# accel_position_integrator

accel_position_integrator/power_grid.png
Pins as bars on the die edge.
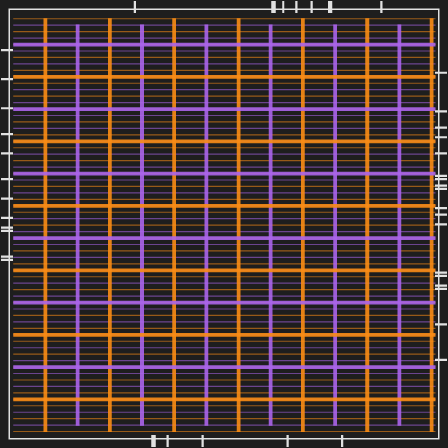
accel_position_integrator/layer_met1.png
Supply wires on this layer in gray.
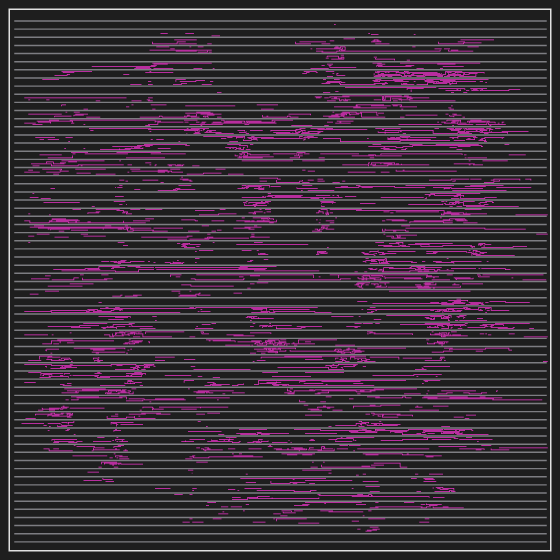
--- config.mk ---
export PLATFORM = sky130hd
export DESIGN_NAME = accel_position_integrator
export DESIGN_NICKNAME = d
export VERILOG_FILES = /design/src/rtl/accel_position_integrator.sv
export SDC_FILE = /design/constraint.sdc
export NUM_CORES = 1
export LEC_CHECK = 0
export CAP_MARGIN = 20
export CORE_MARGIN = 1
export CORE_UTILIZATION = 25
export DETAILED_ROUTE_END_ITERATION = 12
export GPL_ROUTABILITY_DRIVEN = 0
export PLACE_DENSITY_LB_ADDON = 0.05
export SLEW_MARGIN = 20
export SYNTH_ARGS = -nofsm -noshare
export SYNTH_HDL_FRONTEND = slang
export SYNTH_SLANG_ARGS = --single-unit
--- constraint.sdc ---
create_clock -name clock -period 4.6 [get_ports clock]
set_clock_uncertainty 0.15 [all_clocks]
set_input_delay 0.92 -clock clock [delete_from_list [all_inputs] [get_ports clock]]
set_output_delay 0.92 -clock clock [all_outputs]
set_load 0.005 [all_outputs]
--- src/rtl/accel_position_integrator.sv ---
// rtl/accel_position_integrator.sv - tilt-to-position integrator
// Averages raw accelerometer samples, applies a deadzone and gain, and integrates a clamped square position once per frame tick.
module accel_position_integrator #(
  parameter int TICK_CYCLES = 833333,
  parameter int AVG_LOG2    = 2,
  parameter int DEADZONE    = 8,
  parameter int GAIN_SHIFT  = 4,
  parameter int X_MAX       = 623,
  parameter int Y_MAX       = 463,
  parameter int X_INIT      = 312,
  parameter int Y_INIT      = 232
) (
  input  logic       clock,
  input  logic       reset,
  input  logic       enable,
  input  logic       recenter,
  input  logic [8:0] accel_x_in,
  input  logic [8:0] accel_y_in,
  output logic [9:0] pos_x,
  output logic [9:0] pos_y,
  output logic       pos_valid,
  output logic       at_edge_x,
  output logic       at_edge_y
);

  localparam int CNT_W = (TICK_CYCLES > 1) ? $clog2(TICK_CYCLES) : 1;
  localparam int DEPTH = 1 << AVG_LOG2;
  localparam int SUM_W = 9 + AVG_LOG2;
  localparam logic [CNT_W-1:0] CNT_LAST = CNT_W'(TICK_CYCLES - 1);
  localparam logic [9:0] X_MAX_V  = 10'(X_MAX);
  localparam logic [9:0] Y_MAX_V  = 10'(Y_MAX);
  localparam logic [9:0] X_INIT_V = 10'(X_INIT);
  localparam logic [9:0] Y_INIT_V = 10'(Y_INIT);

  typedef enum logic [1:0] {IDLE, SAMPLE, FILTER, UPDATE} state_t;

  state_t                      state_q, state_d;
  logic [CNT_W-1:0]            cnt_q, cnt_d;
  logic [DEPTH-1:0][8:0]       win_x_q, win_x_d;
  logic [DEPTH-1:0][8:0]       win_y_q, win_y_d;
  logic [SUM_W-1:0]            sum_x_q, sum_x_d;
  logic [SUM_W-1:0]            sum_y_q, sum_y_d;
  logic [SUM_W-1:0]            win_sum_x, win_sum_y;
  logic [9:0]                  pos_x_q, pos_x_d;
  logic [9:0]                  pos_y_q, pos_y_d;
  logic                        edge_x_q, edge_x_d;
  logic                        edge_y_q, edge_y_d;
  logic                        valid_q, valid_d;
  logic                        tick;
  logic [10:0]                 upd_x, upd_y;

  // Returns {clamped, new_pos} for one axis from its registered window sum.
  function automatic logic [10:0] next_axis(input logic [9:0] pos,
                                            input logic [SUM_W-1:0] sum,
                                            input logic [9:0] max_v);
    logic [8:0]         avg;
    logic signed [9:0]  offset;
    logic signed [9:0]  vel;
    logic [9:0]         mag;
    logic signed [11:0] nxt;
    logic [10:0]        res;
    avg    = sum[AVG_LOG2 +: 9];
    offset = $signed({1'b0, avg} - 10'd256);
    mag    = offset[9] ? $unsigned(-offset) : $unsigned(offset);
    vel    = (mag <= 10'(DEADZONE)) ? 10'sd0 : (offset >>> GAIN_SHIFT);
    nxt    = $signed({2'b00, pos}) + $signed({{2{vel[9]}}, vel});
    if (nxt < 12'sd0) begin
      res = {1'b1, 10'd0};
    end else if (nxt > $signed({2'b00, max_v})) begin
      res = {1'b1, max_v};
    end else begin
      res = {1'b0, nxt[9:0]};
    end
    return res;
  endfunction

  assign tick = enable && (cnt_q == CNT_LAST);

  always_comb begin
    cnt_d = cnt_q;
    if (!enable) begin
      cnt_d = '0;
    end else if (cnt_q == CNT_LAST) begin
      cnt_d = '0;
    end else begin
      cnt_d = cnt_q + CNT_W'(1);
    end
  end

  always_comb begin
    win_sum_x = '0;
    win_sum_y = '0;
    for (int i = 0; i < DEPTH; i++) begin
      win_sum_x = win_sum_x + SUM_W'(win_x_q[i]);
      win_sum_y = win_sum_y + SUM_W'(win_y_q[i]);
    end
  end

  assign upd_x = next_axis(pos_x_q, sum_x_q, X_MAX_V);
  assign upd_y = next_axis(pos_y_q, sum_y_q, Y_MAX_V);

  // The window loads on the tick edge, so SAMPLE starts with the fresh samples already in place.
  always_comb begin
    state_d  = state_q;
    win_x_d  = win_x_q;
    win_y_d  = win_y_q;
    sum_x_d  = sum_x_q;
    sum_y_d  = sum_y_q;
    pos_x_d  = pos_x_q;
    pos_y_d  = pos_y_q;
    edge_x_d = edge_x_q;
    edge_y_d = edge_y_q;
    valid_d  = 1'b0;
    case (state_q)
      IDLE: begin
        if (tick) begin
          for (int i = DEPTH - 1; i > 0; i--) begin
            win_x_d[i] = win_x_q[i-1];
            win_y_d[i] = win_y_q[i-1];
          end
          win_x_d[0] = accel_x_in;
          win_y_d[0] = accel_y_in;
          state_d    = SAMPLE;
        end
      end
      SAMPLE: begin
        sum_x_d = win_sum_x;
        sum_y_d = win_sum_y;
        state_d = FILTER;
      end
      FILTER: begin
        pos_x_d  = upd_x[9:0];
        edge_x_d = upd_x[10];
        pos_y_d  = upd_y[9:0];
        edge_y_d = upd_y[10];
        valid_d  = 1'b1;
        state_d  = UPDATE;
      end
      UPDATE: begin
        state_d = IDLE;
      end
      default: begin
        state_d = IDLE;
      end
    endcase
    if (recenter) begin
      state_d  = IDLE;
      win_x_d  = win_x_q;
      win_y_d  = win_y_q;
      pos_x_d  = X_INIT_V;
      pos_y_d  = Y_INIT_V;
      edge_x_d = 1'b0;
      edge_y_d = 1'b0;
      valid_d  = 1'b0;
    end
  end

  always_ff @(posedge clock or posedge reset) begin
    if (reset) begin
      state_q  <= IDLE;
      cnt_q    <= '0;
      win_x_q  <= {DEPTH{9'd256}};
      win_y_q  <= {DEPTH{9'd256}};
      sum_x_q  <= '0;
      sum_y_q  <= '0;
      pos_x_q  <= X_INIT_V;
      pos_y_q  <= Y_INIT_V;
      edge_x_q <= 1'b0;
      edge_y_q <= 1'b0;
      valid_q  <= 1'b0;
    end else begin
      state_q  <= state_d;
      cnt_q    <= cnt_d;
      win_x_q  <= win_x_d;
      win_y_q  <= win_y_d;
      sum_x_q  <= sum_x_d;
      sum_y_q  <= sum_y_d;
      pos_x_q  <= pos_x_d;
      pos_y_q  <= pos_y_d;
      edge_x_q <= edge_x_d;
      edge_y_q <= edge_y_d;
      valid_q  <= valid_d;
    end
  end

  assign pos_x     = pos_x_q;
  assign pos_y     = pos_y_q;
  assign pos_valid = valid_q;
  assign at_edge_x = edge_x_q;
  assign at_edge_y = edge_y_q;

endmodule

==> flow_metrics.py <==
# Auto-generated metrics
metrics = {
    "final_timing": {
        "max_clock_freq_ghz": 0.2580,
        "slew_headroom_pct": 36.73,
        "worst_pin_slew_ns": 0.9455,
        "drv_slew": 0,
    },
    "worst_setup_path": {
        "end_kind": "flop",
        "r2r-start": "sum_y_q[2]",
        "setup.worst_path.end": "at_edge_y",
        "max_stage_delay_ns": 0.47,
        "crit_path_start": "sum_y_q[2]",
        "cp_max_fo": 5,
        "path_class": "flop to flop",
        "crit_slowest_cell": "fa_1",
        "r2r_end": "at_edge_y",
        "cp_top_family": "AND-OR/OR-AND gates",
        "worstPathCellList": "nor3_1, maj3_1, nand2_1, a21oi_1, nor2b_1, fa_1, a21oi_1, nor2_1, o31a_1, or2_2, a2111oi_4, a21oi_1, a311oi_1",
        "crit_top_cell": "a21oi_1",
    },
    "clocking": {
        "clockBufferDepth": 2,
        "cts_max_level": 4,
        "clock-sinks": 132,
    },
    "final_layout": {
        "n_antenna_cell": 0,
        "comb_cells": 534,
        "buffers": 51,
        "clkbuf_count": 18,
        "final_common_cell": "dfrtp_1",
        "drive_gt1_share_pct": 17.87,
        "final-clk-cell-share_pct": 5.746,
        "area_growth_pct": 18.66,
        "buffer_area_share_pct": 5.481,
        "regArea_um2": 3323,
        "seq_share_pct": 35.16,
        "inverters": 40,
    },
    "worst_hold_path": {
        "hp-start": "win_y_q[9]",
        "worstHoldEndpoint": "win_y_q[9]",
    },
    "global_routing": {
        "grt.total_usage_pct": 11.36,
        "grt_max_degree": 75,
        "grt_pass1_wl_um": 29550,
    },
    "pwr": {
        "powerSeq_mw": 1.33,
        "combinationalPower_mw": 1.52,
        "power_leader": "combinational logic",
        "power_switching_share_pct": 36.66,
        "pg_clk_mw": 1.26,
        "peakVddDrop_v": 0.0002333,
    },
    "synth": {
        "synth_seq_share_pct": 41.73,
        "syn_area_um2": 7964,
        "ys_ff": 132,
        "yosys.cell_count.top_type": "dfrtp_1",
        "synth_area_leader_cell": "dfrtp_1",
        "yosysWarnings": 0,
        "synth-edff-count": 0,
        "yosys_area_um2": 7964,
        "synthTopCellsByCount": "dfrtp_1 (116), mux2_2 (70), nor2_1 (54)",
        "topCellsByArea": "dfrtp_1 (36%), mux2_2 (9.9%), fa_1 (9.6%)",
    },
    "floorplanning": {
        "chip_area_um2": 32570,
        "ios": 45,
        "taps": 396,
        "coreArea_um2": 30990,
    },
    "route": {
        "totalWireLength_um": 17220,
        "wl_per_cell_um": 14.53,
        "drt_iter0_markers": 221,
        "vias_per_cell": 4.580,
        "vias": 5427,
        "drtAntennaViolNets": 0,
        "firstDrtPassIters": 5,
        "drc": 0,
    },
    "flow_run": {
        "warning_count": 33,
    },
    "status": {
        "outcome": "completed",
    },
    "place": {
        "dp_hpwl_um": 12670,
    },
}
About accel_position_integrator/power_grid.png:
[orange] VSS
[purple] VDD
signal pins: 45
met4 straps: 13
met5 straps: 12
met1 rails: 65

About accel_position_integrator/layer_met1.png:
nets with wire on the layer: 810
main direction: horizontal

metrics by stage:
step                worst slack, ns  utilization [%]  std cells  total power, mW  cell area [um^2]
finish                       0.7240            30.50       1185            4.110              9450
global route                 0.4213            30.50       1185            4.433              9450
CTS                          0.6727            30.50       1185            4.188              9450
detailed placement           0.7056            28.74       1153            2.886              8907
global placement             0.7713            28.74       1153            2.894              8907
floorplan                   0.03043                -        725            2.425              7964
cell families (layout without fill, tap and decap cells):
| kind of cell | Yosys count | in the layout | synth area share (%) |
|---|---|---|---|
| compound gates | 143 | 143 | 12.16 |
| xor+xnor | 35 | 35 | 3.944 |
| fa+ha+maj | 83 | 83 | 16.59 |
| buf+inv | 59 | 123 | 2.828 |
| flops | 132 | 132 | 41.73 |
| mux | 70 | 70 | 9.898 |
| simple gates | 203 | 203 | 12.85 |
worst min-delay path, stage by stage, from the launching register on:
cell and delay [ns]:
dfrtp_1 0.34, nand2_1 0.04, o21ai_0 0.06
per-layer routing:
metal	GRT usage, %	vias up	part of all wire [%]
li1	-	2673	-
met1	15.50	2655	50
met2	18.19	87	45
met3	2.021	12	3.0
met4	3.590	0	1.3
met5	0	-	0

# led_water_ctrl

--- src/rtl/led_water_ctrl.sv ---
// Running-light sequencer: divides clk down to a step tick and walks an
// 8-bit LED pattern in rotate-left, rotate-right, ping-pong or blink mode.
module led_water_ctrl #(
  parameter int DIV   = 25,
  parameter int CNT_W = 32
) (
  input  logic       clk,
  input  logic       rst,
  input  logic       en,
  input  logic       stop,
  input  logic [1:0] mode,
  input  logic [1:0] speed,
  output logic [7:0] led,
  output logic       tick,
  output logic       wrap,
  output logic       running
);

  typedef enum logic [1:0] {
    IDLE  = 2'd0,
    RUN   = 2'd1,
    PAUSE = 2'd2
  } state_t;

  localparam logic [1:0] M_ROL   = 2'b00;
  localparam logic [1:0] M_ROR   = 2'b01;
  localparam logic [1:0] M_PING  = 2'b10;
  localparam logic [1:0] M_BLINK = 2'b11;

  state_t           state_q, state_d;
  logic [CNT_W-1:0] cnt_q, cnt_d;
  logic [CNT_W-1:0] n_m1;
  logic [7:0]       led_q, led_d;
  logic             dir_r_q, dir_r_d;   // ping-pong direction, 1 = moving right
  logic [1:0]       mode_q, mode_d;
  logic             tick_q, tick_d;
  logic             wrap_q, wrap_d;
  logic             running_q;
  logic [7:0]       nxt_led;
  logic             nxt_dir_r;

  function automatic logic [7:0] start_pattern(input logic [1:0] m);
    case (m)
      M_ROL:   start_pattern = 8'h01;
      M_ROR:   start_pattern = 8'h80;
      M_PING:  start_pattern = 8'h01;
      default: start_pattern = 8'hFF;
    endcase
  endfunction

  // Ping-pong bounces off the end LEDs instead of rotating through them.
  function automatic logic [7:0] next_pattern(input logic [1:0] m,
                                              input logic [7:0] cur,
                                              input logic       dir_r);
    case (m)
      M_ROL:  next_pattern = {cur[6:0], cur[7]};
      M_ROR:  next_pattern = {cur[0], cur[7:1]};
      M_PING: begin
        if (!dir_r) next_pattern = (cur == 8'h80) ? 8'h40 : {cur[6:0], 1'b0};
        else        next_pattern = (cur == 8'h01) ? 8'h02 : {1'b0, cur[7:1]};
      end
      default: next_pattern = ~cur;
    endcase
  endfunction

  function automatic logic next_dir(input logic [1:0] m,
                                    input logic [7:0] cur,
                                    input logic       dir_r);
    next_dir = dir_r;
    if (m == M_PING) begin
      if (!dir_r && cur == 8'h80) next_dir = 1'b1;
      if (dir_r && cur == 8'h01)  next_dir = 1'b0;
    end
  endfunction

  // A full cycle ends when the freshly stepped pattern is back at its home value.
  function automatic logic wrap_hit(input logic [1:0] m, input logic [7:0] nl);
    case (m)
      M_ROL:   wrap_hit = (nl == 8'h01);
      M_ROR:   wrap_hit = (nl == 8'h80);
      M_PING:  wrap_hit = (nl == 8'h01);
      default: wrap_hit = (nl == 8'hFF);
    endcase
  endfunction

  // Step period minus one; compare is >= so a speed-up never strands the count.
  always_comb begin
    n_m1 = (CNT_W'(DIV) << speed) - CNT_W'(1);
  end

  // Candidate next pattern and direction for the current mode.
  always_comb begin
    nxt_led   = next_pattern(mode_q, led_q, dir_r_q);
    nxt_dir_r = next_dir(mode_q, led_q, dir_r_q);
  end

  // Next-state logic: en=0 beats mode change, which beats stop, which beats the step.
  always_comb begin
    state_d = state_q;
    cnt_d   = cnt_q;
    led_d   = led_q;
    dir_r_d = dir_r_q;
    mode_d  = mode_q;
    tick_d  = 1'b0;
    wrap_d  = 1'b0;
    case (state_q)
      IDLE: begin
        led_d = 8'h00;
        cnt_d = '0;
        if (en) begin
          state_d = stop ? PAUSE : RUN;
          led_d   = start_pattern(mode);
          mode_d  = mode;
          dir_r_d = 1'b0;
        end
      end
      RUN, PAUSE: begin
        if (!en) begin
          state_d = IDLE;
          led_d   = 8'h00;
          cnt_d   = '0;
        end else if (mode != mode_q) begin
          led_d   = start_pattern(mode);
          cnt_d   = '0;
          dir_r_d = 1'b0;
          mode_d  = mode;
        end else if (stop) begin
          state_d = PAUSE;
        end else begin
          state_d = RUN;
          if (cnt_q >= n_m1) begin
            cnt_d   = '0;
            led_d   = nxt_led;
            dir_r_d = nxt_dir_r;
            tick_d  = 1'b1;
            wrap_d  = wrap_hit(mode_q, nxt_led);
          end else begin
            cnt_d = cnt_q + CNT_W'(1);
          end
        end
      end
      default: begin
        state_d = IDLE;
        led_d   = 8'h00;
        cnt_d   = '0;
      end
    endcase
  end

  // State and output registers; mode_q tracks the mode input while in reset.
  always_ff @(posedge clk) begin
    if (rst) begin
      state_q   <= IDLE;
      cnt_q     <= '0;
      led_q     <= 8'h00;
      dir_r_q   <= 1'b0;
      mode_q    <= mode;
      tick_q    <= 1'b0;
      wrap_q    <= 1'b0;
      running_q <= 1'b0;
    end else begin
      state_q   <= state_d;
      cnt_q     <= cnt_d;
      led_q     <= led_d;
      dir_r_q   <= dir_r_d;
      mode_q    <= mode_d;
      tick_q    <= tick_d;
      wrap_q    <= wrap_d;
      running_q <= (state_d == RUN);
    end
  end

  assign led     = led_q;
  assign tick    = tick_q;
  assign wrap    = wrap_q;
  assign running = running_q;

endmodule

--- config.mk ---
export PLATFORM = sky130hd
export DESIGN_NAME = led_water_ctrl
export DESIGN_NICKNAME = d
export VERILOG_FILES = /design/src/rtl/led_water_ctrl.sv
export SDC_FILE = /design/constraint.sdc
export NUM_CORES = 1
export LEC_CHECK = 0
export CAP_MARGIN = 10
export CORE_ASPECT_RATIO = 1.75
export CORE_MARGIN = 8
export CORE_UTILIZATION = 60
export CTS_CLUSTER_DIAMETER = 200
export DETAILED_ROUTE_END_ITERATION = 10
export PLACE_DENSITY_LB_ADDON = 0.3
export SETUP_SLACK_MARGIN = 0.2
export SYNTH_ARGS = -nofsm -noshare
export SYNTH_HDL_FRONTEND = slang
export SYNTH_SLANG_ARGS = --single-unit
--- constraint.sdc ---
create_clock -name clk -period 3.4 [get_ports clk]
set_clock_uncertainty 0.15 [all_clocks]
set_input_delay 0.68 -clock clk [delete_from_list [all_inputs] [get_ports clk]]
set_output_delay 0.68 -clock clk [all_outputs]
set_load 0.02 [all_outputs]
led_water_ctrl/flops_by_reg.png
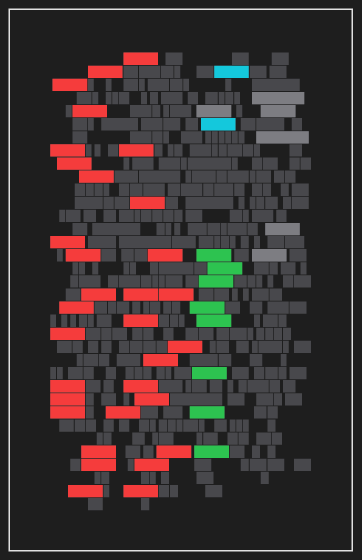
[cyan] state_q | flops: 2
[red] cnt_q | flops: 32
[green] led | flops: 8 | where: center

led_water_ctrl/layer_met1.png
Supply wires on this layer in gray.
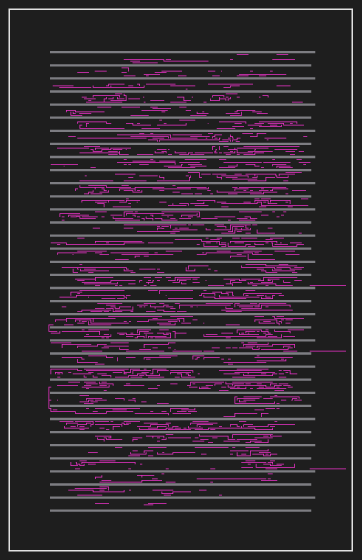
longest straight run: 14.7 um
nets with wire on the layer: 394
main direction: horizontal
wire length on this layer: 2830 um

==> flow_metrics.py <==
# Auto-generated metrics
metrics = {
    "clocking": {
        "cts_hold_buf": 0,
        "clock-root-buffer": "clkbuf_8",
        "cts_tree": "yes",
        "clock-sinks": 48,
    },
    "place": {
        "gp_congestion": 0.9145,
    },
    "route": {
        "dr_wl_met3_um": 178,
        "totalWireLength_um": 7464,
        "drtAntennaViolNets": 0,
        "routed.top_layer": "met4",
        "vias_per_cell": 6.157,
    },
    "floorplanning": {
        "ios": 19,
        "taps": 55,
        "die_y_um": 112.1,
    },
    "synth": {
        "synthTopCellsByCount": "dfxtp_1 (46), nor2_1 (40), inv_1 (24), nand2_1 (24), a21oi_1 (20)",
        "syn_area_um2": 3168,
        "avgSynthCellArea_um2": 8.539,
        "yosys_area_um2": 3168,
        "synth_area_leader_cell": "dfxtp_1",
        "synth_seq_share_pct": 30.96,
        "yosysWarnings": 0,
    },
    "final_layout": {
        "comb_cells": 283,
        "area_growth_pct": 13.98,
        "fin_area_um2": 3611,
        "nets": 421,
        "buffer_area_share_pct": 8.316,
        "seq_share_pct": 27.17,
    },
    "worst_hold_path": {
        "hp-start": "cnt_q[30]",
        "hold_class": "flop to flop",
    },
    "pwr": {
        "powerSeq_mw": 0.598,
        "power_leader": "registers",
        "comb_power_share_pct": 14.8,
        "peakVddDrop_v": 0.0002928,
    },
    "status": {
        "outcome": "completed",
    },
    "flow_run": {
        "maxCapViolCount": 0,
    },
    "worst_setup_path": {
        "r2r_end": "cnt_q[26]",
        "path_class": "input pin to flop",
    },
    "global_routing": {
        "antenna_found_initial": 0,
        "grt_pass1_wl_um": 12570,
    },
}
-- per-stage QoR --
step	hold WS, ns	power (mW)
6_report	0.3173	1.328
3_3_place_gp	0.3016	0.7953
4_1_cts	0.3170	1.331
5_1_grt	0.3530	1.378
3_5_place_dp	0.3032	0.7998
2_1_floorplan	0.2845	0.7452
-- flip-flops by register name, indices dropped and copies added, names as in the netlist --
name / flops
tick: 1
running: 1
led: 8
dir_r_q: 1
mode_q: 2
state_q: 2
wrap: 1
cnt_q: 32
-- kinds of logic (layout without fill, tap and decap cells) --
family | after synthesis | after routing | share of synthesized area [%]
AND/OR/NAND/NOR | 158 | 159 | 29.54
AND-OR/OR-AND | 81 | 81 | 18.68
flip-flops | 48 | 48 | 30.96
buffers and inverters | 42 | 66 | 6.398
XOR/XNOR | 22 | 22 | 6.912
adder cells (fa/ha/maj) | 17 | 17 | 6.714
multiplexers | 2 | 2 | 0.6714
other | 1 | 2 | 0.1184
-- per-layer routing --
layer  track usage [%]  vias to the layer above
li1                  -                     1390
met1             17.91                     1329
met2             37.34                       43
met3             2.946                       21
met4             8.671                        0
met5                 0                        -
-- timing repair --
action,CTS,global route
buffers inserted,0,3
resized,0,3
endpoints found under the setup margin,0,35
hold endpoints to repair,0,0

# button_step_counter

button_step_counter/power_grid.png
Pins as bars on the die edge.
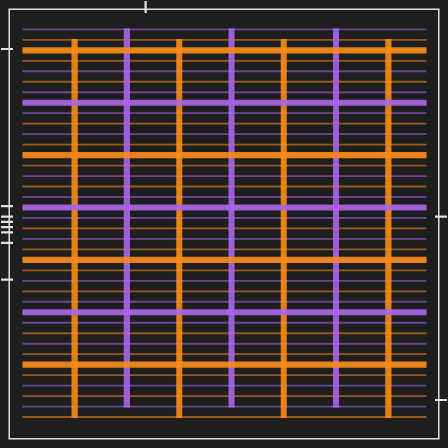
button_step_counter/logic_types.png
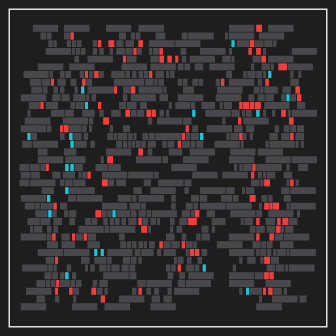
<file path="src/rtl/button_step_counter.sv">
`default_nettype none
//------------------------------------------------------------------------------
// button_step_counter - two debounced pushbuttons with press/hold/auto-repeat
// stepping a wrap-around W-bit value up or down.            Rev 1.0
//------------------------------------------------------------------------------
module button_step_counter #(
  parameter int unsigned W             = 4,
  parameter int unsigned DB_CYCLES     = 500_000,
  parameter int unsigned HOLD_CYCLES   = 25_000_000,
  parameter int unsigned REPEAT_CYCLES = 5_000_000,
  parameter bit          REPEAT_EN     = 1'b1
) (
  input  logic         CLK1,
  input  logic         arst_n,
  input  logic         btn_up,
  input  logic         btn_dn,
  output logic [W-1:0] value,
  output logic         step_up,
  output logic         step_dn,
  output logic         held
);

  localparam int unsigned DB_W  = $clog2(DB_CYCLES + 1);
  localparam int unsigned T_MAX = (HOLD_CYCLES > REPEAT_CYCLES) ? HOLD_CYCLES : REPEAT_CYCLES;
  localparam int unsigned T_W   = $clog2(T_MAX + 1);

  localparam logic [1:0] S_IDLE   = 2'd0;
  localparam logic [1:0] S_HOLD   = 2'd1;
  localparam logic [1:0] S_REPEAT = 2'd2;

  logic [1:0] btn_raw;
  logic [1:0] step_req;
  logic [1:0] in_repeat_d;

  // Index 0 is the up button, index 1 the down button.
  assign btn_raw = {btn_dn, btn_up};

  genvar gi;
  generate
    for (gi = 0; gi < 2; gi++) begin : g_btn
      logic            sync1_q, sync2_q;
      logic            db_q, db_d;
      logic [DB_W-1:0] dbcnt_q, dbcnt_d;
      logic [1:0]      state_q, state_d;
      logic [T_W-1:0]  timer_q, timer_d;
      logic            req;

      always_ff @(posedge CLK1 or negedge arst_n) begin
        if (!arst_n) begin
          sync1_q <= 1'b0;
          sync2_q <= 1'b0;
          db_q    <= 1'b0;
          dbcnt_q <= '0;
        end else begin
          sync1_q <= btn_raw[gi];
          sync2_q <= sync1_q;
          db_q    <= db_d;
          dbcnt_q <= dbcnt_d;
        end
      end

      always_comb begin
        dbcnt_d = '0;
        db_d    = db_q;
        if (sync2_q != db_q) begin
          if (dbcnt_q == DB_W'(DB_CYCLES - 1)) db_d = ~db_q;
          else                                 dbcnt_d = dbcnt_q + 1'b1;
        end
      end

      always_ff @(posedge CLK1 or negedge arst_n) begin
        if (!arst_n) begin
          state_q <= S_IDLE;
          timer_q <= '0;
        end else begin
          state_q <= state_d;
          timer_q <= timer_d;
        end
      end

      // Release always wins over a timer expiry in the same cycle.
      always_comb begin
        state_d = state_q;
        timer_d = timer_q;
        case (state_q)
          S_IDLE: begin
            if (db_q) begin
              state_d = S_HOLD;
              timer_d = T_W'(HOLD_CYCLES - 1);
            end
          end
          S_HOLD: begin
            if (!db_q) begin
              state_d = S_IDLE;
              timer_d = '0;
            end else if (timer_q != '0) begin
              timer_d = timer_q - 1'b1;
            end else if (REPEAT_EN) begin
              state_d = S_REPEAT;
              timer_d = T_W'(REPEAT_CYCLES - 1);
            end
          end
          S_REPEAT: begin
            if (!db_q) begin
              state_d = S_IDLE;
              timer_d = '0;
            end else if (timer_q == '0) begin
              timer_d = T_W'(REPEAT_CYCLES - 1);
            end else begin
              timer_d = timer_q - 1'b1;
            end
          end
          default: begin
            state_d = S_IDLE;
            timer_d = '0;
          end
        endcase
      end

      always_comb begin
        req = 1'b0;
        case (state_q)
          S_IDLE:   req = db_q;
          S_HOLD:   req = db_q && (timer_q == '0) && REPEAT_EN;
          S_REPEAT: req = db_q && (timer_q == '0);
          default:  req = 1'b0;
        endcase
      end

      assign step_req[gi]    = req;
      assign in_repeat_d[gi] = (state_d == S_REPEAT);
    end
  endgenerate

  logic [W-1:0] value_q, value_d;
  logic         step_up_q, step_up_d;
  logic         step_dn_q, step_dn_d;
  logic         held_q;

  // Simultaneous up and down requests cancel and are not deferred.
  always_comb begin
    value_d   = value_q;
    step_up_d = 1'b0;
    step_dn_d = 1'b0;
    case (step_req)
      2'b01: begin
        value_d   = value_q + 1'b1;
        step_up_d = 1'b1;
      end
      2'b10: begin
        value_d   = value_q - 1'b1;
        step_dn_d = 1'b1;
      end
      default: value_d = value_q;
    endcase
  end

  always_ff @(posedge CLK1 or negedge arst_n) begin
    if (!arst_n) begin
      value_q   <= '0;
      step_up_q <= 1'b0;
      step_dn_q <= 1'b0;
      held_q    <= 1'b0;
    end else begin
      value_q   <= value_d;
      step_up_q <= step_up_d;
      step_dn_q <= step_dn_d;
      held_q    <= |in_repeat_d;
    end
  end

  assign value   = value_q;
  assign step_up = step_up_q;
  assign step_dn = step_dn_q;
  assign held    = held_q;

endmodule
`default_nettype wire

</file>
<file path="config.mk">
export PLATFORM = sky130hd
export DESIGN_NAME = button_step_counter
export DESIGN_NICKNAME = d
export VERILOG_FILES = /design/src/rtl/button_step_counter.sv
export SDC_FILE = /design/constraint.sdc
export NUM_CORES = 1
export LEC_CHECK = 0
export CAP_MARGIN = 30
export CELL_PAD_IN_SITES_DETAIL_PLACEMENT = 0
export CELL_PAD_IN_SITES_GLOBAL_PLACEMENT = 1
export CORE_MARGIN = 3
export CORE_UTILIZATION = 53
export DETAILED_ROUTE_END_ITERATION = 8
export PLACE_DENSITY_LB_ADDON = 0.1
export SLEW_MARGIN = 5
export SYNTH_ARGS = -nofsm -noshare
export SYNTH_HDL_FRONTEND = slang
export SYNTH_SLANG_ARGS = --single-unit
</file>
<file path="constraint.sdc">
create_clock -name CLK1 -period 9.8 [get_ports CLK1]
set_input_delay 1.96 -clock CLK1 [delete_from_list [all_inputs] [get_ports CLK1]]
set_output_delay 1.96 -clock CLK1 [all_outputs]
set_load 0.05 [all_outputs]
</file>
==> flow_metrics.py <==
# Auto-generated metrics
metrics = {
    "final_timing": {
        "fin_tns_setup_ns": 0,
        "max_clock_freq_ghz": 0.2781,
        "worst_pin_slew_ns": 0.7839,
        "finalWorstSetupSlack_ns": 6.204,
    },
    "worst_setup_path": {
        "worstPathCellList": "clkdlybuf4s50_1",
    },
    "status": {
        "outcome": "completed",
    },
    "pwr": {
        "p_seq_share_pct": 59.6,
        "power_leader": "registers",
    },
    "global_routing": {
        "grt_util_met1_pct": 30.58,
    },
    "clocking": {
        "cts_max_level": 3,
        "numCtsBuffers": 9,
    },
    "final_layout": {
        "largest_cell_class": "multi-input combinational cells",
        "fin_cells": 780,
    },
    "synth": {
        "synthArstFlopShare_pct": 100.0,
        "yosysWarnings": 0,
    },
}
Notes on button_step_counter/power_grid.png above:
[orange] VSS
[purple] VDD
rows: 37
met4 straps: 7
met5 straps: 7

Notes on button_step_counter/logic_types.png above:
[cyan] inverters | cells: 22
[red] NAND gates | cells: 92 | where: widely spread

-- worst paths after layout --
check / from / to / slack (ns)
max in group asynchronous: arst_n / g_btn[1].timer_q[6] / 7.06
min in group asynchronous: arst_n / g_btn[0].dbcnt_q[3] / 1.58
setup / recovery: value[1] / value[1] / 6.20
hold / removal: g_btn[1].sync1_q / g_btn[1].sync2_q / 0.36
setup reg to reg: g_btn[0].timer_q[2] / value[3] / 6.35
hold reg to reg: g_btn[1].sync1_q / g_btn[1].sync2_q / 0.36
-- flip-flops by register name (all words and copies together), names as in the netlist --
signal,cells
step_up,1
g_btn.timer_q,50
g_btn.dbcnt_q,38
g_btn.sync1_q,2
g_btn.state_q,4
step_dn,1
value,4
held,1
g_btn.db_q,2
g_btn.sync2_q,2
-- cell families after synthesis --
kind of cell	share of synthesized area [%]
muxes	0.1923
adders and majority gates	4.188
and+or+nand+nor	22.89
DFF	44.87
AOI/OAI and AO/OA	16.60
xor gates and xnor gates	7.778
buffers and inverters	3.483

# seq_alu

seq_alu/layer_met1.png
Supply wires on this layer in gray.
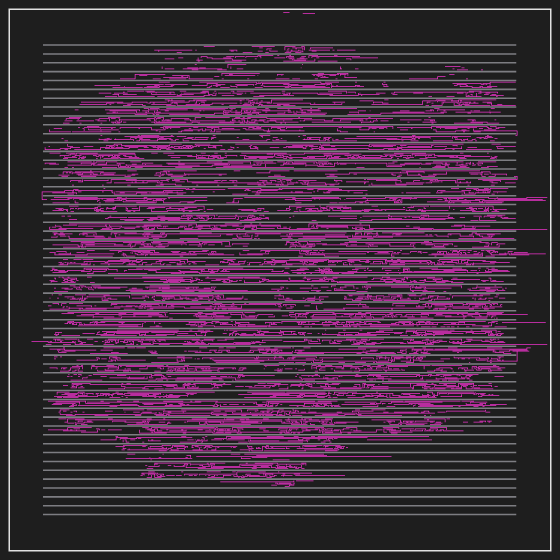
seq_alu/flops_by_reg.png
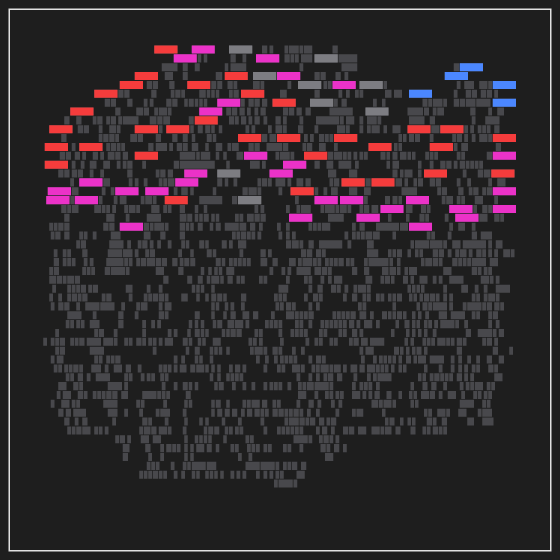
--- src/rtl/kgp_alu_pkg.sv ---
// Shared encodings, flag layout and helper functions for the sequential ALU (seq_alu).
// SEQ_ALU_FAST_SHIFT_EN selects the single-cycle barrel shift in the design files.
package kgp_alu_pkg;

    localparam int WIDTH   = 32;
    localparam int SHAMT_W = 5;

    localparam logic [2:0] OP_ADD   = 3'b000;
    localparam logic [2:0] OP_AND   = 3'b001;
    localparam logic [2:0] OP_XOR   = 3'b010;
    localparam logic [2:0] OP_COMP  = 3'b011;
    localparam logic [2:0] OP_SHIFT = 3'b100;
    localparam logic [2:0] OP_NOP   = 3'b111;

    localparam logic [2:0] FS_ZERO   = 3'b000;
    localparam logic [2:0] FS_NZERO  = 3'b001;
    localparam logic [2:0] FS_NEG    = 3'b010;
    localparam logic [2:0] FS_CARRY  = 3'b011;
    localparam logic [2:0] FS_ALWAYS = 3'b100;
    localparam logic [2:0] FS_NONE   = 3'b111;

    // flags vector is {carry, zero, sign, overflow}
    localparam int FLAG_C = 3;
    localparam int FLAG_Z = 2;
    localparam int FLAG_S = 1;
    localparam int FLAG_V = 0;

    typedef enum logic [1:0] {
        IDLE  = 2'd0,
        SHIFT = 2'd1,
        DONE  = 2'd2
    } alu_state_e;

    localparam logic [1:0] ST_IDLE  = IDLE;
    localparam logic [1:0] ST_SHIFT = SHIFT;
    localparam logic [1:0] ST_DONE  = DONE;

    function automatic logic [3:0] pack_flags(input logic [WIDTH-1:0] r,
                                              input logic             c,
                                              input logic             v);
        logic [3:0] f;
        f         = '0;
        f[FLAG_C] = c;
        f[FLAG_Z] = (r == '0);
        f[FLAG_S] = r[WIDTH-1];
        f[FLAG_V] = v;
        return f;
    endfunction

    // Unlisted condition codes fall through to "never taken".
    function automatic logic branch_eval(input logic [2:0] sel,
                                         input logic [3:0] f);
        logic taken;
        taken = 1'b0;
        case (sel)
            FS_ZERO:   taken = f[FLAG_Z];
            FS_NZERO:  taken = ~f[FLAG_Z];
            FS_NEG:    taken = f[FLAG_S];
            FS_CARRY:  taken = f[FLAG_C];
            FS_ALWAYS: taken = 1'b1;
            default:   taken = 1'b0;
        endcase
        return taken;
    endfunction

endpackage

--- src/rtl/alu_shifter.sv ---
// Shift datapath for seq_alu: a one-bit step by default, or a full barrel shift
// when SEQ_ALU_FAST_SHIFT_EN is defined.
module alu_shifter
    import kgp_alu_pkg::*;
(
    input  logic [WIDTH-1:0]   data,
`ifdef SEQ_ALU_FAST_SHIFT_EN
    input  logic [SHAMT_W-1:0] amount,
`endif
    input  logic               is_log,
    input  logic               dir,
    output logic [WIDTH-1:0]   shifted
);

`ifdef SEQ_ALU_FAST_SHIFT_EN
    // Arithmetic left is the same as logical left, so only the right shift cares about is_log.
    always_comb begin
        if (dir) begin
            shifted = data << amount;
        end else if (is_log) begin
            shifted = data >> amount;
        end else begin
            shifted = $signed(data) >>> amount;
        end
    end
`else
    always_comb begin
        if (dir) begin
            shifted = {data[WIDTH-2:0], 1'b0};
        end else begin
            shifted = {(is_log ? 1'b0 : data[WIDTH-1]), data[WIDTH-1:1]};
        end
    end
`endif

endmodule

--- src/rtl/seq_alu.sv ---
// Sequential ALU with registered result/flags and a branch condition evaluated at accept.
// Define SEQ_ALU_FAST_SHIFT_EN to replace the bit-serial shift with a single-cycle barrel shift.
module seq_alu
    import kgp_alu_pkg::*;
(
    input  logic             clk,
    input  logic             reset,
    input  logic             start,
    input  logic [2:0]       op_switch,
    input  logic [2:0]       flag_switch,
    input  logic             is_log,
    input  logic             dir,
    input  logic [WIDTH-1:0] a,
    input  logic [WIDTH-1:0] b,
    output logic             busy,
    output logic             done,
    output logic [WIDTH-1:0] result,
    output logic [3:0]       flags,
    output logic             branch_taken
);

    logic [1:0]       state_q;
    logic             accept;
    logic [WIDTH:0]   add_sum;
    logic [WIDTH-1:0] comp_val;
    logic [WIDTH-1:0] acc_val;
    logic             acc_c;
    logic             acc_v;
    logic             acc_commit;
    logic [WIDTH-1:0] shift_out;

    assign accept   = start && (state_q == ST_IDLE);
    assign busy     = (state_q != ST_IDLE);
    assign done     = (state_q == ST_DONE);
    assign add_sum  = {1'b0, a} + {1'b0, b};
    assign comp_val = ~b + WIDTH'(1);

`ifdef SEQ_ALU_FAST_SHIFT_EN
    alu_shifter u_shifter (
        .data    (a),
        .amount  (b[SHAMT_W-1:0]),
        .is_log  (is_log),
        .dir     (dir),
        .shifted (shift_out)
    );
`else
    logic [SHAMT_W-1:0] cnt_q;
    logic [WIDTH-1:0]   shreg_q;
    logic               sh_log_q;
    logic               sh_dir_q;
    logic               go_shift;

    // The shift works on a private copy so result keeps its old value until the op finishes.
    alu_shifter u_shifter (
        .data    (shreg_q),
        .is_log  (sh_log_q),
        .dir     (sh_dir_q),
        .shifted (shift_out)
    );
`endif

    // Value and flag inputs to commit when an op finishes straight from IDLE.
    always_comb begin
        acc_val    = '0;
        acc_c      = 1'b0;
        acc_v      = 1'b0;
        acc_commit = 1'b1;
`ifndef SEQ_ALU_FAST_SHIFT_EN
        go_shift   = 1'b0;
`endif
        case (op_switch)
            OP_ADD: begin
                acc_val = add_sum[WIDTH-1:0];
                acc_c   = add_sum[WIDTH];
                acc_v   = (a[WIDTH-1] == b[WIDTH-1]) && (add_sum[WIDTH-1] != a[WIDTH-1]);
            end
            OP_AND: begin
                acc_val = a & b;
            end
            OP_XOR: begin
                acc_val = a ^ b;
            end
            OP_COMP: begin
                acc_val = comp_val;
                acc_c   = (b == '0);
                acc_v   = (b == {1'b1, {(WIDTH-1){1'b0}}});
            end
            OP_SHIFT: begin
`ifdef SEQ_ALU_FAST_SHIFT_EN
                acc_val = shift_out;
`else
                acc_val  = a;
                go_shift = (b[SHAMT_W-1:0] != '0);
`endif
            end
            default: begin
                acc_commit = 1'b0;
            end
        endcase
    end

    // Branch is judged against the flags left by the previous op, before this one commits.
    always_ff @(posedge clk) begin
        if (reset) begin
            state_q      <= ST_IDLE;
            result       <= '0;
            flags        <= '0;
            branch_taken <= 1'b0;
`ifndef SEQ_ALU_FAST_SHIFT_EN
            cnt_q        <= '0;
            shreg_q      <= '0;
            sh_log_q     <= 1'b0;
            sh_dir_q     <= 1'b0;
`endif
        end else begin
            case (state_q)
                ST_IDLE: begin
                    if (accept) begin
                        branch_taken <= branch_eval(flag_switch, flags);
`ifndef SEQ_ALU_FAST_SHIFT_EN
                        if (go_shift) begin
                            state_q  <= ST_SHIFT;
                            cnt_q    <= b[SHAMT_W-1:0];
                            shreg_q  <= a;
                            sh_log_q <= is_log;
                            sh_dir_q <= dir;
                        end else
`endif
                        begin
                            state_q <= ST_DONE;
                            if (acc_commit) begin
                                result <= acc_val;
                                flags  <= pack_flags(acc_val, acc_c, acc_v);
                            end
                        end
                    end
                end
`ifndef SEQ_ALU_FAST_SHIFT_EN
                ST_SHIFT: begin
                    cnt_q   <= cnt_q - SHAMT_W'(1);
                    shreg_q <= shift_out;
                    if (cnt_q == SHAMT_W'(1)) begin
                        state_q <= ST_DONE;
                        result  <= shift_out;
                        flags   <= pack_flags(shift_out, 1'b0, 1'b0);
                    end
                end
`endif
                ST_DONE: begin
                    state_q <= ST_IDLE;
                end
                default: begin
                    state_q <= ST_IDLE;
                end
            endcase
        end
    end

endmodule
--- config.mk ---
export PLATFORM = sky130hd
export DESIGN_NAME = seq_alu
export DESIGN_NICKNAME = d
export VERILOG_FILES = /design/src/rtl/kgp_alu_pkg.sv /design/src/rtl/alu_shifter.sv /design/src/rtl/seq_alu.sv
export SDC_FILE = /design/constraint.sdc
export NUM_CORES = 1
export LEC_CHECK = 0
export ABC_AREA = 1
export CAP_MARGIN = 20
export CORE_MARGIN = 10
export CORE_UTILIZATION = 39
export CTS_BUF_LIST = sky130_fd_sc_hd__clkbuf_4 sky130_fd_sc_hd__clkbuf_8
export DETAILED_ROUTE_END_ITERATION = 6
export DONT_BUFFER_PORTS = 1
export GPL_TIMING_DRIVEN = 1
export SKIP_LAST_GASP = 1
export SLEW_MARGIN = 20
export SYNTH_ARGS = -nofsm -noshare
export SYNTH_HDL_FRONTEND = slang
export SYNTH_SLANG_ARGS = --single-unit
export TNS_END_PERCENT = 20
--- constraint.sdc ---
create_clock -name clk -period 2.7 [get_ports clk]
set_input_delay 0.54 -clock clk [delete_from_list [all_inputs] [get_ports clk]]
set_output_delay 0.54 -clock clk [all_outputs]
set_load 0.01 [all_outputs]
==> flow_metrics.py <==
# Auto-generated metrics
metrics = {
    "status": {
        "outcome": "completed",
    },
    "final_layout": {
        "biggestRegsByFlops": "shreg_q (32), result (31), cnt_q (5)",
        "regMostFlops": "shreg_q",
        "fillCellCount": 2391,
        "drive_gt1_share_pct": 7.102,
        "area_growth_pct": 10.08,
        "largest_reg_flops": 32,
        "final_core_util_pct": 43.56,
    },
    "pwr": {
        "switching_power_mw": 1.482,
        "combinationalPower_mw": 1.43,
        "clockPowerShare_pct": 24.8,
        "peakVddDrop_v": 0.0002555,
        "p_seq_share_pct": 36.3,
        "power_leader": "combinational logic",
    },
    "global_routing": {
        "grt_max_degree": 63,
        "grt_busiest_layer": "met2",
        "grt_pass1_wl_um": 55260,
        "grt_pass1_vias": 9264,
        "grtUsageMet2_pct": 38.14,
    },
    "place": {
        "gp_congestion": 1.066,
        "dpl.cell_count": 1822,
        "dp_hpwl_um": 29710,
        "port_buffers": 0,
    },
    "synth": {
        "yosys_cells": 1537,
        "topCellsByArea": "nand2_1 (23%), dfxtp_1 (19%), inv_1 (9.7%)",
        "avgSynthCellArea_um2": 5.395,
        "top_area_share_pct": 22.73,
        "yosys.cell_count.top_type": "nand2_1",
    },
    "floorplanning": {
        "die_y_um": 165.8,
    },
    "clocking": {
        "cts_tree": "yes",
        "clockBufferDepth": 2,
    },
    "route": {
        "dr_wl_met3_um": 4462,
        "drc": 0,
        "m1WireLength_um": 15040,
        "vias_per_cell": 5.557,
    },
    "worst_setup_path": {
        "max_stage_delay_ns": 0.27,
        "worstPathCellList": "ha_1, inv_1, fa_1, inv_1, or2_2, nand3_1, nand2_1, nor2_1, nand3_1, nor2_1, nand2_1, nor2_1, nand2_1, nor2_1, nand2_1, nor2_1, nand2_1, a21oi_1",
        "cp_top_family": "simple AND/OR/NAND/NOR gates",
    },
    "final_timing": {
        "hold-worst-slack_ns": 0.2323,
        "clock_skew_ns": 0.01457,
        "fin_tns_setup_ns": 0,
        "finalCritPeriodShare_pct": 87.57,
        "finalWorstSetupSlack_ns": 0.3355,
        "max_clock_freq_ghz": 0.4229,
    },
    "flow_run": {
        "warning_count": 27,
        "maxCapViolCount": 0,
    },
}
About seq_alu/layer_met1.png:
share of all routed wire: 41%
main direction: horizontal
longest straight run: 59.8 um

About seq_alu/flops_by_reg.png:
[blue] cnt_q | flops: 5 | where: north-east
[red] shreg_q | flops: 32 | where: a band across the top
[magenta] result | flops: 31
not colored: 9

-- cell families (layout without fill, tap and decap cells) --
kind of cell,after synthesis,in the layout,synth area share (%)
simple gates,868,868,43.58
compound gates,278,278,18.71
buf+inv,273,299,13.01
flops,77,77,18.59
fa+ha+maj,37,37,5.674
xor+xnor,3,3,0.3169
mux,1,1,0.1207
-- area by class of cell --
cell class	instances	area [um^2]	area share [%]
clock buffer	12	152.6	1.672
clock inverter	4	47.55	0.5209
inverter	222	835.8	9.157
multi-input combinational	1187	5685	62.29
sequential	77	1541	16.89
tap	275	344.1	3.770
timing repair buffer	61	520.5	5.703
-- path summary, 6_finish.rpt --
check,start,end,slack (ns),depth (start not counted)
worst max register to register,state_q[0],flags[2],0.45,8
worst min-delay path,reset,shreg_q[0],0.23,1
worst max-delay path,a[0],flags[2],0.34,18
worst min register to register,cnt_q[4],cnt_q[4],0.46,2
-- cells in the final DEF, fill, tap and decap left out, drive strengths merged, types with 7 or more instances in the layout --
cell / n
dfxtp: 77
nand3b: 7
o21ai: 98
a221oi: 13
inv: 221
nand4: 21
clkbuf: 12
a21oi: 113
nor3: 9
ha: 36
nand2: 507
nor2: 188
or2: 11
o22ai: 10
nand3: 118
a31oi: 27
buf: 61

# instr_mem_loader_flat

`src/rtl/instr_mem_loader_if.sv`:
```
// ============================================================================
//  Module      : instr_mem_loader_if
//  Description : Byte-stream input and instruction-memory write port used by
//                instr_mem_loader.
//                  in_byte  / in_valid / in_ready : byte stream, accepted on
//                                                   in_valid && in_ready
//                  wr_en / wr_addr / wr_data       : one-cycle word write into
//                                                   instruction memory
//                Modports:
//                  slave  - the loader (consumes the stream, drives the write)
//                  master - the environment (byte source, memory sink)
//  Revision    : 1.0 - initial release
// ============================================================================
`default_nettype none

interface instr_mem_loader_if #(
  parameter int ADDRESS_WIDTH = 32,
  parameter int DATA_WIDTH    = 32
);

  logic [7:0]               in_byte;
  logic                     in_valid;
  logic                     in_ready;
  logic                     wr_en;
  logic [ADDRESS_WIDTH-1:0] wr_addr;
  logic [DATA_WIDTH-1:0]    wr_data;

  modport slave (
    input  in_byte,
    input  in_valid,
    output in_ready,
    output wr_en,
    output wr_addr,
    output wr_data
  );

  modport master (
    output in_byte,
    output in_valid,
    input  in_ready,
    input  wr_en,
    input  wr_addr,
    input  wr_data
  );

endinterface

`default_nettype wire

```
`src/rtl/instr_mem_loader.sv`:
```
// ============================================================================
//  Module      : instr_mem_loader
//  Description : Boot loader for the instruction memory. Receives a
//                little-endian byte stream
//                  count[7:0], count[15:8], count x 4 data bytes (LSB first)
//                packs every 4 bytes into a 32-bit word and writes it to
//                consecutive word addresses starting at 0. The core is held
//                in reset (core_hold) until the whole program is written.
//
//  Ports       : clk        - system clock, rising-edge
//                rst        - synchronous, active-high reset
//                bus        - instr_mem_loader_if.slave
//                             (in_byte/in_valid/in_ready stream,
//                              wr_en/wr_addr/wr_data memory write port)
//                load_start - one-cycle pulse, restarts from DONE or ERR
//                core_hold  - high keeps the core in reset
//                done       - program fully written
//                error      - load aborted
//
//  Parameters  : ADDRESS_WIDTH - width of wr_addr (byte address)
//                DATA_WIDTH    - instruction word width, must be 32
//                MEM_SIZE      - memory depth in words; larger counts -> ERR
//
//  Options     : INSTR_LOADER_CHECKSUM_EN - when defined, a trailing XOR
//                checksum byte over all data bytes is checked before DONE.
//
//  Revision    : 1.0 - initial release
// ============================================================================
`default_nettype none

module instr_mem_loader #(
  parameter int ADDRESS_WIDTH = 32,
  parameter int DATA_WIDTH    = 32,
  parameter int MEM_SIZE      = 512
) (
  input  wire logic           clk,
  input  wire logic           rst,
  instr_mem_loader_if.slave   bus,
  input  wire logic           load_start,
  output logic                core_hold,
  output logic                done,
  output logic                error
);

`ifdef INSTR_LOADER_CHECKSUM_EN
  typedef enum logic [2:0] {
    S_LEN0 = 3'd0,
    S_LEN1 = 3'd1,
    S_DATA = 3'd2,
    S_CSUM = 3'd3,
    S_DONE = 3'd4,
    S_ERR  = 3'd5
  } state_t;
`else
  typedef enum logic [2:0] {
    S_LEN0 = 3'd0,
    S_LEN1 = 3'd1,
    S_DATA = 3'd2,
    S_DONE = 3'd4,
    S_ERR  = 3'd5
  } state_t;
`endif

  state_t r_state;
  state_t w_state_nxt;

  logic [15:0]              r_count;     // word count from the header
  logic [15:0]              r_word_idx;  // words written so far
  logic [1:0]               r_byte_idx;  // next lane to fill
  logic [23:0]              r_asm;       // lanes 0..2; lane 3 goes straight to wr_data
  logic                     r_wr_en;
  logic [ADDRESS_WIDTH-1:0] r_wr_addr;
  logic [DATA_WIDTH-1:0]    r_wr_data;
`ifdef INSTR_LOADER_CHECKSUM_EN
  logic [7:0]               r_csum;
`endif

  logic        w_accepting;
  logic        w_in_ready;
  logic        w_accept;
  logic [15:0] w_count_full;
  logic        w_last_word;

  // --------------------------------------------------------------------------
  // Handshake
  // --------------------------------------------------------------------------
`ifdef INSTR_LOADER_CHECKSUM_EN
  assign w_accepting = (r_state == S_LEN0) || (r_state == S_LEN1) ||
                       (r_state == S_DATA) || (r_state == S_CSUM);
`else
  assign w_accepting = (r_state == S_LEN0) || (r_state == S_LEN1) ||
                       (r_state == S_DATA);
`endif

  assign w_in_ready = w_accepting && !rst;
  assign w_accept   = bus.in_valid && w_in_ready;

  // Full count as it will be once the high byte in LEN1 is latched.
  assign w_count_full = {bus.in_byte, r_count[7:0]};
  assign w_last_word  = ((r_word_idx + 16'd1) == r_count);

  // --------------------------------------------------------------------------
  // State register
  // --------------------------------------------------------------------------
  always_ff @(posedge clk) begin
    if (rst) begin
      r_state <= S_LEN0;
    end else begin
      r_state <= w_state_nxt;
    end
  end

  // --------------------------------------------------------------------------
  // Next-state logic
  // --------------------------------------------------------------------------
  always_comb begin
    w_state_nxt = r_state;
    case (r_state)
      S_LEN0: begin
        if (w_accept) begin
          w_state_nxt = S_LEN1;
        end
      end
      S_LEN1: begin
        if (w_accept) begin
          if (32'(w_count_full) > MEM_SIZE) begin
            w_state_nxt = S_ERR;
          end else if (w_count_full == 16'd0) begin
            w_state_nxt = S_DONE;
          end else begin
            w_state_nxt = S_DATA;
          end
        end
      end
      S_DATA: begin
        // The final word's write strobe fires in the first cycle of the
        // following state; done is masked during that cycle (see below).
        if (w_accept && (r_byte_idx == 2'd3) && w_last_word) begin
`ifdef INSTR_LOADER_CHECKSUM_EN
          w_state_nxt = S_CSUM;
`else
          w_state_nxt = S_DONE;
`endif
        end
      end
`ifdef INSTR_LOADER_CHECKSUM_EN
      S_CSUM: begin
        if (w_accept) begin
          w_state_nxt = (bus.in_byte == r_csum) ? S_DONE : S_ERR;
        end
      end
`endif
      S_DONE, S_ERR: begin
        if (load_start) begin
          w_state_nxt = S_LEN0;
        end
      end
      default: begin
        w_state_nxt = S_LEN0;
      end
    endcase
  end

  // --------------------------------------------------------------------------
  // Datapath: header latch, word assembly, write port, checksum
  // --------------------------------------------------------------------------
  always_ff @(posedge clk) begin
    if (rst) begin
      r_count    <= 16'd0;
      r_word_idx <= 16'd0;
      r_byte_idx <= 2'd0;
      r_asm      <= 24'd0;
      r_wr_en    <= 1'b0;
      r_wr_addr  <= '0;
      r_wr_data  <= '0;
`ifdef INSTR_LOADER_CHECKSUM_EN
      r_csum     <= 8'd0;
`endif
    end else begin
      r_wr_en <= 1'b0;
      case (r_state)
        S_LEN0: begin
`ifdef INSTR_LOADER_CHECKSUM_EN
          r_csum <= 8'd0;
`endif
          if (w_accept) begin
            r_count[7:0] <= bus.in_byte;
          end
        end
        S_LEN1: begin
          if (w_accept) begin
            r_count[15:8] <= bus.in_byte;
          end
        end
        S_DATA: begin
          if (w_accept) begin
            r_byte_idx <= r_byte_idx + 2'd1;
`ifdef INSTR_LOADER_CHECKSUM_EN
            r_csum     <= r_csum ^ bus.in_byte;
`endif
            case (r_byte_idx)
              2'd0: r_asm[7:0]   <= bus.in_byte;
              2'd1: r_asm[15:8]  <= bus.in_byte;
              2'd2: r_asm[23:16] <= bus.in_byte;
              default: begin
                r_wr_en    <= 1'b1;
                r_wr_data  <= {bus.in_byte, r_asm};
                r_wr_addr  <= ADDRESS_WIDTH'({r_word_idx, 2'b00});
                r_word_idx <= r_word_idx + 16'd1;
              end
            endcase
          end
        end
        S_DONE, S_ERR: begin
          // Restart: counters clear, the last write address/data stay visible.
          if (load_start) begin
            r_count    <= 16'd0;
            r_word_idx <= 16'd0;
            r_byte_idx <= 2'd0;
            r_asm      <= 24'd0;
`ifdef INSTR_LOADER_CHECKSUM_EN
            r_csum     <= 8'd0;
`endif
          end
        end
        default: begin
        end
      endcase
    end
  end

  // --------------------------------------------------------------------------
  // Outputs
  // --------------------------------------------------------------------------
  assign bus.in_ready = w_in_ready;
  assign bus.wr_en    = r_wr_en;
  assign bus.wr_addr  = r_wr_addr;
  assign bus.wr_data  = r_wr_data;

  // Masking with r_wr_en keeps done low during the final write strobe so the
  // core is never released while the last word is still being written.
  assign done      = (r_state == S_DONE) && !r_wr_en;
  assign error     = (r_state == S_ERR);
  assign core_hold = !done;

endmodule

`default_nettype wire

```
`src/flat_wrapper.sv`:
```
// flat-port wrapper written by rule: the top's interface ports become plain ports
module instr_mem_loader_flat 
#(
  parameter int ADDRESS_WIDTH = 32,
  parameter int DATA_WIDTH    = 32,
  parameter int MEM_SIZE      = 512
)
  (clk, rst, load_start, core_hold, done, error, bus_in_byte, bus_in_valid, bus_in_ready, bus_wr_en, bus_wr_addr, bus_wr_data);
  instr_mem_loader_if #(.ADDRESS_WIDTH(ADDRESS_WIDTH), .DATA_WIDTH(DATA_WIDTH)) bus_i ();
  input  wire logic clk;
  input  wire logic rst;
  input  wire logic load_start;
  output logic core_hold;
  output logic done;
  output logic error;
  input wire logic [$bits(bus_i.in_byte)-1:0] bus_in_byte;
  input wire logic [$bits(bus_i.in_valid)-1:0] bus_in_valid;
  output wire logic [$bits(bus_i.in_ready)-1:0] bus_in_ready;
  output wire logic [$bits(bus_i.wr_en)-1:0] bus_wr_en;
  output wire logic [$bits(bus_i.wr_addr)-1:0] bus_wr_addr;
  output wire logic [$bits(bus_i.wr_data)-1:0] bus_wr_data;
  assign bus_i.in_byte = bus_in_byte;
  assign bus_i.in_valid = bus_in_valid;
  assign bus_in_ready = bus_i.in_ready;
  assign bus_wr_en = bus_i.wr_en;
  assign bus_wr_addr = bus_i.wr_addr;
  assign bus_wr_data = bus_i.wr_data;
  instr_mem_loader #(.ADDRESS_WIDTH(ADDRESS_WIDTH), .DATA_WIDTH(DATA_WIDTH), .MEM_SIZE(MEM_SIZE)) u_core (.clk(clk), .rst(rst), .bus(bus_i), .load_start(load_start), .core_hold(core_hold), .done(done), .error(error));
endmodule
```
`config.mk`:
```
export PLATFORM = sky130hd
export DESIGN_NAME = instr_mem_loader_flat
export DESIGN_NICKNAME = d
export VERILOG_FILES = /design/src/rtl/instr_mem_loader_if.sv /design/src/rtl/instr_mem_loader.sv /design/src/flat_wrapper.sv
export SDC_FILE = /design/constraint.sdc
export NUM_CORES = 1
export LEC_CHECK = 0
export CORE_MARGIN = 8
export CORE_UTILIZATION = 55
export CTS_CLUSTER_DIAMETER = 80
export CTS_CLUSTER_SIZE = 16
export DETAILED_ROUTE_END_ITERATION = 8
export GPL_TIMING_DRIVEN = 1
export PLACE_DENSITY_LB_ADDON = 0.3
export SYNTH_ARGS = -nofsm -noshare
export SYNTH_HDL_FRONTEND = slang
export SYNTH_SLANG_ARGS = --single-unit
```
`constraint.sdc`:
```
create_clock -name clk -period 4.6 [get_ports clk]
set_input_delay 0.46 -clock clk [delete_from_list [all_inputs] [get_ports clk]]
set_output_delay 0.46 -clock clk [all_outputs]
set_load 0.05 [all_outputs]
```
instr_mem_loader_flat/power_grid.png
Pins as bars on the die edge.
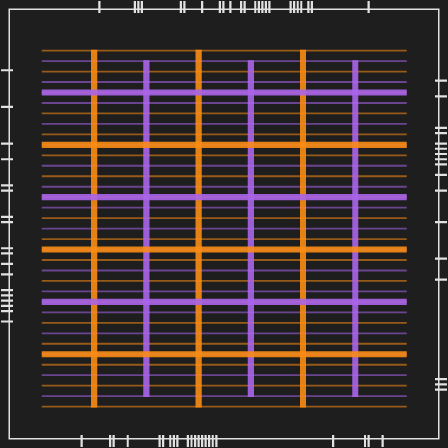
[purple] VDD
[orange] VSS
met4 straps: 6
met1 rails: 35
signal pins: 81
met5 straps: 6

instr_mem_loader_flat/logic_types.png
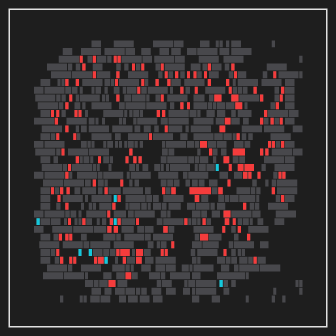
[red] NAND gates | cells: 148
[cyan] inverters | cells: 8

==> flow_metrics.py <==
# Auto-generated metrics
metrics = {
    "worst_setup_path": {
        "cp_num_cells": 4,
        "startpoint_type": "flop",
        "path_class": "flop to output port",
    },
    "final_timing": {
        "grt_setup_unrepaired": "false",
        "clock_skew_ns": 0.01162,
        "hold-worst-slack_ns": 0.4579,
        "max_clock_freq_ghz": 0.3063,
        "finalCritPeriodShare_pct": 70.98,
    },
    "synth": {
        "compound_area_share_pct": 16.75,
        "synthSimpleGateAreaFrac_pct": 25.83,
        "yosysWarnings": 0,
        "synthTopCellsByCount": "nand2_1 (121), dfxtp_1 (110), nor2_1 (85)",
        "fa_ha_area_share_pct": 1.506,
        "yosys_cells": 633,
        "ys_types": 54,
        "yosys_area_um2": 4984,
        "avgSynthCellArea_um2": 7.873,
        "syn_area_um2": 4984,
        "ys.flop_type": "dfxtp_1",
        "synth-edff-count": 0,
        "synth_area_leader_cell": "dfxtp_1",
        "top_area_share_pct": 44.19,
        "topCombFamilyByArea": "simple AND/OR/NAND/NOR gates",
        "synthCells": 633,
    },
    "final_layout": {
        "largest_reg_flops": 32,
        "area_growth_pct": 14.51,
        "nets": 680,
        "final_core_util_pct": 65.12,
        "lay_top_cells": "nand2_1 (121), dfxtp_1 (110), nor2_1 (85), a21oi_1 (65), clkdlybuf4s50_1 (63)",
        "final_common_cell": "nand2_1",
    },
    "clocking": {
        "numCtsBuffers": 9,
        "cts_tree": "yes",
        "clk_pin_slew_ns": 0.11,
        "cts_resized": 0,
    },
    "route": {
        "firstDrtPassIters": 5,
        "vias": 4377,
        "drc": 0,
        "vias_per_cell": 5.648,
        "wl_per_cell_um": 16.10,
    },
    "worst_hold_path": {
        "hold_class": "flop to flop",
    },
    "place": {
        "dp_hpwl_um": 8671,
    },
    "global_routing": {
        "grt.total_usage_pct": 19.63,
        "antenna_found_initial": 0,
        "grt_overflow": 0,
    },
    "flow_run": {
        "warning_count": 32,
    },
    "floorplanning": {
        "fp_util_pct": 56.87,
        "rows": 34,
    },
    "status": {
        "outcome": "completed",
    },
    "pwr": {
        "peakVddDrop_v": 0.0001890,
        "powerDensity_nw_per_um2": 290.9,
    },
}
instr_mem_loader_flat/layer_met1.png
Supply wires on this layer in gray.
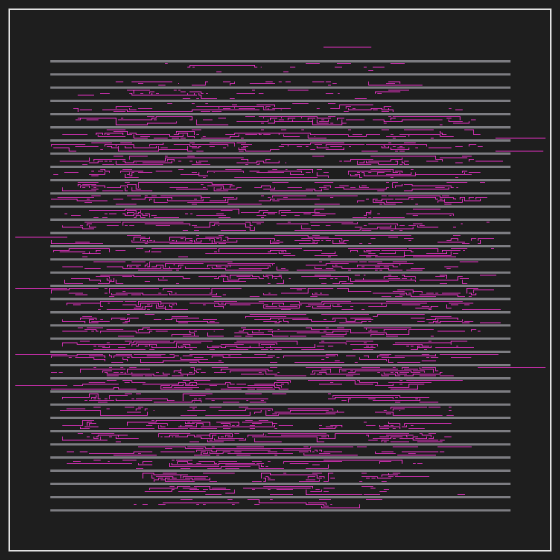
wire length on this layer: 5350 um
share of all routed wire: 43%
nets with wire on the layer: 620

==> how the worst min path moves through the flow <==
stage	start	to	slack, ns
after global routing	u_core.bus.wr_data[9]	u_core.bus.wr_data[9]	0.48
after CTS	u_core.bus.wr_addr[17]	u_core.bus.wr_addr[17]	0.46
after floorplan	u_core.r_asm[0]	u_core.bus.wr_data[0]	0.43
after detailed placement	u_core.bus.wr_data[9]	u_core.bus.wr_data[9]	0.45
final	u_core.bus.wr_addr[17]	u_core.bus.wr_addr[17]	0.46
after global placement	u_core.bus.wr_addr[7]	u_core.bus.wr_addr[7]	0.45
==> where the power goes <==
| part | switching [mW] | leakage (nW) | internal [mW] | total, mW |
|---|---|---|---|---|
| Sequential | 0.00822 | 0.887 | 0.958 | 0.967 |
| Combinational | 0.0899 | 1.03 | 0.0323 | 0.122 |
| Clock | 0.357 | 0.0992 | 0.214 | 0.571 |
==> layout make-up <==
type                       instances  area, um^2
fill                             754        3057
multi-input combinational        467        2486
sequential                       110        2202
timing repair buffer              66       653.1
tap                              108       135.1
clock buffer                       9       123.9
clock inverter                     7       76.32
inverter                           8       30.03

# cartoon_fx_flat

cartoon_fx_flat/logic_types.png
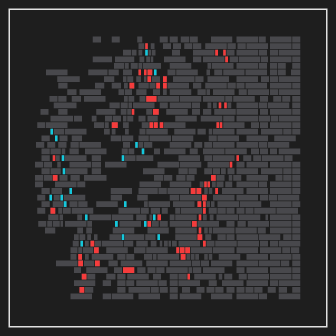
==> src/rtl/cartoon_pkg.sv <==
// Shared types and helpers for the HSV cartoon effect stage and related HSV effects.
// Channel layout of a packed pixel: H in the top slot, then S, then V.
package cartoon_pkg;

  localparam int DEF_CH_W = 8;

  typedef enum logic [1:0] {
    MODE_BYPASS = 2'd0,
    MODE_BLACK  = 2'd1,
    MODE_DARKEN = 2'd2,
    MODE_EDGE   = 2'd3
  } mode_e;

  function automatic int h_lsb(input int ch_w);
    return 2 * ch_w;
  endfunction

  function automatic int s_lsb(input int ch_w);
    return ch_w;
  endfunction

  function automatic int v_lsb(input int ch_w);
    return 0 * ch_w;
  endfunction

  // Adds two unsigned values and clamps the sum to the largest w-bit value.
  function automatic logic [31:0] sat_add(input logic [31:0] a, input logic [31:0] b, input int w);
    logic [32:0] sum;
    logic [32:0] lim;
    sum = {1'b0, a} + {1'b0, b};
    lim = (33'd1 << w) - 33'd1;
    if (sum > lim) begin
      return lim[31:0];
    end else begin
      return sum[31:0];
    end
  endfunction

endpackage

==> src/rtl/cartoon_fx_if.sv <==
// Pixel stream bundle for the cartoon stage: qualified input pixel with syncs,
// and the matching delayed output stream.
interface cartoon_fx_if #(
  parameter int CH_W = 8
);
  localparam int PIX_W = 3 * CH_W;

  logic             in_valid;
  logic             in_vsync;
  logic             in_hsync;
  logic [CH_W-1:0]  edge_in;
  logic [PIX_W-1:0] blur_in;
  logic [PIX_W-1:0] pixel_in;
  logic [PIX_W-1:0] pass_in;

  logic             out_valid;
  logic             out_vsync;
  logic             out_hsync;
  logic [PIX_W-1:0] pixel_out;
  logic [PIX_W-1:0] pass_out;

  modport master (
    output in_valid, in_vsync, in_hsync, edge_in, blur_in, pixel_in, pass_in,
    input  out_valid, out_vsync, out_hsync, pixel_out, pass_out
  );

  modport slave (
    input  in_valid, in_vsync, in_hsync, edge_in, blur_in, pixel_in, pass_in,
    output out_valid, out_vsync, out_hsync, pixel_out, pass_out
  );
endinterface

==> src/rtl/cartoon_sat_boost.sv <==
// Saturation boost: S shifted left by a small gain plus an offset, clamped to
// full scale instead of wrapping.
module cartoon_sat_boost
  import cartoon_pkg::*;
#(
  parameter int CH_W = DEF_CH_W
) (
  input  logic [CH_W-1:0] s_in,
  input  logic [1:0]      shift,
  input  logic [CH_W-1:0] offset,
  output logic [CH_W-1:0] s_out
);

  logic [CH_W+3:0] s_shl_s;

  // Four guard bits hold the largest shift, so only the clamp can limit the result.
  always_comb begin
    s_shl_s = {4'b0000, s_in} << shift;
    s_out   = CH_W'(sat_add(32'(s_shl_s), 32'(offset), CH_W));
  end

endmodule

==> src/rtl/cartoon_fx.sv <==
// Two-stage cartoon effect on HSV pixels with frame-synchronous config shadowing,
// saturation boost, V posterisation, horizontal edge dilation and four output modes.
module cartoon_fx
  import cartoon_pkg::*;
#(
  parameter int              CH_W       = DEF_CH_W,
  parameter int              DIL_W      = 3,
  parameter logic [CH_W-1:0] DEF_THRESH = CH_W'(8'h40),
  parameter logic [CH_W-1:0] DEF_OFFSET = CH_W'(8'd50)
) (
  input  logic             clk,
  input  logic             reset_n,
  input  logic             en,
  input  logic [1:0]       mode,
  input  logic [CH_W-1:0]  edge_thresh,
  input  logic [1:0]       sat_shift,
  input  logic [CH_W-1:0]  sat_offset,
  input  logic [2:0]       post_bits,
  input  logic [DIL_W-1:0] dil_len,
  cartoon_fx_if.slave      bus
);

  localparam int PIX_W = 3 * CH_W;
  localparam int H_LSB = h_lsb(CH_W);
  localparam int S_LSB = s_lsb(CH_W);
  localparam int V_LSB = v_lsb(CH_W);

  logic             vs_prev_q, vs_prev_d, load_s;
  logic             en_q, en_d;
  mode_e            mode_q, mode_d;
  logic [CH_W-1:0]  thresh_q, thresh_d, offset_q, offset_d;
  logic [1:0]       shift_q, shift_d;
  logic [2:0]       post_q, post_d;
  logic [DIL_W-1:0] dil_len_q, dil_len_d, cnt_q, cnt_d;

  logic             edge_raw_s, edge_f_s;
  logic [CH_W-1:0]  h_blur_s, s_blur_s, v_blur_s, s_boost_s, v_mask_s, v_post_s;

  logic             s1_valid_q, s1_valid_d, s1_vsync_q, s1_vsync_d, s1_hsync_q, s1_hsync_d;
  logic             s1_edge_q, s1_edge_d, s1_en_q, s1_en_d;
  mode_e            s1_mode_q, s1_mode_d;
  logic [PIX_W-1:0] s1_blur_q, s1_blur_d, s1_pix_q, s1_pix_d, s1_pass_q, s1_pass_d;
  logic [CH_W-1:0]  s1_sat_q, s1_sat_d, s1_post_q, s1_post_d;

  logic             out_valid_q, out_valid_d, out_vsync_q, out_vsync_d, out_hsync_q, out_hsync_d;
  logic [PIX_W-1:0] out_pix_q, out_pix_d, out_pass_q, out_pass_d;
  logic [CH_W-1:0]  s1_h_s, s1_s_s, s1_v_s;

  // The *_d shadow values are what the current pixel uses, so a load cycle sees new config.
  always_comb begin
    vs_prev_d = bus.in_vsync;
    load_s    = bus.in_vsync & ~vs_prev_q;
    if (load_s) begin
      en_d      = en;
      mode_d    = mode_e'(mode);
      thresh_d  = edge_thresh;
      shift_d   = sat_shift;
      offset_d  = sat_offset;
      post_d    = post_bits;
      dil_len_d = dil_len;
    end else begin
      en_d      = en_q;
      mode_d    = mode_q;
      thresh_d  = thresh_q;
      shift_d   = shift_q;
      offset_d  = offset_q;
      post_d    = post_q;
      dil_len_d = dil_len_q;
    end
  end

  always_ff @(posedge clk or negedge reset_n) begin
    if (!reset_n) begin
      vs_prev_q <= 1'b0;
      en_q      <= 1'b0;
      mode_q    <= MODE_BYPASS;
      thresh_q  <= DEF_THRESH;
      shift_q   <= 2'd0;
      offset_q  <= DEF_OFFSET;
      post_q    <= 3'd0;
      dil_len_q <= {DIL_W{1'b0}};
    end else begin
      vs_prev_q <= vs_prev_d;
      en_q      <= en_d;
      mode_q    <= mode_d;
      thresh_q  <= thresh_d;
      shift_q   <= shift_d;
      offset_q  <= offset_d;
      post_q    <= post_d;
      dil_len_q <= dil_len_d;
    end
  end

  cartoon_sat_boost #(.CH_W(CH_W)) u_sat_boost (
    .s_in   (s_blur_s),
    .shift  (shift_d),
    .offset (offset_d),
    .s_out  (s_boost_s)
  );

  // Stage 1: edge detect with dilation, saturation boost and posterise.
  always_comb begin
    h_blur_s   = bus.blur_in[H_LSB +: CH_W];
    s_blur_s   = bus.blur_in[S_LSB +: CH_W];
    v_blur_s   = bus.blur_in[V_LSB +: CH_W];
    edge_raw_s = bus.edge_in > thresh_d;
    if (bus.in_hsync) begin
      cnt_d    = {DIL_W{1'b0}};
      edge_f_s = edge_raw_s;
    end else if (bus.in_valid && edge_raw_s) begin
      cnt_d    = dil_len_d;
      edge_f_s = 1'b1;
    end else if (bus.in_valid && (cnt_q != {DIL_W{1'b0}})) begin
      cnt_d    = cnt_q - DIL_W'(1);
      edge_f_s = 1'b1;
    end else begin
      cnt_d    = cnt_q;
      edge_f_s = edge_raw_s | (cnt_q != {DIL_W{1'b0}});
    end
    v_mask_s = {CH_W{1'b1}} << (CH_W - int'(post_d));
    if ((post_d != 3'd0) && (int'(post_d) < CH_W)) begin
      v_post_s = v_blur_s & v_mask_s;
    end else begin
      v_post_s = v_blur_s;
    end
    s1_valid_d = bus.in_valid;
    s1_vsync_d = bus.in_vsync;
    s1_hsync_d = bus.in_hsync;
    s1_edge_d  = edge_f_s;
    s1_en_d    = en_d;
    s1_mode_d  = mode_d;
    s1_blur_d  = bus.blur_in;
    s1_pix_d   = bus.pixel_in;
    s1_pass_d  = bus.pass_in;
    s1_sat_d   = s_boost_s;
    s1_post_d  = v_post_s;
  end

  always_ff @(posedge clk or negedge reset_n) begin
    if (!reset_n) begin
      cnt_q      <= {DIL_W{1'b0}};
      s1_valid_q <= 1'b0;
      s1_vsync_q <= 1'b0;
      s1_hsync_q <= 1'b0;
      s1_edge_q  <= 1'b0;
      s1_en_q    <= 1'b0;
      s1_mode_q  <= MODE_BYPASS;
      s1_blur_q  <= {PIX_W{1'b0}};
      s1_pix_q   <= {PIX_W{1'b0}};
      s1_pass_q  <= {PIX_W{1'b0}};
      s1_sat_q   <= {CH_W{1'b0}};
      s1_post_q  <= {CH_W{1'b0}};
    end else begin
      cnt_q      <= cnt_d;
      s1_valid_q <= s1_valid_d;
      s1_vsync_q <= s1_vsync_d;
      s1_hsync_q <= s1_hsync_d;
      s1_edge_q  <= s1_edge_d;
      s1_en_q    <= s1_en_d;
      s1_mode_q  <= s1_mode_d;
      s1_blur_q  <= s1_blur_d;
      s1_pix_q   <= s1_pix_d;
      s1_pass_q  <= s1_pass_d;
      s1_sat_q   <= s1_sat_d;
      s1_post_q  <= s1_post_d;
    end
  end

  // Stage 2: output select using the config captured with this pixel.
  always_comb begin
    s1_h_s      = s1_blur_q[H_LSB +: CH_W];
    s1_s_s      = s1_blur_q[S_LSB +: CH_W];
    s1_v_s      = s1_blur_q[V_LSB +: CH_W];
    out_valid_d = s1_valid_q;
    out_vsync_d = s1_vsync_q;
    out_hsync_d = s1_hsync_q;
    out_pass_d  = s1_pass_q;
    if (!s1_en_q) begin
      out_pix_d = s1_pix_q;
    end else begin
      case (s1_mode_q)
        MODE_BYPASS: out_pix_d = s1_pix_q;
        MODE_BLACK:  out_pix_d = s1_edge_q ? {s1_h_s, s1_s_s, {CH_W{1'b0}}}
                                           : {s1_h_s, s1_sat_q, s1_post_q};
        MODE_DARKEN: out_pix_d = s1_edge_q ? {s1_h_s, s1_s_s, (s1_v_s >> 2)}
                                           : {s1_h_s, s1_sat_q, s1_post_q};
        MODE_EDGE:   out_pix_d = {{(2*CH_W){1'b0}}, {CH_W{s1_edge_q}}};
        default:     out_pix_d = s1_pix_q;
      endcase
    end
  end

  always_ff @(posedge clk or negedge reset_n) begin
    if (!reset_n) begin
      out_valid_q <= 1'b0;
      out_vsync_q <= 1'b0;
      out_hsync_q <= 1'b0;
      out_pix_q   <= {PIX_W{1'b0}};
      out_pass_q  <= {PIX_W{1'b0}};
    end else begin
      out_valid_q <= out_valid_d;
      out_vsync_q <= out_vsync_d;
      out_hsync_q <= out_hsync_d;
      out_pix_q   <= out_pix_d;
      out_pass_q  <= out_pass_d;
    end
  end

  assign bus.out_valid = out_valid_q;
  assign bus.out_vsync = out_vsync_q;
  assign bus.out_hsync = out_hsync_q;
  assign bus.pixel_out = out_pix_q;
  assign bus.pass_out  = out_pass_q;

endmodule
==> src/flat_wrapper.sv <==
// flat-port wrapper written by rule: the top's interface ports become plain ports
module cartoon_fx_flat import cartoon_pkg::*;
#(
  parameter int              CH_W       = DEF_CH_W,
  parameter int              DIL_W      = 3,
  parameter logic [CH_W-1:0] DEF_THRESH = CH_W'(8'h40),
  parameter logic [CH_W-1:0] DEF_OFFSET = CH_W'(8'd50)
)
  (clk, reset_n, en, mode, edge_thresh, sat_shift, sat_offset, post_bits, dil_len, bus_in_valid, bus_in_vsync, bus_in_hsync, bus_edge_in, bus_blur_in, bus_pixel_in, bus_pass_in, bus_out_valid, bus_out_vsync, bus_out_hsync, bus_pixel_out, bus_pass_out);
  cartoon_fx_if #(.CH_W(CH_W)) bus_i ();
  input  logic clk;
  input  logic reset_n;
  input  logic en;
  input  logic [1:0] mode;
  input  logic [CH_W-1:0] edge_thresh;
  input  logic [1:0] sat_shift;
  input  logic [CH_W-1:0] sat_offset;
  input  logic [2:0] post_bits;
  input  logic [DIL_W-1:0] dil_len;
  input wire logic [$bits(bus_i.in_valid)-1:0] bus_in_valid;
  input wire logic [$bits(bus_i.in_vsync)-1:0] bus_in_vsync;
  input wire logic [$bits(bus_i.in_hsync)-1:0] bus_in_hsync;
  input wire logic [$bits(bus_i.edge_in)-1:0] bus_edge_in;
  input wire logic [$bits(bus_i.blur_in)-1:0] bus_blur_in;
  input wire logic [$bits(bus_i.pixel_in)-1:0] bus_pixel_in;
  input wire logic [$bits(bus_i.pass_in)-1:0] bus_pass_in;
  output wire logic [$bits(bus_i.out_valid)-1:0] bus_out_valid;
  output wire logic [$bits(bus_i.out_vsync)-1:0] bus_out_vsync;
  output wire logic [$bits(bus_i.out_hsync)-1:0] bus_out_hsync;
  output wire logic [$bits(bus_i.pixel_out)-1:0] bus_pixel_out;
  output wire logic [$bits(bus_i.pass_out)-1:0] bus_pass_out;
  assign bus_i.in_valid = bus_in_valid;
  assign bus_i.in_vsync = bus_in_vsync;
  assign bus_i.in_hsync = bus_in_hsync;
  assign bus_i.edge_in = bus_edge_in;
  assign bus_i.blur_in = bus_blur_in;
  assign bus_i.pixel_in = bus_pixel_in;
  assign bus_i.pass_in = bus_pass_in;
  assign bus_out_valid = bus_i.out_valid;
  assign bus_out_vsync = bus_i.out_vsync;
  assign bus_out_hsync = bus_i.out_hsync;
  assign bus_pixel_out = bus_i.pixel_out;
  assign bus_pass_out = bus_i.pass_out;
  cartoon_fx #(.CH_W(CH_W), .DIL_W(DIL_W), .DEF_THRESH(DEF_THRESH), .DEF_OFFSET(DEF_OFFSET)) u_core (.clk(clk), .reset_n(reset_n), .en(en), .mode(mode), .edge_thresh(edge_thresh), .sat_shift(sat_shift), .sat_offset(sat_offset), .post_bits(post_bits), .dil_len(dil_len), .bus(bus_i));
endmodule
==> config.mk <==
export PLATFORM = sky130hd
export DESIGN_NAME = cartoon_fx_flat
export DESIGN_NICKNAME = d
export VERILOG_FILES = /design/src/rtl/cartoon_pkg.sv /design/src/rtl/cartoon_fx_if.sv /design/src/rtl/cartoon_sat_boost.sv /design/src/rtl/cartoon_fx.sv /design/src/flat_wrapper.sv
export SDC_FILE = /design/constraint.sdc
export NUM_CORES = 1
export LEC_CHECK = 0
export ABC_CLOCK_PERIOD_IN_PS = 9800
export CAP_MARGIN = 20
export CORE_MARGIN = 10
export CORE_UTILIZATION = 53
export CTS_CLUSTER_DIAMETER = 200
export DETAILED_ROUTE_END_ITERATION = 16
export HOLD_SLACK_MARGIN = 0.15
export PLACE_DENSITY = 0.85
export SLEW_MARGIN = 10
export SYNTH_ARGS = -nofsm -noshare
export SYNTH_HDL_FRONTEND = slang
export SYNTH_HIERARCHICAL = 1
export SYNTH_SLANG_ARGS = --single-unit
export TNS_END_PERCENT = 100
==> constraint.sdc <==
create_clock -name clk -period 9.8 [get_ports clk]
set_clock_uncertainty 0.2 [all_clocks]
set_input_delay 1.96 -clock clk [delete_from_list [all_inputs] [get_ports clk]]
set_output_delay 1.96 -clock clk [all_outputs]
set_load 0.02 [all_outputs]
==> flow_metrics.py <==
# Auto-generated metrics
metrics = {
    "pwr": {
        "peakVddDrop_v": 0.00009230,
    },
    "final_timing": {
        "slew_headroom_pct": 41.78,
        "drv_slew": 0,
        "hold_viol_final": 0,
        "grt_setup_unrepaired": "false",
        "finalWorstSetupSlack_ns": 4.418,
        "setup_viol": 0,
        "worst_pin_slew_ns": 0.8733,
    },
    "final_layout": {
        "final-clk-cell-share_pct": 6.135,
        "seq_cells": 171,
        "comb_cells": 254,
        "n_antenna_cell": 2,
        "fillCellCount": 739,
        "fin_cells": 790,
        "clkbuf_count": 23,
        "largest_cell_class": "flip-flops and latches",
    },
    "worst_setup_path": {
        "cp_top_family": "AND-OR/OR-AND gates",
    },
    "synth": {
        "syn_area_um2": 6472,
        "top_area_share_pct": 64.57,
        "ys_ff": 171,
    },
    "floorplanning": {
        "fp.dieW_um": 130.5,
        "die_y_um": 130.5,
        "taps": 147,
    },
    "route": {
        "vias_per_cell": 5.359,
        "m1WireLength_um": 6333,
    },
    "flow_run": {
        "warning_count": 30,
    },
    "status": {
        "outcome": "completed",
    },
    "place": {
        "dpl.cell_count": 756,
    },
    "clocking": {
        "clock-sinks": 171,
        "clk_pin_slew_ns": 0.06,
    },
}
About cartoon_fx_flat/logic_types.png:
[red] NAND gates | cells: 58
[cyan] inverters | cells: 21

-- cell usage in the layout (no fill, tap or decap), types with 4 or more instances in the layout --
master           netlist  final
o211ai_1               7      7
nand3_1               12     12
nor2b_1                6      6
a21oi_1               23     23
nor3_1                 5      5
nand2b_1              15     15
clkbuf_8               0      5
mux4_2                 4      4
inv_1                 20     20
o32a_1                 6      6
ha_1                  21     21
clkdlybuf4s50_1        0    161
dfrtp_1              167    167
xor2_1                 4      4
mux2_2                19     19
a22o_1                10     10
nor3b_1                5      5
mux2i_1               16     16
clkbuf_16              0     17
o21ai_0               22     22
nand2_1               24     24
dfstp_2                4      4
o21a_1                 4      4
nor2_1                 7      7
and2_1                 4      4
-- cells by family (layout without fill, tap and decap cells) --
family,Yosys count,count (layout),synth area share (%)
adder cells (fa/ha/maj),22,22,4.369
flip-flops,171,171,66.19
multiplexers,42,42,8.080
buffers and inverters,38,216,2.610
XOR/XNOR,6,6,0.8119
AND-OR/OR-AND,92,92,9.859
AND/OR/NAND/NOR,92,92,8.081
other,0,2,0

# mcu_uart_rx

==> config.mk <==
export PLATFORM = sky130hd
export DESIGN_NAME = mcu_uart_rx
export DESIGN_NICKNAME = d
export VERILOG_FILES = /design/src/rtl/mcu_uart_rx.sv
export SDC_FILE = /design/constraint.sdc
export NUM_CORES = 1
export LEC_CHECK = 0
export CAP_MARGIN = 20
export CORE_MARGIN = 2
export CORE_UTILIZATION = 42
export CTS_BUF_LIST = sky130_fd_sc_hd__clkbuf_8
export DETAILED_ROUTE_END_ITERATION = 7
export GPL_TIMING_DRIVEN = 0
export PLACE_DENSITY_LB_ADDON = 0.05
export SLEW_MARGIN = 20
export SYNTH_ARGS = -nofsm -noshare
export SYNTH_HDL_FRONTEND = slang
export SYNTH_SLANG_ARGS = --single-unit
==> constraint.sdc <==
create_clock -name sys_clk -period 2.61 [get_ports sys_clk]
set_clock_uncertainty 0.15 [all_clocks]
set_input_delay 0.6525 -clock sys_clk [delete_from_list [all_inputs] [get_ports sys_clk]]
set_output_delay 0.6525 -clock sys_clk [all_outputs]
set_load 0.03 [all_outputs]
==> src/rtl/mcu_uart_rx.sv <==
// 8N1 UART receiver for the MCU debug serial line, with a small first-word-fall-through
// byte FIFO and sticky framing-error / overrun flags.
module mcu_uart_rx #(
   parameter int unsigned BAUD_DIV   = 434,
   parameter int unsigned FIFO_DEPTH = 4,
   parameter int unsigned CNT_W      = 3
) (
   input  logic             sys_clk,
   input  logic             io_resetb,
   input  logic             rxd,
   output logic [7:0]       rx_data,
   output logic             rx_valid,
   input  logic             rx_ready,
   output logic [CNT_W-1:0] fifo_cnt,
   output logic             frame_err,
   output logic             overrun,
   input  logic             err_clr
);

   localparam int unsigned BW = $clog2(BAUD_DIV);
   localparam int unsigned AW = (FIFO_DEPTH > 1) ? $clog2(FIFO_DEPTH) : 1;

   typedef enum logic [2:0] {
      S_IDLE,
      S_START,
      S_DATA,
      S_STOP,
      S_BREAK
   } state_t;

   state_t          state, state_n;
   logic [BW-1:0]   bcnt, bcnt_n;
   logic [2:0]      bit_idx, bit_idx_n;
   logic [7:0]      shreg, shreg_n;
   logic            rxd_m, rxd_s;
   logic            sample, push, ferr_set;

   logic [7:0]      mem [FIFO_DEPTH];
   logic [AW-1:0]   wr_ptr, rd_ptr;
   logic [CNT_W-1:0] cnt_n;
   logic            pop, full, wr_en, ovr_set;

   // Two-flop synchroniser; idles high so reset looks like a quiet line
   always_ff @(posedge sys_clk or negedge io_resetb) begin
      if (!io_resetb) begin
         rxd_m <= 1'b1;
         rxd_s <= 1'b1;
      end else begin
         rxd_m <= rxd;
         rxd_s <= rxd_m;
      end
   end

   always_ff @(posedge sys_clk or negedge io_resetb) begin
      if (!io_resetb) begin
         state   <= S_IDLE;
         bcnt    <= '0;
         bit_idx <= '0;
         shreg   <= '0;
      end else begin
         state   <= state_n;
         bcnt    <= bcnt_n;
         bit_idx <= bit_idx_n;
         shreg   <= shreg_n;
      end
   end

   assign sample = (bcnt == '0);

   // Frame sequencing: half-bit delay to the start-bit centre, then whole-bit steps
   always_comb begin
      state_n   = state;
      bcnt_n    = bcnt;
      bit_idx_n = bit_idx;
      shreg_n   = shreg;
      push      = 1'b0;
      ferr_set  = 1'b0;
      case (state)
         S_IDLE: begin
            if (!rxd_s) begin
               bcnt_n  = BW'(BAUD_DIV / 2 - 1);
               state_n = S_START;
            end
         end
         S_START: begin
            if (!sample) begin
               bcnt_n = bcnt - BW'(1);
            end else if (rxd_s) begin
               state_n = S_IDLE;
            end else begin
               bcnt_n    = BW'(BAUD_DIV - 1);
               bit_idx_n = '0;
               state_n   = S_DATA;
            end
         end
         S_DATA: begin
            if (!sample) begin
               bcnt_n = bcnt - BW'(1);
            end else begin
               shreg_n[bit_idx] = rxd_s;
               bcnt_n           = BW'(BAUD_DIV - 1);
               if (bit_idx == 3'd7) state_n = S_STOP;
               else                 bit_idx_n = bit_idx + 3'd1;
            end
         end
         S_STOP: begin
            if (!sample) begin
               bcnt_n = bcnt - BW'(1);
            end else if (rxd_s) begin
               push    = 1'b1;
               state_n = S_IDLE;
            end else begin
               ferr_set = 1'b1;
               state_n  = S_BREAK;
            end
         end
         S_BREAK: begin
            if (rxd_s) state_n = S_IDLE;
         end
         default: state_n = S_IDLE;
      endcase
   end

   // A full FIFO still accepts a byte when the consumer pops on the same edge
   assign pop     = rx_valid & rx_ready;
   assign full    = (fifo_cnt == CNT_W'(FIFO_DEPTH));
   assign wr_en   = push & (~full | pop);
   assign ovr_set = push & full & ~pop;

   always_comb begin
      cnt_n = fifo_cnt;
      case ({wr_en, pop})
         2'b10:   cnt_n = fifo_cnt + CNT_W'(1);
         2'b01:   cnt_n = fifo_cnt - CNT_W'(1);
         default: cnt_n = fifo_cnt;
      endcase
   end

   always_ff @(posedge sys_clk or negedge io_resetb) begin
      if (!io_resetb) begin
         for (int i = 0; i < int'(FIFO_DEPTH); i++) mem[i] <= '0;
         wr_ptr    <= '0;
         rd_ptr    <= '0;
         fifo_cnt  <= '0;
         rx_valid  <= 1'b0;
         frame_err <= 1'b0;
         overrun   <= 1'b0;
      end else begin
         if (wr_en) begin
            mem[wr_ptr] <= shreg;
            wr_ptr      <= wr_ptr + AW'(1);
         end
         if (pop) rd_ptr <= rd_ptr + AW'(1);
         fifo_cnt  <= cnt_n;
         rx_valid  <= (cnt_n != '0);
         frame_err <= ferr_set | (frame_err & ~err_clr);
         overrun   <= ovr_set  | (overrun   & ~err_clr);
      end
   end

   assign rx_data = mem[rd_ptr];

endmodule

mcu_uart_rx/layer_met1.png
Supply wires on this layer in gray.
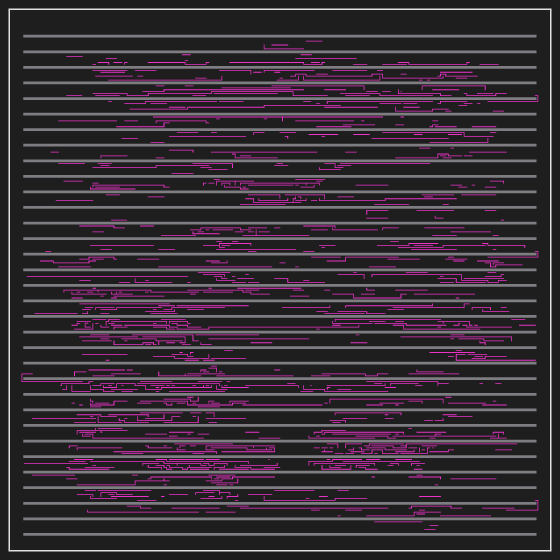
main direction: horizontal
longest straight run: 40.0 um

==> flow_metrics.py <==
# Auto-generated metrics
metrics = {
    "final_layout": {
        "comb_cells": 191,
        "sh_comb_area_pct": 41.15,
    },
    "worst_setup_path": {
        "worstPathCellList": "buf_4, mux4_2, clkdlybuf4s15_2",
        "end_kind": "output port",
        "crit_path_start": "rd_ptr[0]",
        "setup.worst_path.end": "rx_data[0]",
        "cp_num_cells": 3,
    },
    "synth": {
        "synth-xor-area-share_pct": 1.022,
        "topCombFamilyByArea": "multiplexers",
        "synth_seq_share_pct": 48.98,
        "compound_area_share_pct": 9.708,
        "yosys_area_um2": 3428,
    },
    "final_timing": {
        "finalCritPeriodShare_pct": 97.59,
    },
    "floorplanning": {
        "fp_util_pct": 43.91,
        "chip_area_um2": 8901,
    },
    "flow_run": {
        "warning_count": 31,
    },
    "clocking": {
        "cts_tree": "yes",
        "clk_pin_slew_ns": 0.08,
        "clockBufferDepth": 2,
    },
    "place": {
        "gp_congestion": 0.8108,
    },
    "global_routing": {
        "grt_max_degree": 56,
    },
    "pwr": {
        "internal-power_mw": 1.916,
        "clockPowerShare_pct": 35.9,
        "p_leak_nw": 1.919,
    },
    "status": {
        "outcome": "completed",
    },
    "route": {
        "drtAntennaViolNets": 0,
        "totalWireLength_um": 6674,
    },
}
mcu_uart_rx/clocks.png
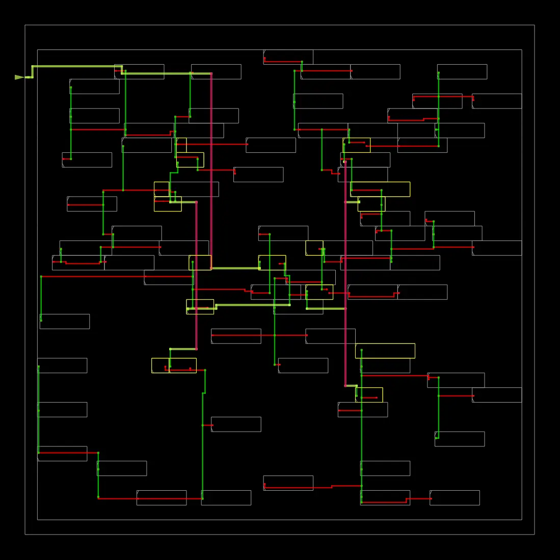
FF+latch count: 67
CTS Buf Count: 9
CLK BUF: 9
Latency at later pin: 0.34 ns
clock group power: 0.970 mW

==> timing repair <==
| action | 4_1_cts | 5_1_grt |
|---|---|---|
| pin swaps | 1 | 2 |
| hold endpoints to repair | 11 | 0 |
| endpoints found under the setup margin | 11 | 11 |
| hold buffers | 1 | 0 |
| buffers inserted | 3 | 5 |
| resized | 24 | 5 |
==> worst min-delay path by stage <==
stage	depth (start not counted)	to	from
2_1_floorplan	0	rxd_s	rxd_m
3_3_place_gp	0	rxd_s	rxd_m
3_5_place_dp	0	rxd_s	rxd_m
4_1_cts	0	rxd_s	rxd_m
5_1_grt	0	rxd_s	rxd_m
6_report	0	rxd_s	rxd_m
==> stage by stage <==
| stage | util [%] | power, mW | worst slack, ns |
|---|---|---|---|
| CTS | 51.79 | 2.693 | 0.001507 |
| global route | 52.50 | 2.839 | -0.02213 |
| floorplan | - | 1.501 | 0.02906 |
| detailed placement | 48.17 | 1.681 | -0.4275 |
| global placement | 47.85 | 1.663 | -1.690 |
| finish | 52.50 | 2.704 | 0.06301 |
==> per-layer routing <==
metal	up-vias	GRT usage, %	share of wire [%]
met1	1102	24.34	53
met4	0	6.522	1.6
met3	9	3.033	3.3
met2	33	23.63	42
met5	-	0	0
li1	1085	-	-

# home_automation

home_automation/clocks.png
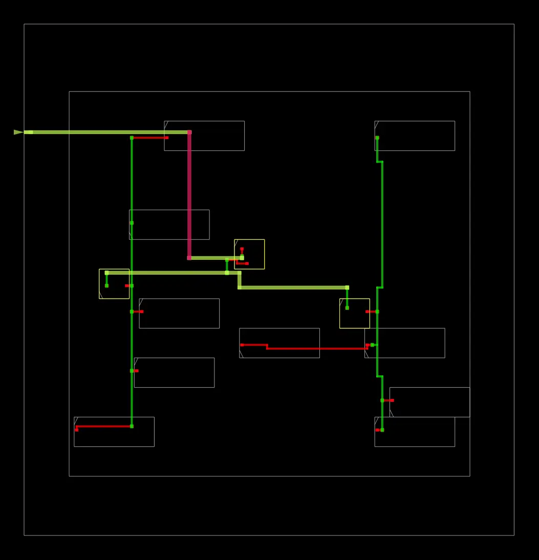
home_automation/logic_types.png
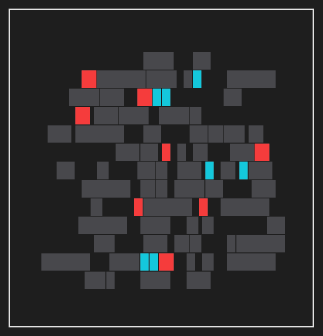
--- src/rtl/home_automation_pkg.sv ---
// Shared types and default constants for the home-energy controller.
package home_automation_pkg;

    typedef enum logic [1:0] {
        ST_OFF       = 2'd0,
        ST_ON        = 2'd1,
        ST_COUNTDOWN = 2'd2
    } comp_state_t;

    localparam int DEF_IDLE_LIMIT    = 4;
    localparam int DEF_PRESENCE_HOLD = 2;

    function automatic int max_int(input int a, input int b);
        return (a > b) ? a : b;
    endfunction

endpackage

--- src/rtl/home_automation_presence_filter.sv ---
// Occupancy debounce: presence is dropped only after PRESENCE_HOLD
// consecutive low samples; any high sample reasserts it at once.
module presence_filter
    import home_automation_pkg::*;
#(
    parameter int PRESENCE_HOLD = DEF_PRESENCE_HOLD,
    parameter int CNT_W         = $clog2(PRESENCE_HOLD + 1)
) (
    input  logic clk,
    input  logic rst,
    input  logic presence_detected,
    output logic present_q
);

    localparam logic [CNT_W-1:0] HOLD = CNT_W'(PRESENCE_HOLD);

    logic [CNT_W-1:0] abs_cnt;
    logic [CNT_W-1:0] abs_inc;

    assign abs_inc = abs_cnt + 1'b1;

    always_ff @(posedge clk) begin
        if (rst) begin
            present_q <= 1'b0;
            abs_cnt   <= '0;
        end else if (presence_detected) begin
            present_q <= 1'b1;
            abs_cnt   <= '0;
        end else if (abs_cnt != HOLD) begin
            abs_cnt <= abs_inc;
            if (abs_inc == HOLD) begin
                present_q <= 1'b0;
            end
        end
    end

endmodule

--- src/rtl/home_automation.sv ---
// Home-energy controller: fridge eco/normal mode and computer power
// management driven by inactivity, occupancy and time of day.
module home_automation
    import home_automation_pkg::*;
#(
    parameter int IDLE_LIMIT    = DEF_IDLE_LIMIT,
    parameter int PRESENCE_HOLD = DEF_PRESENCE_HOLD,
    parameter int CNT_W         =
        $clog2(max_int(IDLE_LIMIT, PRESENCE_HOLD) + 1)
) (
    input  logic clk,
    input  logic rst,
    input  logic usage_profile,
    input  logic time_of_day,
    input  logic computer_inactive,
    input  logic presence_detected,
    output logic fridge_control,
    output logic computer_control
);

    localparam logic [CNT_W-1:0] IDLE_LAST = CNT_W'(IDLE_LIMIT - 1);

    comp_state_t      state_q;
    comp_state_t      state_d;
    logic [CNT_W-1:0] idle_cnt;
    logic [CNT_W-1:0] idle_cnt_d;
    logic             present_q;
    logic             shutdown_ok;
    logic             idle_ok;

    presence_filter #(
        .PRESENCE_HOLD (PRESENCE_HOLD),
        .CNT_W         (CNT_W)
    ) u_presence (
        .clk               (clk),
        .rst               (rst),
        .presence_detected (presence_detected),
        .present_q         (present_q)
    );

    assign shutdown_ok = ~present_q | time_of_day;
    assign idle_ok     = computer_inactive & shutdown_ok;

    always_ff @(posedge clk) begin
        if (rst) begin
            fridge_control <= 1'b1;
        end else begin
            fridge_control <= usage_profile | ~time_of_day;
        end
    end

    always_ff @(posedge clk) begin
        if (rst) begin
            state_q  <= ST_OFF;
            idle_cnt <= '0;
        end else begin
            state_q  <= state_d;
            idle_cnt <= idle_cnt_d;
        end
    end

    always_comb begin
        state_d    = state_q;
        idle_cnt_d = idle_cnt;
        unique case (state_q)
            ST_OFF: begin
                if (presence_detected && !computer_inactive) begin
                    state_d = ST_ON;
                end
            end
            ST_ON: begin
                if (idle_ok) begin
                    state_d    = ST_COUNTDOWN;
                    idle_cnt_d = CNT_W'(1);
                end
            end
            ST_COUNTDOWN: begin
                if (!idle_ok) begin
                    state_d    = ST_ON;
                    idle_cnt_d = '0;
                end else if (idle_cnt == IDLE_LAST) begin
                    state_d    = ST_OFF;
                    idle_cnt_d = '0;
                end else begin
                    idle_cnt_d = idle_cnt + 1'b1;
                end
            end
            default: begin
                state_d    = ST_OFF;
                idle_cnt_d = '0;
            end
        endcase
    end

    assign computer_control = (state_q != ST_OFF);

endmodule

--- config.mk ---
export PLATFORM = sky130hd
export DESIGN_NAME = home_automation
export DESIGN_NICKNAME = d
export VERILOG_FILES = /design/src/rtl/home_automation_pkg.sv /design/src/rtl/home_automation_presence_filter.sv /design/src/rtl/home_automation.sv
export SDC_FILE = /design/constraint.sdc
export NUM_CORES = 1
export LEC_CHECK = 0
export CORE_AREA = 4 4 41 43
export CTS_BUF_LIST = sky130_fd_sc_hd__clkbuf_4 sky130_fd_sc_hd__clkbuf_8
export CTS_CLUSTER_SIZE = 16
export DETAILED_ROUTE_END_ITERATION = 12
export DIE_AREA = 0 0 45 47
export PLACE_DENSITY = 0.69
export SLEW_MARGIN = 40
export SYNTH_ARGS = -nofsm -noshare
export SYNTH_HDL_FRONTEND = slang
export SYNTH_SLANG_ARGS = --single-unit
--- constraint.sdc ---
create_clock -name clk -period 2.2 [get_ports clk]
set_input_delay 0.22 -clock clk [delete_from_list [all_inputs] [get_ports clk]]
set_output_delay 0.22 -clock clk [all_outputs]
set_load 0.1 [all_outputs]
==> flow_metrics.py <==
# Auto-generated metrics
metrics = {
    "status": {
        "outcome": "completed",
    },
    "route": {
        "firstDrtPassIters": 4,
        "wl_per_cell_um": 11.93,
        "vias_per_cell": 5.297,
        "wl_met2_um": 459,
        "dr_wl_met3_um": 127,
        "drc": 0,
    },
    "synth": {
        "yosysWarnings": 0,
        "synthArstFlopShare_pct": 0,
        "synthTopCellsByCount": "dfxtp_1 (10), ha_1 (9), inv_1 (7)",
        "yosys.cell_count.top_type": "dfxtp_1",
        "topCellsByArea": "dfxtp_1 (34%), ha_1 (19%), mux2i_1 (6.8%)",
        "ys_types": 23,
        "yosys_cells": 67,
        "fa_ha_area_share_pct": 18.99,
    },
    "worst_setup_path": {
        "ff2ff_setup_slack_ns": 0.37,
        "cp_top_family": "AND-OR/OR-AND gates",
        "end_kind": "flop",
        "cp.buffers_inverters": 1,
        "required_ns": 2.39,
        "cp_max_fo": 5,
        "startpoint_type": "flop",
        "path_class": "flop to flop",
    },
    "clocking": {
        "cts_tree": "yes",
        "cts_max_level": 1,
        "post_cts_buffers": 0,
    },
    "pwr": {
        "power_switching_share_pct": 40.93,
        "internal-power_mw": 0.3555,
        "peakVddDrop_v": 0.0003906,
        "power.total_mw": 0.6018,
    },
    "final_timing": {
        "clock_skew_ns": 0.004985,
        "hold-worst-slack_ns": 0.4653,
        "hold_viol_final": 0,
        "drv_slew": 0,
        "max_clock_freq_ghz": 0.5465,
        "finalWorstSetupSlack_ns": 0.3700,
        "setup_viol": 0,
    },
    "floorplanning": {
        "rows": 13,
        "fp.dieW_um": 45,
        "die_y_um": 47,
    },
    "final_layout": {
        "fin_area_um2": 695.7,
        "nets": 93,
        "drive_gt1_share_pct": 6.579,
        "regArea_um2": 200.2,
        "final_common_cell": "dfxtp_1",
    },
    "worst_hold_path": {
        "hold_depth": 2,
        "hp-start": "idle_cnt[1]",
    },
    "global_routing": {
        "grt_pass1_vias": 479,
    },
    "place": {
        "preCtsSetupSlack_ns": 0.3795,
        "place_area_um2": 673.1,
    },
    "flow_run": {
        "maxCapViolCount": 0,
    },
}
About home_automation/clocks.png:
CTS Buf Count: 3
FF+latch count: 10
CLK BUF: 3
Latency at later pin: 0.26 ns

About home_automation/logic_types.png:
[red] NAND gates | cells: 8
[cyan] inverters | cells: 7

## layout make-up
class                   count  share of cell area (%)
clock buffers               3                   3.237
inverters                   7                   3.777
multi-input cells          49                   52.16
flip-flops and latches     10                   28.78
well taps                  15                   2.698
repair buffers              7                   9.353
## power by group through the flow
stage	Sequential, mW	Clock, mW	Combinational, mW
after floorplan	0.221	0	0.204
after global placement	0.219	0	0.261
after CTS	0.216	0.127	0.266
after global routing	0.219	0.135	0.295
final	0.216	0.120	0.266
after detailed placement	0.220	0	0.265
## worst max-delay path by stage
stage                 startpoint          to  slack, ns  depth (start not counted)
2_1_floorplan         state_q[1]  state_q[0]       0.54                          6
3_3_place_gp   computer_inactive  state_q[0]       0.43                          5
3_5_place_dp          state_q[1]  state_q[0]       0.38                          6
4_1_cts               state_q[1]  state_q[0]       0.37                          6
5_1_grt               state_q[1]  state_q[1]       0.19                          6
6_report              state_q[1]  state_q[1]       0.37                          6
## sequential cells by signal, summed over array words and instances, names as in the netlist
name / flops
idle_cnt: 3
state_q: 2
fridge_control: 1
u_presence.present_q: 1
u_presence.abs_cnt: 3

# alu_arbiter

`src/rtl/alu_arbiter.sv`:
```
// rtl/alu_arbiter.sv - two-requester arbiter feeding a 4-bit alu through an IDLE/EXEC/RESP fsm
// Contains the team alu and the alu_arbiter top.

module alu (
    input  logic [3:0] a,
    input  logic [3:0] b,
    input  logic [2:0] op,
    output logic [3:0] result,
    output logic       carry
);
    always_comb begin
        result = 4'd0;
        carry  = 1'b0;
        case (op)
            3'b000: {carry, result} = {1'b0, a} + {1'b0, b};
            3'b001: begin
                result = a - b;
                carry  = (a < b);
            end
            3'b010: result = a & b;
            3'b011: result = a | b;
            3'b100: result = a ^ b;
            3'b101: result = ~a;
            3'b110: result = {1'b0, a[3:1]};
            3'b111: result = {a[2:0], 1'b0};
            default: result = 4'd0;
        endcase
    end
endmodule

module alu_arbiter #(
    parameter bit RR_EN = 1'b1
) (
    input  logic       clk,
    input  logic       rst_n,
    input  logic       req0_valid,
    output logic       req0_ready,
    input  logic [3:0] req0_a,
    input  logic [3:0] req0_b,
    input  logic [2:0] req0_op,
    input  logic       req1_valid,
    output logic       req1_ready,
    input  logic [3:0] req1_a,
    input  logic [3:0] req1_b,
    input  logic [2:0] req1_op,
    output logic       rsp_valid,
    input  logic       rsp_ready,
    output logic [3:0] rsp_result,
    output logic       rsp_carry,
    output logic       rsp_id,
    output logic       busy
);
    typedef enum logic [1:0] {IDLE, EXEC, RESP} state_t;

    state_t     state;
    state_t     state_next;
    logic       last_grant;
    logic [3:0] a_q;
    logic [3:0] b_q;
    logic [2:0] op_q;
    logic       id_q;
    logic       win0;
    logic       win1;
    logic       handshake;
    logic [3:0] alu_result;
    logic       alu_carry;

    alu u_alu (
        .a      (a_q),
        .b      (b_q),
        .op     (op_q),
        .result (alu_result),
        .carry  (alu_carry)
    );

    // last_grant==0 means requester 0 was granted last, so requester 1 wins a tie
    always_comb begin
        win1 = req1_valid & (~req0_valid | (RR_EN & ~last_grant));
        win0 = req0_valid & ~win1;
    end

    assign req0_ready = rst_n & (state == IDLE) & win0;
    assign req1_ready = rst_n & (state == IDLE) & win1;
    assign handshake  = req0_ready | req1_ready;
    assign busy       = (state != IDLE);

    always_comb begin
        state_next = state;
        case (state)
            IDLE:    if (handshake) state_next = EXEC;
            EXEC:    state_next = RESP;
            RESP:    if (rsp_valid & rsp_ready) state_next = IDLE;
            default: state_next = IDLE;
        endcase
    end

    always_ff @(posedge clk or negedge rst_n) begin
        if (!rst_n) begin
            state      <= IDLE;
            last_grant <= 1'b1;
            a_q        <= 4'd0;
            b_q        <= 4'd0;
            op_q       <= 3'd0;
            id_q       <= 1'b0;
            rsp_valid  <= 1'b0;
            rsp_result <= 4'd0;
            rsp_carry  <= 1'b0;
            rsp_id     <= 1'b0;
        end else begin
            state <= state_next;
            if (handshake) begin
                a_q        <= win1 ? req1_a  : req0_a;
                b_q        <= win1 ? req1_b  : req0_b;
                op_q       <= win1 ? req1_op : req0_op;
                id_q       <= win1;
                last_grant <= win1;
            end
            if (state == EXEC) begin
                rsp_result <= alu_result;
                rsp_carry  <= alu_carry;
                rsp_id     <= id_q;
                rsp_valid  <= 1'b1;
            end else if (rsp_valid & rsp_ready) begin
                rsp_valid <= 1'b0;
            end
        end
    end
endmodule

```
`config.mk`:
```
export PLATFORM = sky130hd
export DESIGN_NAME = alu_arbiter
export DESIGN_NICKNAME = d
export VERILOG_FILES = /design/src/rtl/alu_arbiter.sv
export SDC_FILE = /design/constraint.sdc
export NUM_CORES = 1
export LEC_CHECK = 0
export CAP_MARGIN = 40
export CORE_MARGIN = 4
export CORE_UTILIZATION = 56
export CTS_BUF_LIST = sky130_fd_sc_hd__clkbuf_8
export CTS_CLUSTER_DIAMETER = 100
export CTS_CLUSTER_SIZE = 40
export DETAILED_ROUTE_END_ITERATION = 16
export GPL_TIMING_DRIVEN = 1
export PLACE_DENSITY_LB_ADDON = 0.1
export SLEW_MARGIN = 20
export SYNTH_ARGS = -nofsm -noshare
export SYNTH_HDL_FRONTEND = slang
export SYNTH_SLANG_ARGS = --single-unit
```
`constraint.sdc`:
```
create_clock -name clk -period 3.4 [get_ports clk]
set_clock_uncertainty 0.15 [all_clocks]
set_input_delay 0.34 -clock clk [delete_from_list [all_inputs] [get_ports clk]]
set_output_delay 0.34 -clock clk [all_outputs]
set_load 0.05 [all_outputs]
```
alu_arbiter/power_grid.png
Pins as bars on the die edge.
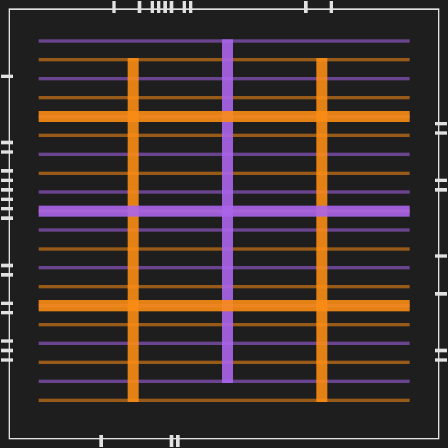
[orange] VSS
[purple] VDD
rows: 19
met4 straps: 3
signal pins: 37
met5 straps: 3
met1 rails: 20

==> flow_metrics.py <==
# Auto-generated metrics
metrics = {
    "status": {
        "outcome": "completed",
    },
    "worst_setup_path": {
        "cp_max_fo": 5,
        "ff2ff_setup_slack_ns": 1.20,
        "path_class": "flop to flop",
        "cp.buffers_inverters": 2,
        "cp_top_family": "adder cells",
        "crit_slowest_cell": "fa_1",
        "startpoint_type": "flop",
        "worstPathCellList": "inv_1, ha_1, fa_1, inv_1, o21ai_0, o21ai_0, a221oi_1, o21ai_0",
    },
    "final_layout": {
        "regArea_um2": 551.8,
        "final_core_util_pct": 73.05,
        "biggestRegsByFlops": "a_q (4), b_q (4), rsp_result (4)",
        "drive_gt1_share_pct": 10.53,
        "logic_area_um2": 905.9,
    },
    "pwr": {
        "clockPowerShare_pct": 12.9,
        "comb_power_share_pct": 58.4,
        "p_seq_share_pct": 28.7,
        "switching_power_mw": 0.9233,
        "p_leak_nw": 0.9249,
        "power.total_mw": 1.946,
        "pg_clk_mw": 0.251,
    },
    "synth": {
        "synth_seq_share_pct": 34.35,
        "top_area_share_pct": 32.71,
        "avgSynthCellArea_um2": 9.077,
        "synth_area_leader_cell": "dfrtp_1",
        "synthCells": 177,
        "ys_types": 40,
    },
    "route": {
        "firstDrtPassIters": 4,
        "vias": 1332,
        "drc": 0,
        "wl_per_cell_um": 13.92,
        "drtAntennaViolNets": 0,
    },
    "global_routing": {
        "antenna_found_initial": 0,
        "grt_util_met1_pct": 23.03,
        "grt_busiest_layer": "met2",
        "grt.total_usage_pct": 20.05,
        "grt_max_degree": 24,
        "grtUsageMet3_pct": 3.564,
    },
    "clocking": {
        "clock-sinks": 22,
        "clk_pin_slew_ns": 0.09,
        "cts_hold_buf": 0,
        "clock-root-buffer": "clkbuf_8",
        "numCtsBuffers": 3,
    },
    "place": {
        "gp_congestion": 0.9327,
        "place_area_um2": 1943,
        "dpl.cell_count": 236,
        "dp_hpwl_um": 2644,
    },
    "final_timing": {
        "grt_setup_unrepaired": "false",
        "drv_slew": 0,
        "slew_headroom_pct": 64.18,
        "worst_pin_slew_ns": 0.5374,
        "finalWorstSetupSlack_ns": 1.203,
    },
    "floorplanning": {
        "die_y_um": 61.56,
        "rows": 19,
    },
}
==> cell usage in the layout, fill, tap and decap left out, types with 2 or more instances in the layout <==
master,netlist,final
clkdlybuf4s50_1,0,34
buf_4,2,3
o21a_1,3,3
a221oi_1,2,2
a21o_1,2,2
clkbuf_8,1,3
inv_1,17,17
mux2i_1,13,13
fa_1,2,2
o21ai_0,11,11
a31oi_1,2,2
xnor2_1,3,3
o2111ai_1,2,2
ha_1,12,12
nand2_1,21,21
nor2_1,19,19
dfrtp_1,21,21
nand3_1,3,3
a21oi_1,9,9
a21oi_2,8,8
==> cell type report <==
cell class                      count  area share (%)
Multi-Input combinational cell    128           44.97
Sequential cell                    22           27.39
Timing Repair Buffer               38           19.01
Clock buffer                        3           2.050
Tap cell                           31           1.925
Clock inverter                      1           1.491
Inverter                           17           3.168
==> cells by family after synthesis <==
kind of cell,Yosys count,share of synthesized area [%]
and+or+nand+nor,50,13.79
AOI/OAI and AO/OA,47,20.48
buffers and inverters,27,9.266
DFF,22,34.35
adders and majority gates,14,11.84
muxes,13,8.099
xor gates and xnor gates,4,2.181

# instr_fetch_flat

instr_fetch_flat/clocks.png
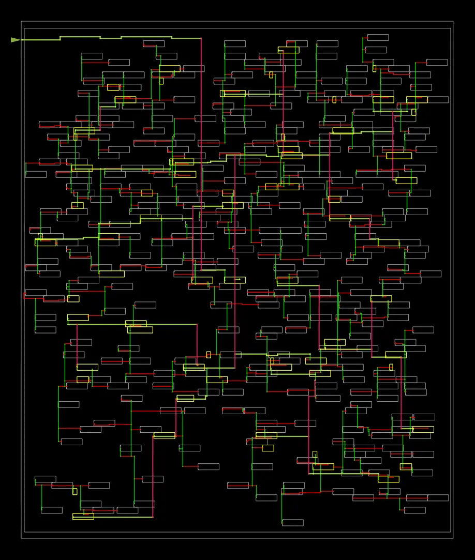
instr_fetch_flat/layer_met1.png
Supply wires on this layer in gray.
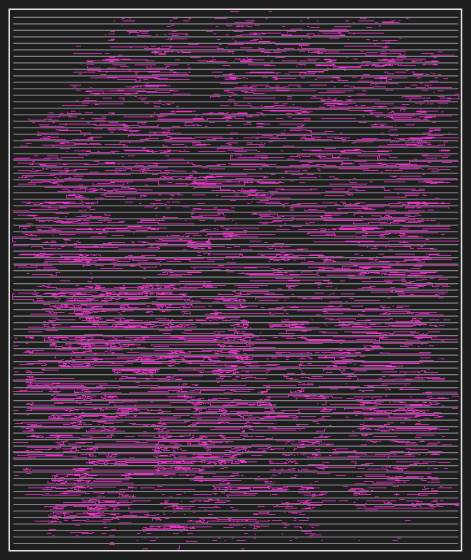
### config.mk
export PLATFORM = sky130hd
export DESIGN_NAME = instr_fetch_flat
export DESIGN_NICKNAME = d
export VERILOG_FILES = /design/src/rtl/instr_fetch_if.sv /design/src/rtl/instr_fetch.sv /design/src/flat_wrapper.sv
export SDC_FILE = /design/constraint.sdc
export NUM_CORES = 1
export LEC_CHECK = 0
export CAP_MARGIN = 20
export CELL_PAD_IN_SITES_DETAIL_PLACEMENT = 0
export CELL_PAD_IN_SITES_GLOBAL_PLACEMENT = 1
export CORE_ASPECT_RATIO = 1.2
export CORE_UTILIZATION = 40
export CTS_CLUSTER_SIZE = 12
export DETAILED_ROUTE_END_ITERATION = 10
export PLACE_DENSITY_LB_ADDON = 0.08
export SYNTH_ARGS = -nofsm -noshare
export SYNTH_HDL_FRONTEND = slang
export SYNTH_SLANG_ARGS = --single-unit
### constraint.sdc
create_clock -name clk -period 3.7 [get_ports clk]
set_clock_uncertainty 0.05 [all_clocks]
set_input_delay 0.555 -clock clk [delete_from_list [all_inputs] [get_ports clk]]
set_output_delay 0.555 -clock clk [all_outputs]
set_load 0.02 [all_outputs]
### src/rtl/instr_fetch_if.sv
// Fetch-stage bus bundle: instruction read request/response channel
// plus the valid/ready handshake toward decode.
interface instr_fetch_if;
    logic        instr_req_valid_o;
    logic [31:0] instr_req_addr_o;
    logic        instr_req_ready_i;
    logic        instr_resp_valid_i;
    logic [31:0] instr_resp_data_i;
    logic        instr_resp_error_i;
    logic        fetch_valid_o;
    logic        fetch_ready_i;
    logic [31:0] fetch_instr_o;
    logic        fetch_fault_o;
    logic [31:0] fault_pc_o;

    modport master (
        output instr_req_valid_o,
        output instr_req_addr_o,
        input  instr_req_ready_i,
        input  instr_resp_valid_i,
        input  instr_resp_data_i,
        input  instr_resp_error_i,
        output fetch_valid_o,
        input  fetch_ready_i,
        output fetch_instr_o,
        output fetch_fault_o,
        output fault_pc_o
    );

    modport slave (
        input  instr_req_valid_o,
        input  instr_req_addr_o,
        output instr_req_ready_i,
        output instr_resp_valid_i,
        output instr_resp_data_i,
        output instr_resp_error_i,
        input  fetch_valid_o,
        output fetch_ready_i,
        input  fetch_instr_o,
        input  fetch_fault_o,
        input  fault_pc_o
    );
endinterface

### src/rtl/instr_fetch.sv
// Instruction fetch front end: credit-limited bus reads, response buffer,
// decode handshake, redirect flush with in-flight discard, fault reporting.
module instr_fetch #(
    parameter int FIFO_DEPTH = 4,
    parameter int MAX_OUT    = 2
) (
    input  logic          clk,
    input  logic          rst,
    input  logic          jump_i,
    input  logic [31:0]   pc_reset_i,
    input  logic [31:0]   pc_jump_i,
    instr_fetch_if.master bus
);
    localparam int CW = $clog2(FIFO_DEPTH + 1);
    localparam int PW = $clog2(FIFO_DEPTH);
    localparam logic [CW:0]   DEPTH_C = (CW + 1)'(FIFO_DEPTH);
    localparam logic [CW-1:0] MAXO_C  = CW'(MAX_OUT);

    typedef enum logic [1:0] {BOOT, RUN, FAULT} state_e;

    state_e state_q, state_d;
    logic [31:0]   pc_q, pc_d, rpc_q, rpc_d;
    logic [CW-1:0] out_q, out_d, disc_q, disc_d, cnt_q, cnt_d;
    logic [PW-1:0] wp_q, wp_d, rp_q, rp_d;
    logic [31:0]   data_q [FIFO_DEPTH];
    logic [31:0]   epc_q  [FIFO_DEPTH];
    logic [FIFO_DEPTH-1:0] err_q;

    logic run, empty, head_err, redir, req, acc, dec;
    logic keep, pop, fault;
    logic [CW:0] credit;

    always_comb begin
        run      = state_q == RUN;
        empty    = cnt_q == '0;
        head_err = ~empty & err_q[rp_q];
        redir    = jump_i & (state_q != BOOT);
        credit   = {1'b0, out_q} + {1'b0, cnt_q};
        req      = run & ~jump_i & (out_q < MAXO_C)
                 & (credit < DEPTH_C);
        acc      = req & bus.instr_req_ready_i;
        // Responses with nothing tracked (pre-reset traffic) are ignored.
        dec      = bus.instr_resp_valid_i & (out_q != '0);
        fault    = run & ~jump_i & head_err;
        keep     = dec & run & ~jump_i & ~fault & (disc_q == '0);
        pop      = run & ~jump_i & ~empty & ~head_err
                 & bus.fetch_ready_i;
    end

    always_comb begin
        state_d = state_q;
        pc_d    = pc_q;
        rpc_d   = rpc_q;
        disc_d  = disc_q;
        wp_d    = wp_q;
        rp_d    = rp_q;
        out_d   = out_q + CW'(acc) - CW'(dec);
        cnt_d   = cnt_q + CW'(keep) - CW'(pop);
        if (dec && disc_q != '0) disc_d = disc_q - CW'(1);
        if (acc) pc_d = pc_q + 32'd4;
        if (keep) begin
            wp_d  = wp_q + PW'(1);
            rpc_d = rpc_q + 32'd4;
        end
        if (pop) rp_d = rp_q + PW'(1);
        unique case (state_q)
            BOOT: begin
                pc_d    = pc_reset_i;
                rpc_d   = pc_reset_i;
                state_d = RUN;
            end
            RUN:     if (fault) state_d = FAULT;
            FAULT:   state_d = FAULT;
            default: state_d = BOOT;
        endcase
        if (fault) begin
            cnt_d = '0;
            wp_d  = '0;
            rp_d  = '0;
        end
        // Everything still in flight after this cycle belongs to the old path.
        if (redir) begin
            pc_d    = {pc_jump_i[31:2], 2'b00};
            rpc_d   = {pc_jump_i[31:2], 2'b00};
            disc_d  = out_d;
            cnt_d   = '0;
            wp_d    = '0;
            rp_d    = '0;
            state_d = RUN;
        end
    end

    always_ff @(posedge clk or negedge rst) begin
        if (!rst) begin
            state_q <= BOOT;
            pc_q    <= '0;
            rpc_q   <= '0;
            out_q   <= '0;
            disc_q  <= '0;
            cnt_q   <= '0;
            wp_q    <= '0;
            rp_q    <= '0;
            err_q   <= '0;
            for (int i = 0; i < FIFO_DEPTH; i++) begin
                data_q[i] <= '0;
                epc_q[i]  <= '0;
            end
        end else begin
            state_q <= state_d;
            pc_q    <= pc_d;
            rpc_q   <= rpc_d;
            out_q   <= out_d;
            disc_q  <= disc_d;
            cnt_q   <= cnt_d;
            wp_q    <= wp_d;
            rp_q    <= rp_d;
            if (keep) begin
                data_q[wp_q] <= bus.instr_resp_data_i;
                epc_q[wp_q]  <= rpc_q;
                err_q[wp_q]  <= bus.instr_resp_error_i;
            end
        end
    end

    assign bus.instr_req_valid_o = req;
    assign bus.instr_req_addr_o  = pc_q;
    assign bus.fetch_valid_o     = run & ~jump_i & ~empty & ~head_err;
    assign bus.fetch_instr_o     = empty ? '0 : data_q[rp_q];
    assign bus.fetch_fault_o     = fault;
    assign bus.fault_pc_o        = fault ? epc_q[rp_q] : '0;
endmodule
### src/flat_wrapper.sv
// flat-port wrapper written by rule: the top's interface ports become plain ports
module instr_fetch_flat 
#(
    parameter int FIFO_DEPTH = 4,
    parameter int MAX_OUT    = 2
)
  (clk, rst, jump_i, pc_reset_i, pc_jump_i, bus_instr_req_valid_o, bus_instr_req_addr_o, bus_instr_req_ready_i, bus_instr_resp_valid_i, bus_instr_resp_data_i, bus_instr_resp_error_i, bus_fetch_valid_o, bus_fetch_ready_i, bus_fetch_instr_o, bus_fetch_fault_o, bus_fault_pc_o);
  instr_fetch_if bus_i ();
  input  logic clk;
  input  logic rst;
  input  logic jump_i;
  input  logic [31:0] pc_reset_i;
  input  logic [31:0] pc_jump_i;
  output wire logic [$bits(bus_i.instr_req_valid_o)-1:0] bus_instr_req_valid_o;
  output wire logic [$bits(bus_i.instr_req_addr_o)-1:0] bus_instr_req_addr_o;
  input wire logic [$bits(bus_i.instr_req_ready_i)-1:0] bus_instr_req_ready_i;
  input wire logic [$bits(bus_i.instr_resp_valid_i)-1:0] bus_instr_resp_valid_i;
  input wire logic [$bits(bus_i.instr_resp_data_i)-1:0] bus_instr_resp_data_i;
  input wire logic [$bits(bus_i.instr_resp_error_i)-1:0] bus_instr_resp_error_i;
  output wire logic [$bits(bus_i.fetch_valid_o)-1:0] bus_fetch_valid_o;
  input wire logic [$bits(bus_i.fetch_ready_i)-1:0] bus_fetch_ready_i;
  output wire logic [$bits(bus_i.fetch_instr_o)-1:0] bus_fetch_instr_o;
  output wire logic [$bits(bus_i.fetch_fault_o)-1:0] bus_fetch_fault_o;
  output wire logic [$bits(bus_i.fault_pc_o)-1:0] bus_fault_pc_o;
  assign bus_instr_req_valid_o = bus_i.instr_req_valid_o;
  assign bus_instr_req_addr_o = bus_i.instr_req_addr_o;
  assign bus_i.instr_req_ready_i = bus_instr_req_ready_i;
  assign bus_i.instr_resp_valid_i = bus_instr_resp_valid_i;
  assign bus_i.instr_resp_data_i = bus_instr_resp_data_i;
  assign bus_i.instr_resp_error_i = bus_instr_resp_error_i;
  assign bus_fetch_valid_o = bus_i.fetch_valid_o;
  assign bus_i.fetch_ready_i = bus_fetch_ready_i;
  assign bus_fetch_instr_o = bus_i.fetch_instr_o;
  assign bus_fetch_fault_o = bus_i.fetch_fault_o;
  assign bus_fault_pc_o = bus_i.fault_pc_o;
  instr_fetch #(.FIFO_DEPTH(FIFO_DEPTH), .MAX_OUT(MAX_OUT)) u_core (.clk(clk), .rst(rst), .jump_i(jump_i), .pc_reset_i(pc_reset_i), .pc_jump_i(pc_jump_i), .bus(bus_i));
endmodule
==> flow_metrics.py <==
# Auto-generated metrics
metrics = {
    "pwr": {
        "p_seq_share_pct": 39.0,
        "comb_power_share_pct": 30.7,
        "powerDensity_nw_per_um2": 640.9,
        "clockPowerShare_pct": 30.3,
        "power_leader": "registers",
        "peakVddDrop_v": 0.0003931,
        "p_leak_nw": 9.205,
    },
    "final_layout": {
        "sh_comb_area_pct": 36.84,
        "clkbuf_count": 59,
        "final-clk-cell-share_pct": 6.496,
        "logic_area_um2": 7592,
        "area_growth_pct": 23.09,
        "nets": 1596,
        "fillCellCount": 3630,
        "lay_top_cells": "dfrtp_1 (337), clkdlybuf4s50_1 (198), mux2_1 (150), mux2_2 (110), a21oi_1 (72)",
        "seq_cells": 339,
    },
    "place": {
        "dp_hpwl_um": 28830,
        "gp_congestion": 0.8243,
    },
    "synth": {
        "syn_area_um2": 16740,
        "topCombFamilyByArea": "multiplexers",
        "syn-num-nets": 1415,
        "yosys.cell_count.top_type": "dfrtp_1",
        "synthCells": 1292,
        "synth-edff-count": 0,
        "synth_seq_share_pct": 50.67,
        "ys_sh_mux_pct": 26.35,
        "synth_area_leader_cell": "dfrtp_1",
        "topCellsByArea": "dfrtp_1 (51%), mux2_1 (10%), mux4_2 (8.7%)",
        "ys.flop_type": "dfrtp_1",
        "avgSynthCellArea_um2": 12.96,
        "top_area_share_pct": 50.67,
        "yosys_area_um2": 16740,
    },
    "worst_setup_path": {
        "r2r_end": "u_core.cnt_q[2]",
        "max_stage_delay_ns": 0.64,
        "crit_path_start": "u_core.rp_q[0]",
        "end_kind": "output port",
        "r2r_cells": 13,
        "setup.worst_path.end": "bus_fault_pc_o[31]",
    },
    "final_timing": {
        "hold_viol_final": 14,
        "hold-worst-slack_ns": -0.03067,
        "max_clock_freq_ghz": 0.2881,
        "setup_viol": 0,
        "period_needed_ns": 3.471,
        "fin_tns_setup_ns": 0,
    },
    "global_routing": {
        "grt.total_usage_pct": 21.07,
        "grt_pass1_wl_um": 69970,
    },
    "clocking": {
        "cts_max_level": 2,
        "cts_tree": "yes",
        "numCtsBuffers": 40,
        "clock-root-buffer": "clkbuf_16",
        "cts_hold_buf": 0,
    },
    "floorplanning": {
        "rows": 81,
        "fp_util_pct": 40.79,
        "die_y_um": 226.1,
        "ios": 202,
    },
    "route": {
        "totalWireLength_um": 43530,
        "drtAntennaViolNets": 0,
        "vias_per_cell": 5.543,
        "drt_iter0_markers": 482,
        "wl_per_cell_um": 21.33,
    },
    "flow_run": {
        "maxCapViolCount": 0,
    },
    "status": {
        "outcome": "finished with violations",
        "violations": "hold timing",
    },
}
About instr_fetch_flat/clocks.png:
Latency at later pin: 0.54 ns
CTS sink count: 339

About instr_fetch_flat/layer_met1.png:
longest straight run: 49.7 um
main direction: horizontal
share of all routed wire: 43%

-- per-layer routing --
layer  track usage (%)  share of wire (%)  vias up  wire length, um
met4             5.879                2.0        0              854
met3             2.517                3.5       55             1518
met2             36.99                 52      243            22590
li1                  -                  -     5178                -
met5                 0                  0        -                0
met1             27.35                 43     5837            18570
-- metrics by stage --
stage	hold slack, ns	setup WS (ns)	std cells	area [um^2]	util [%]
floorplan	0.2094	0.8474	1292	16740	-
global placement	0.4119	0.4478	1970	19270	46.94
detailed placement	0.4191	0.4457	1970	19270	46.94
CTS	0.006352	0.1516	2040	20610	50.20
global route	0.008261	0.07234	2041	20610	50.21
finish	-0.03067	0.2288	2041	20610	50.21
-- flip-flops by register name (all words and copies together) (netlist names) --
register,cells
u_core.data_q,128
u_core.cnt_q,3
u_core.epc_q,128
u_core.out_q,3
u_core.bus.instr_req_addr_o,32
u_core.rpc_q,32
u_core.err_q,4
u_core.state_q,2
u_core.wp_q,2
u_core.disc_q,3
u_core.rp_q,2
-- worst max-delay path, delay by kind of cell (launching register included) --
kind / cells / cell delay (ns)
flops: 1 / 0.45
mux: 1 / 0.64
buf+inv: 2 / 1.02
simple gates: 1 / 0.17


==> gallery <==
Sequential cells grouped by signal name.
picture 1
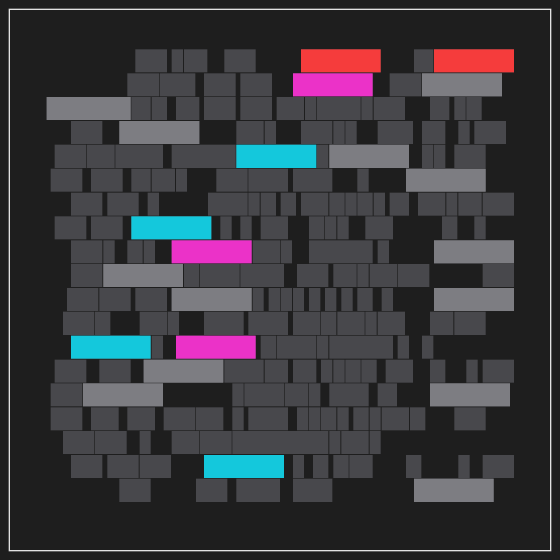
picture 2
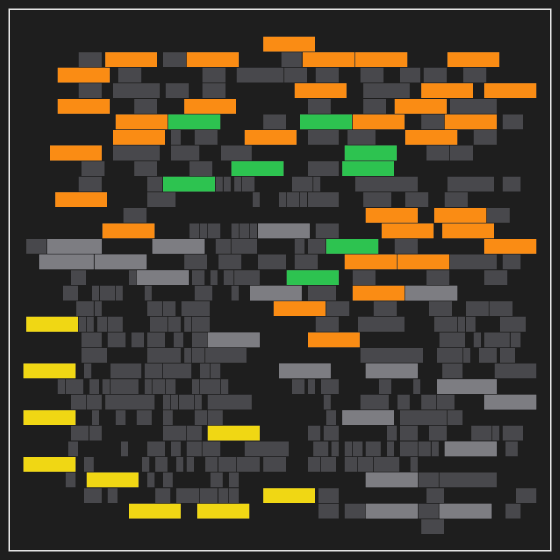
picture 3
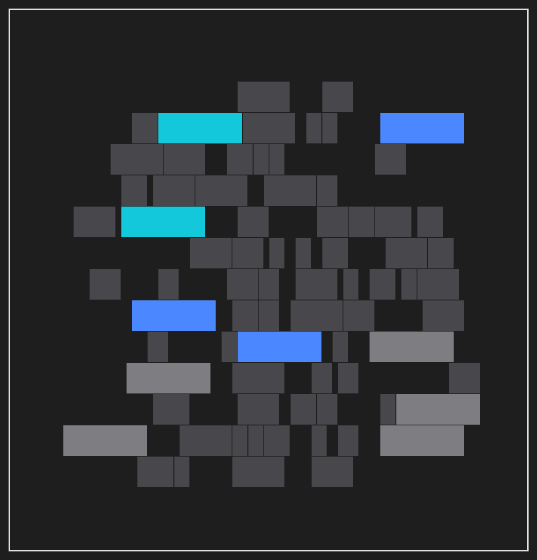
picture 4
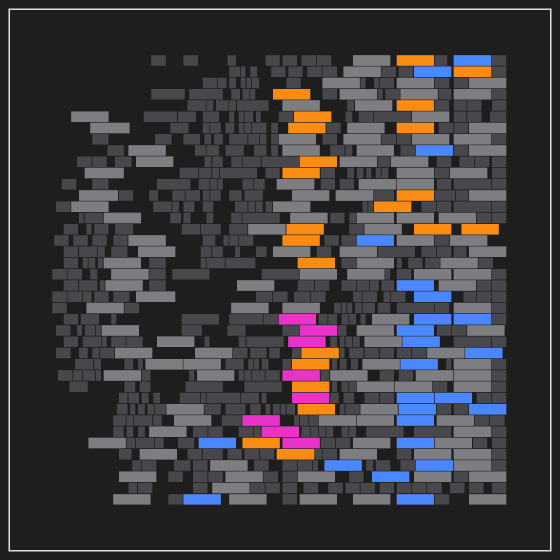
picture 5
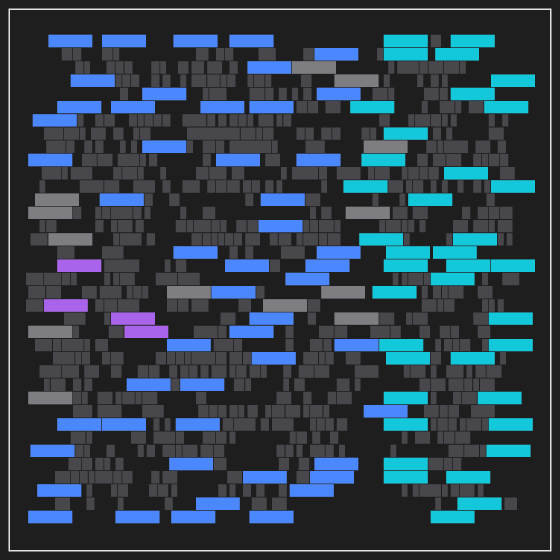
picture 6
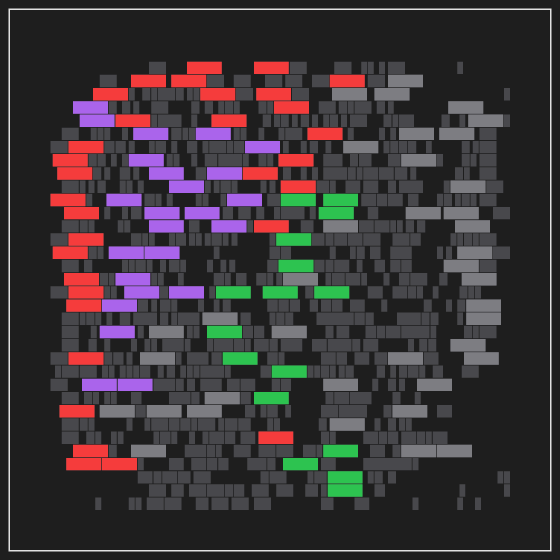
- most sequential cells: picture 4
- fewest sequential cells: picture 3
Picture 1 is alu_arbiter.
Picture 6 is instr_mem_loader_flat.
Picture 2 is mcu_uart_rx.
Picture 3 is home_automation.
Picture 4 is cartoon_fx_flat.
Picture 5 is button_step_counter.

Key to picture 6:
[red] u_core.bus.wr_data | flops: 32
[purple] u_core.r_asm | flops: 24
[green] u_core.r_count | flops: 16


==> gallery <==
Clock routing.
panel A
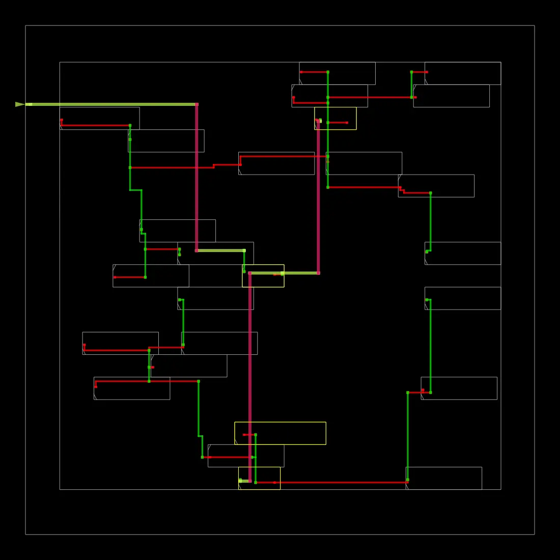
panel B
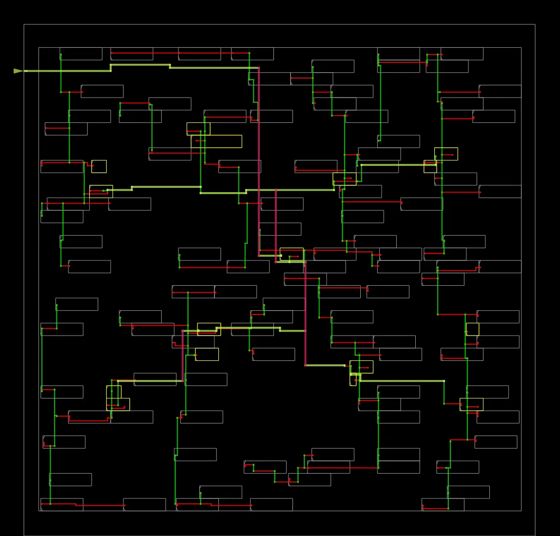
panel C
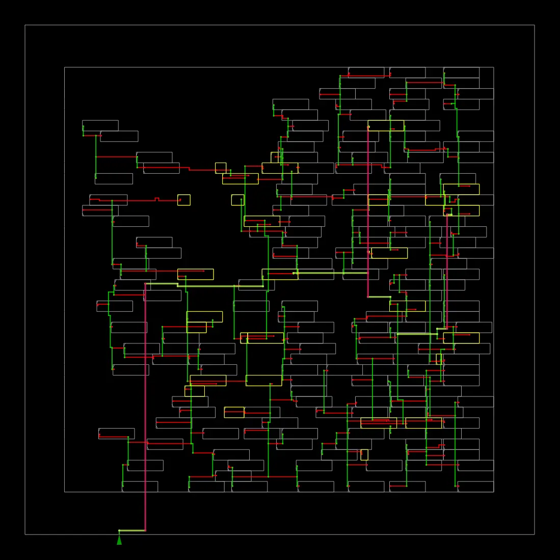
panel D
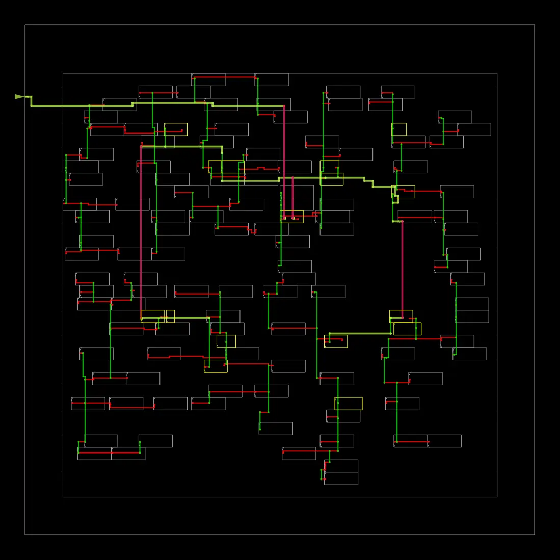
panel E
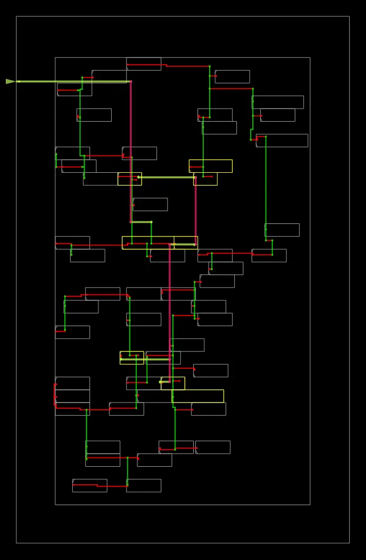
panel E -> led_water_ctrl
panel C -> cartoon_fx_flat
panel D -> instr_mem_loader_flat
panel A -> alu_arbiter
panel B -> button_step_counter

Power figures rest on the tool's default switching activity, not on a simulated workload.
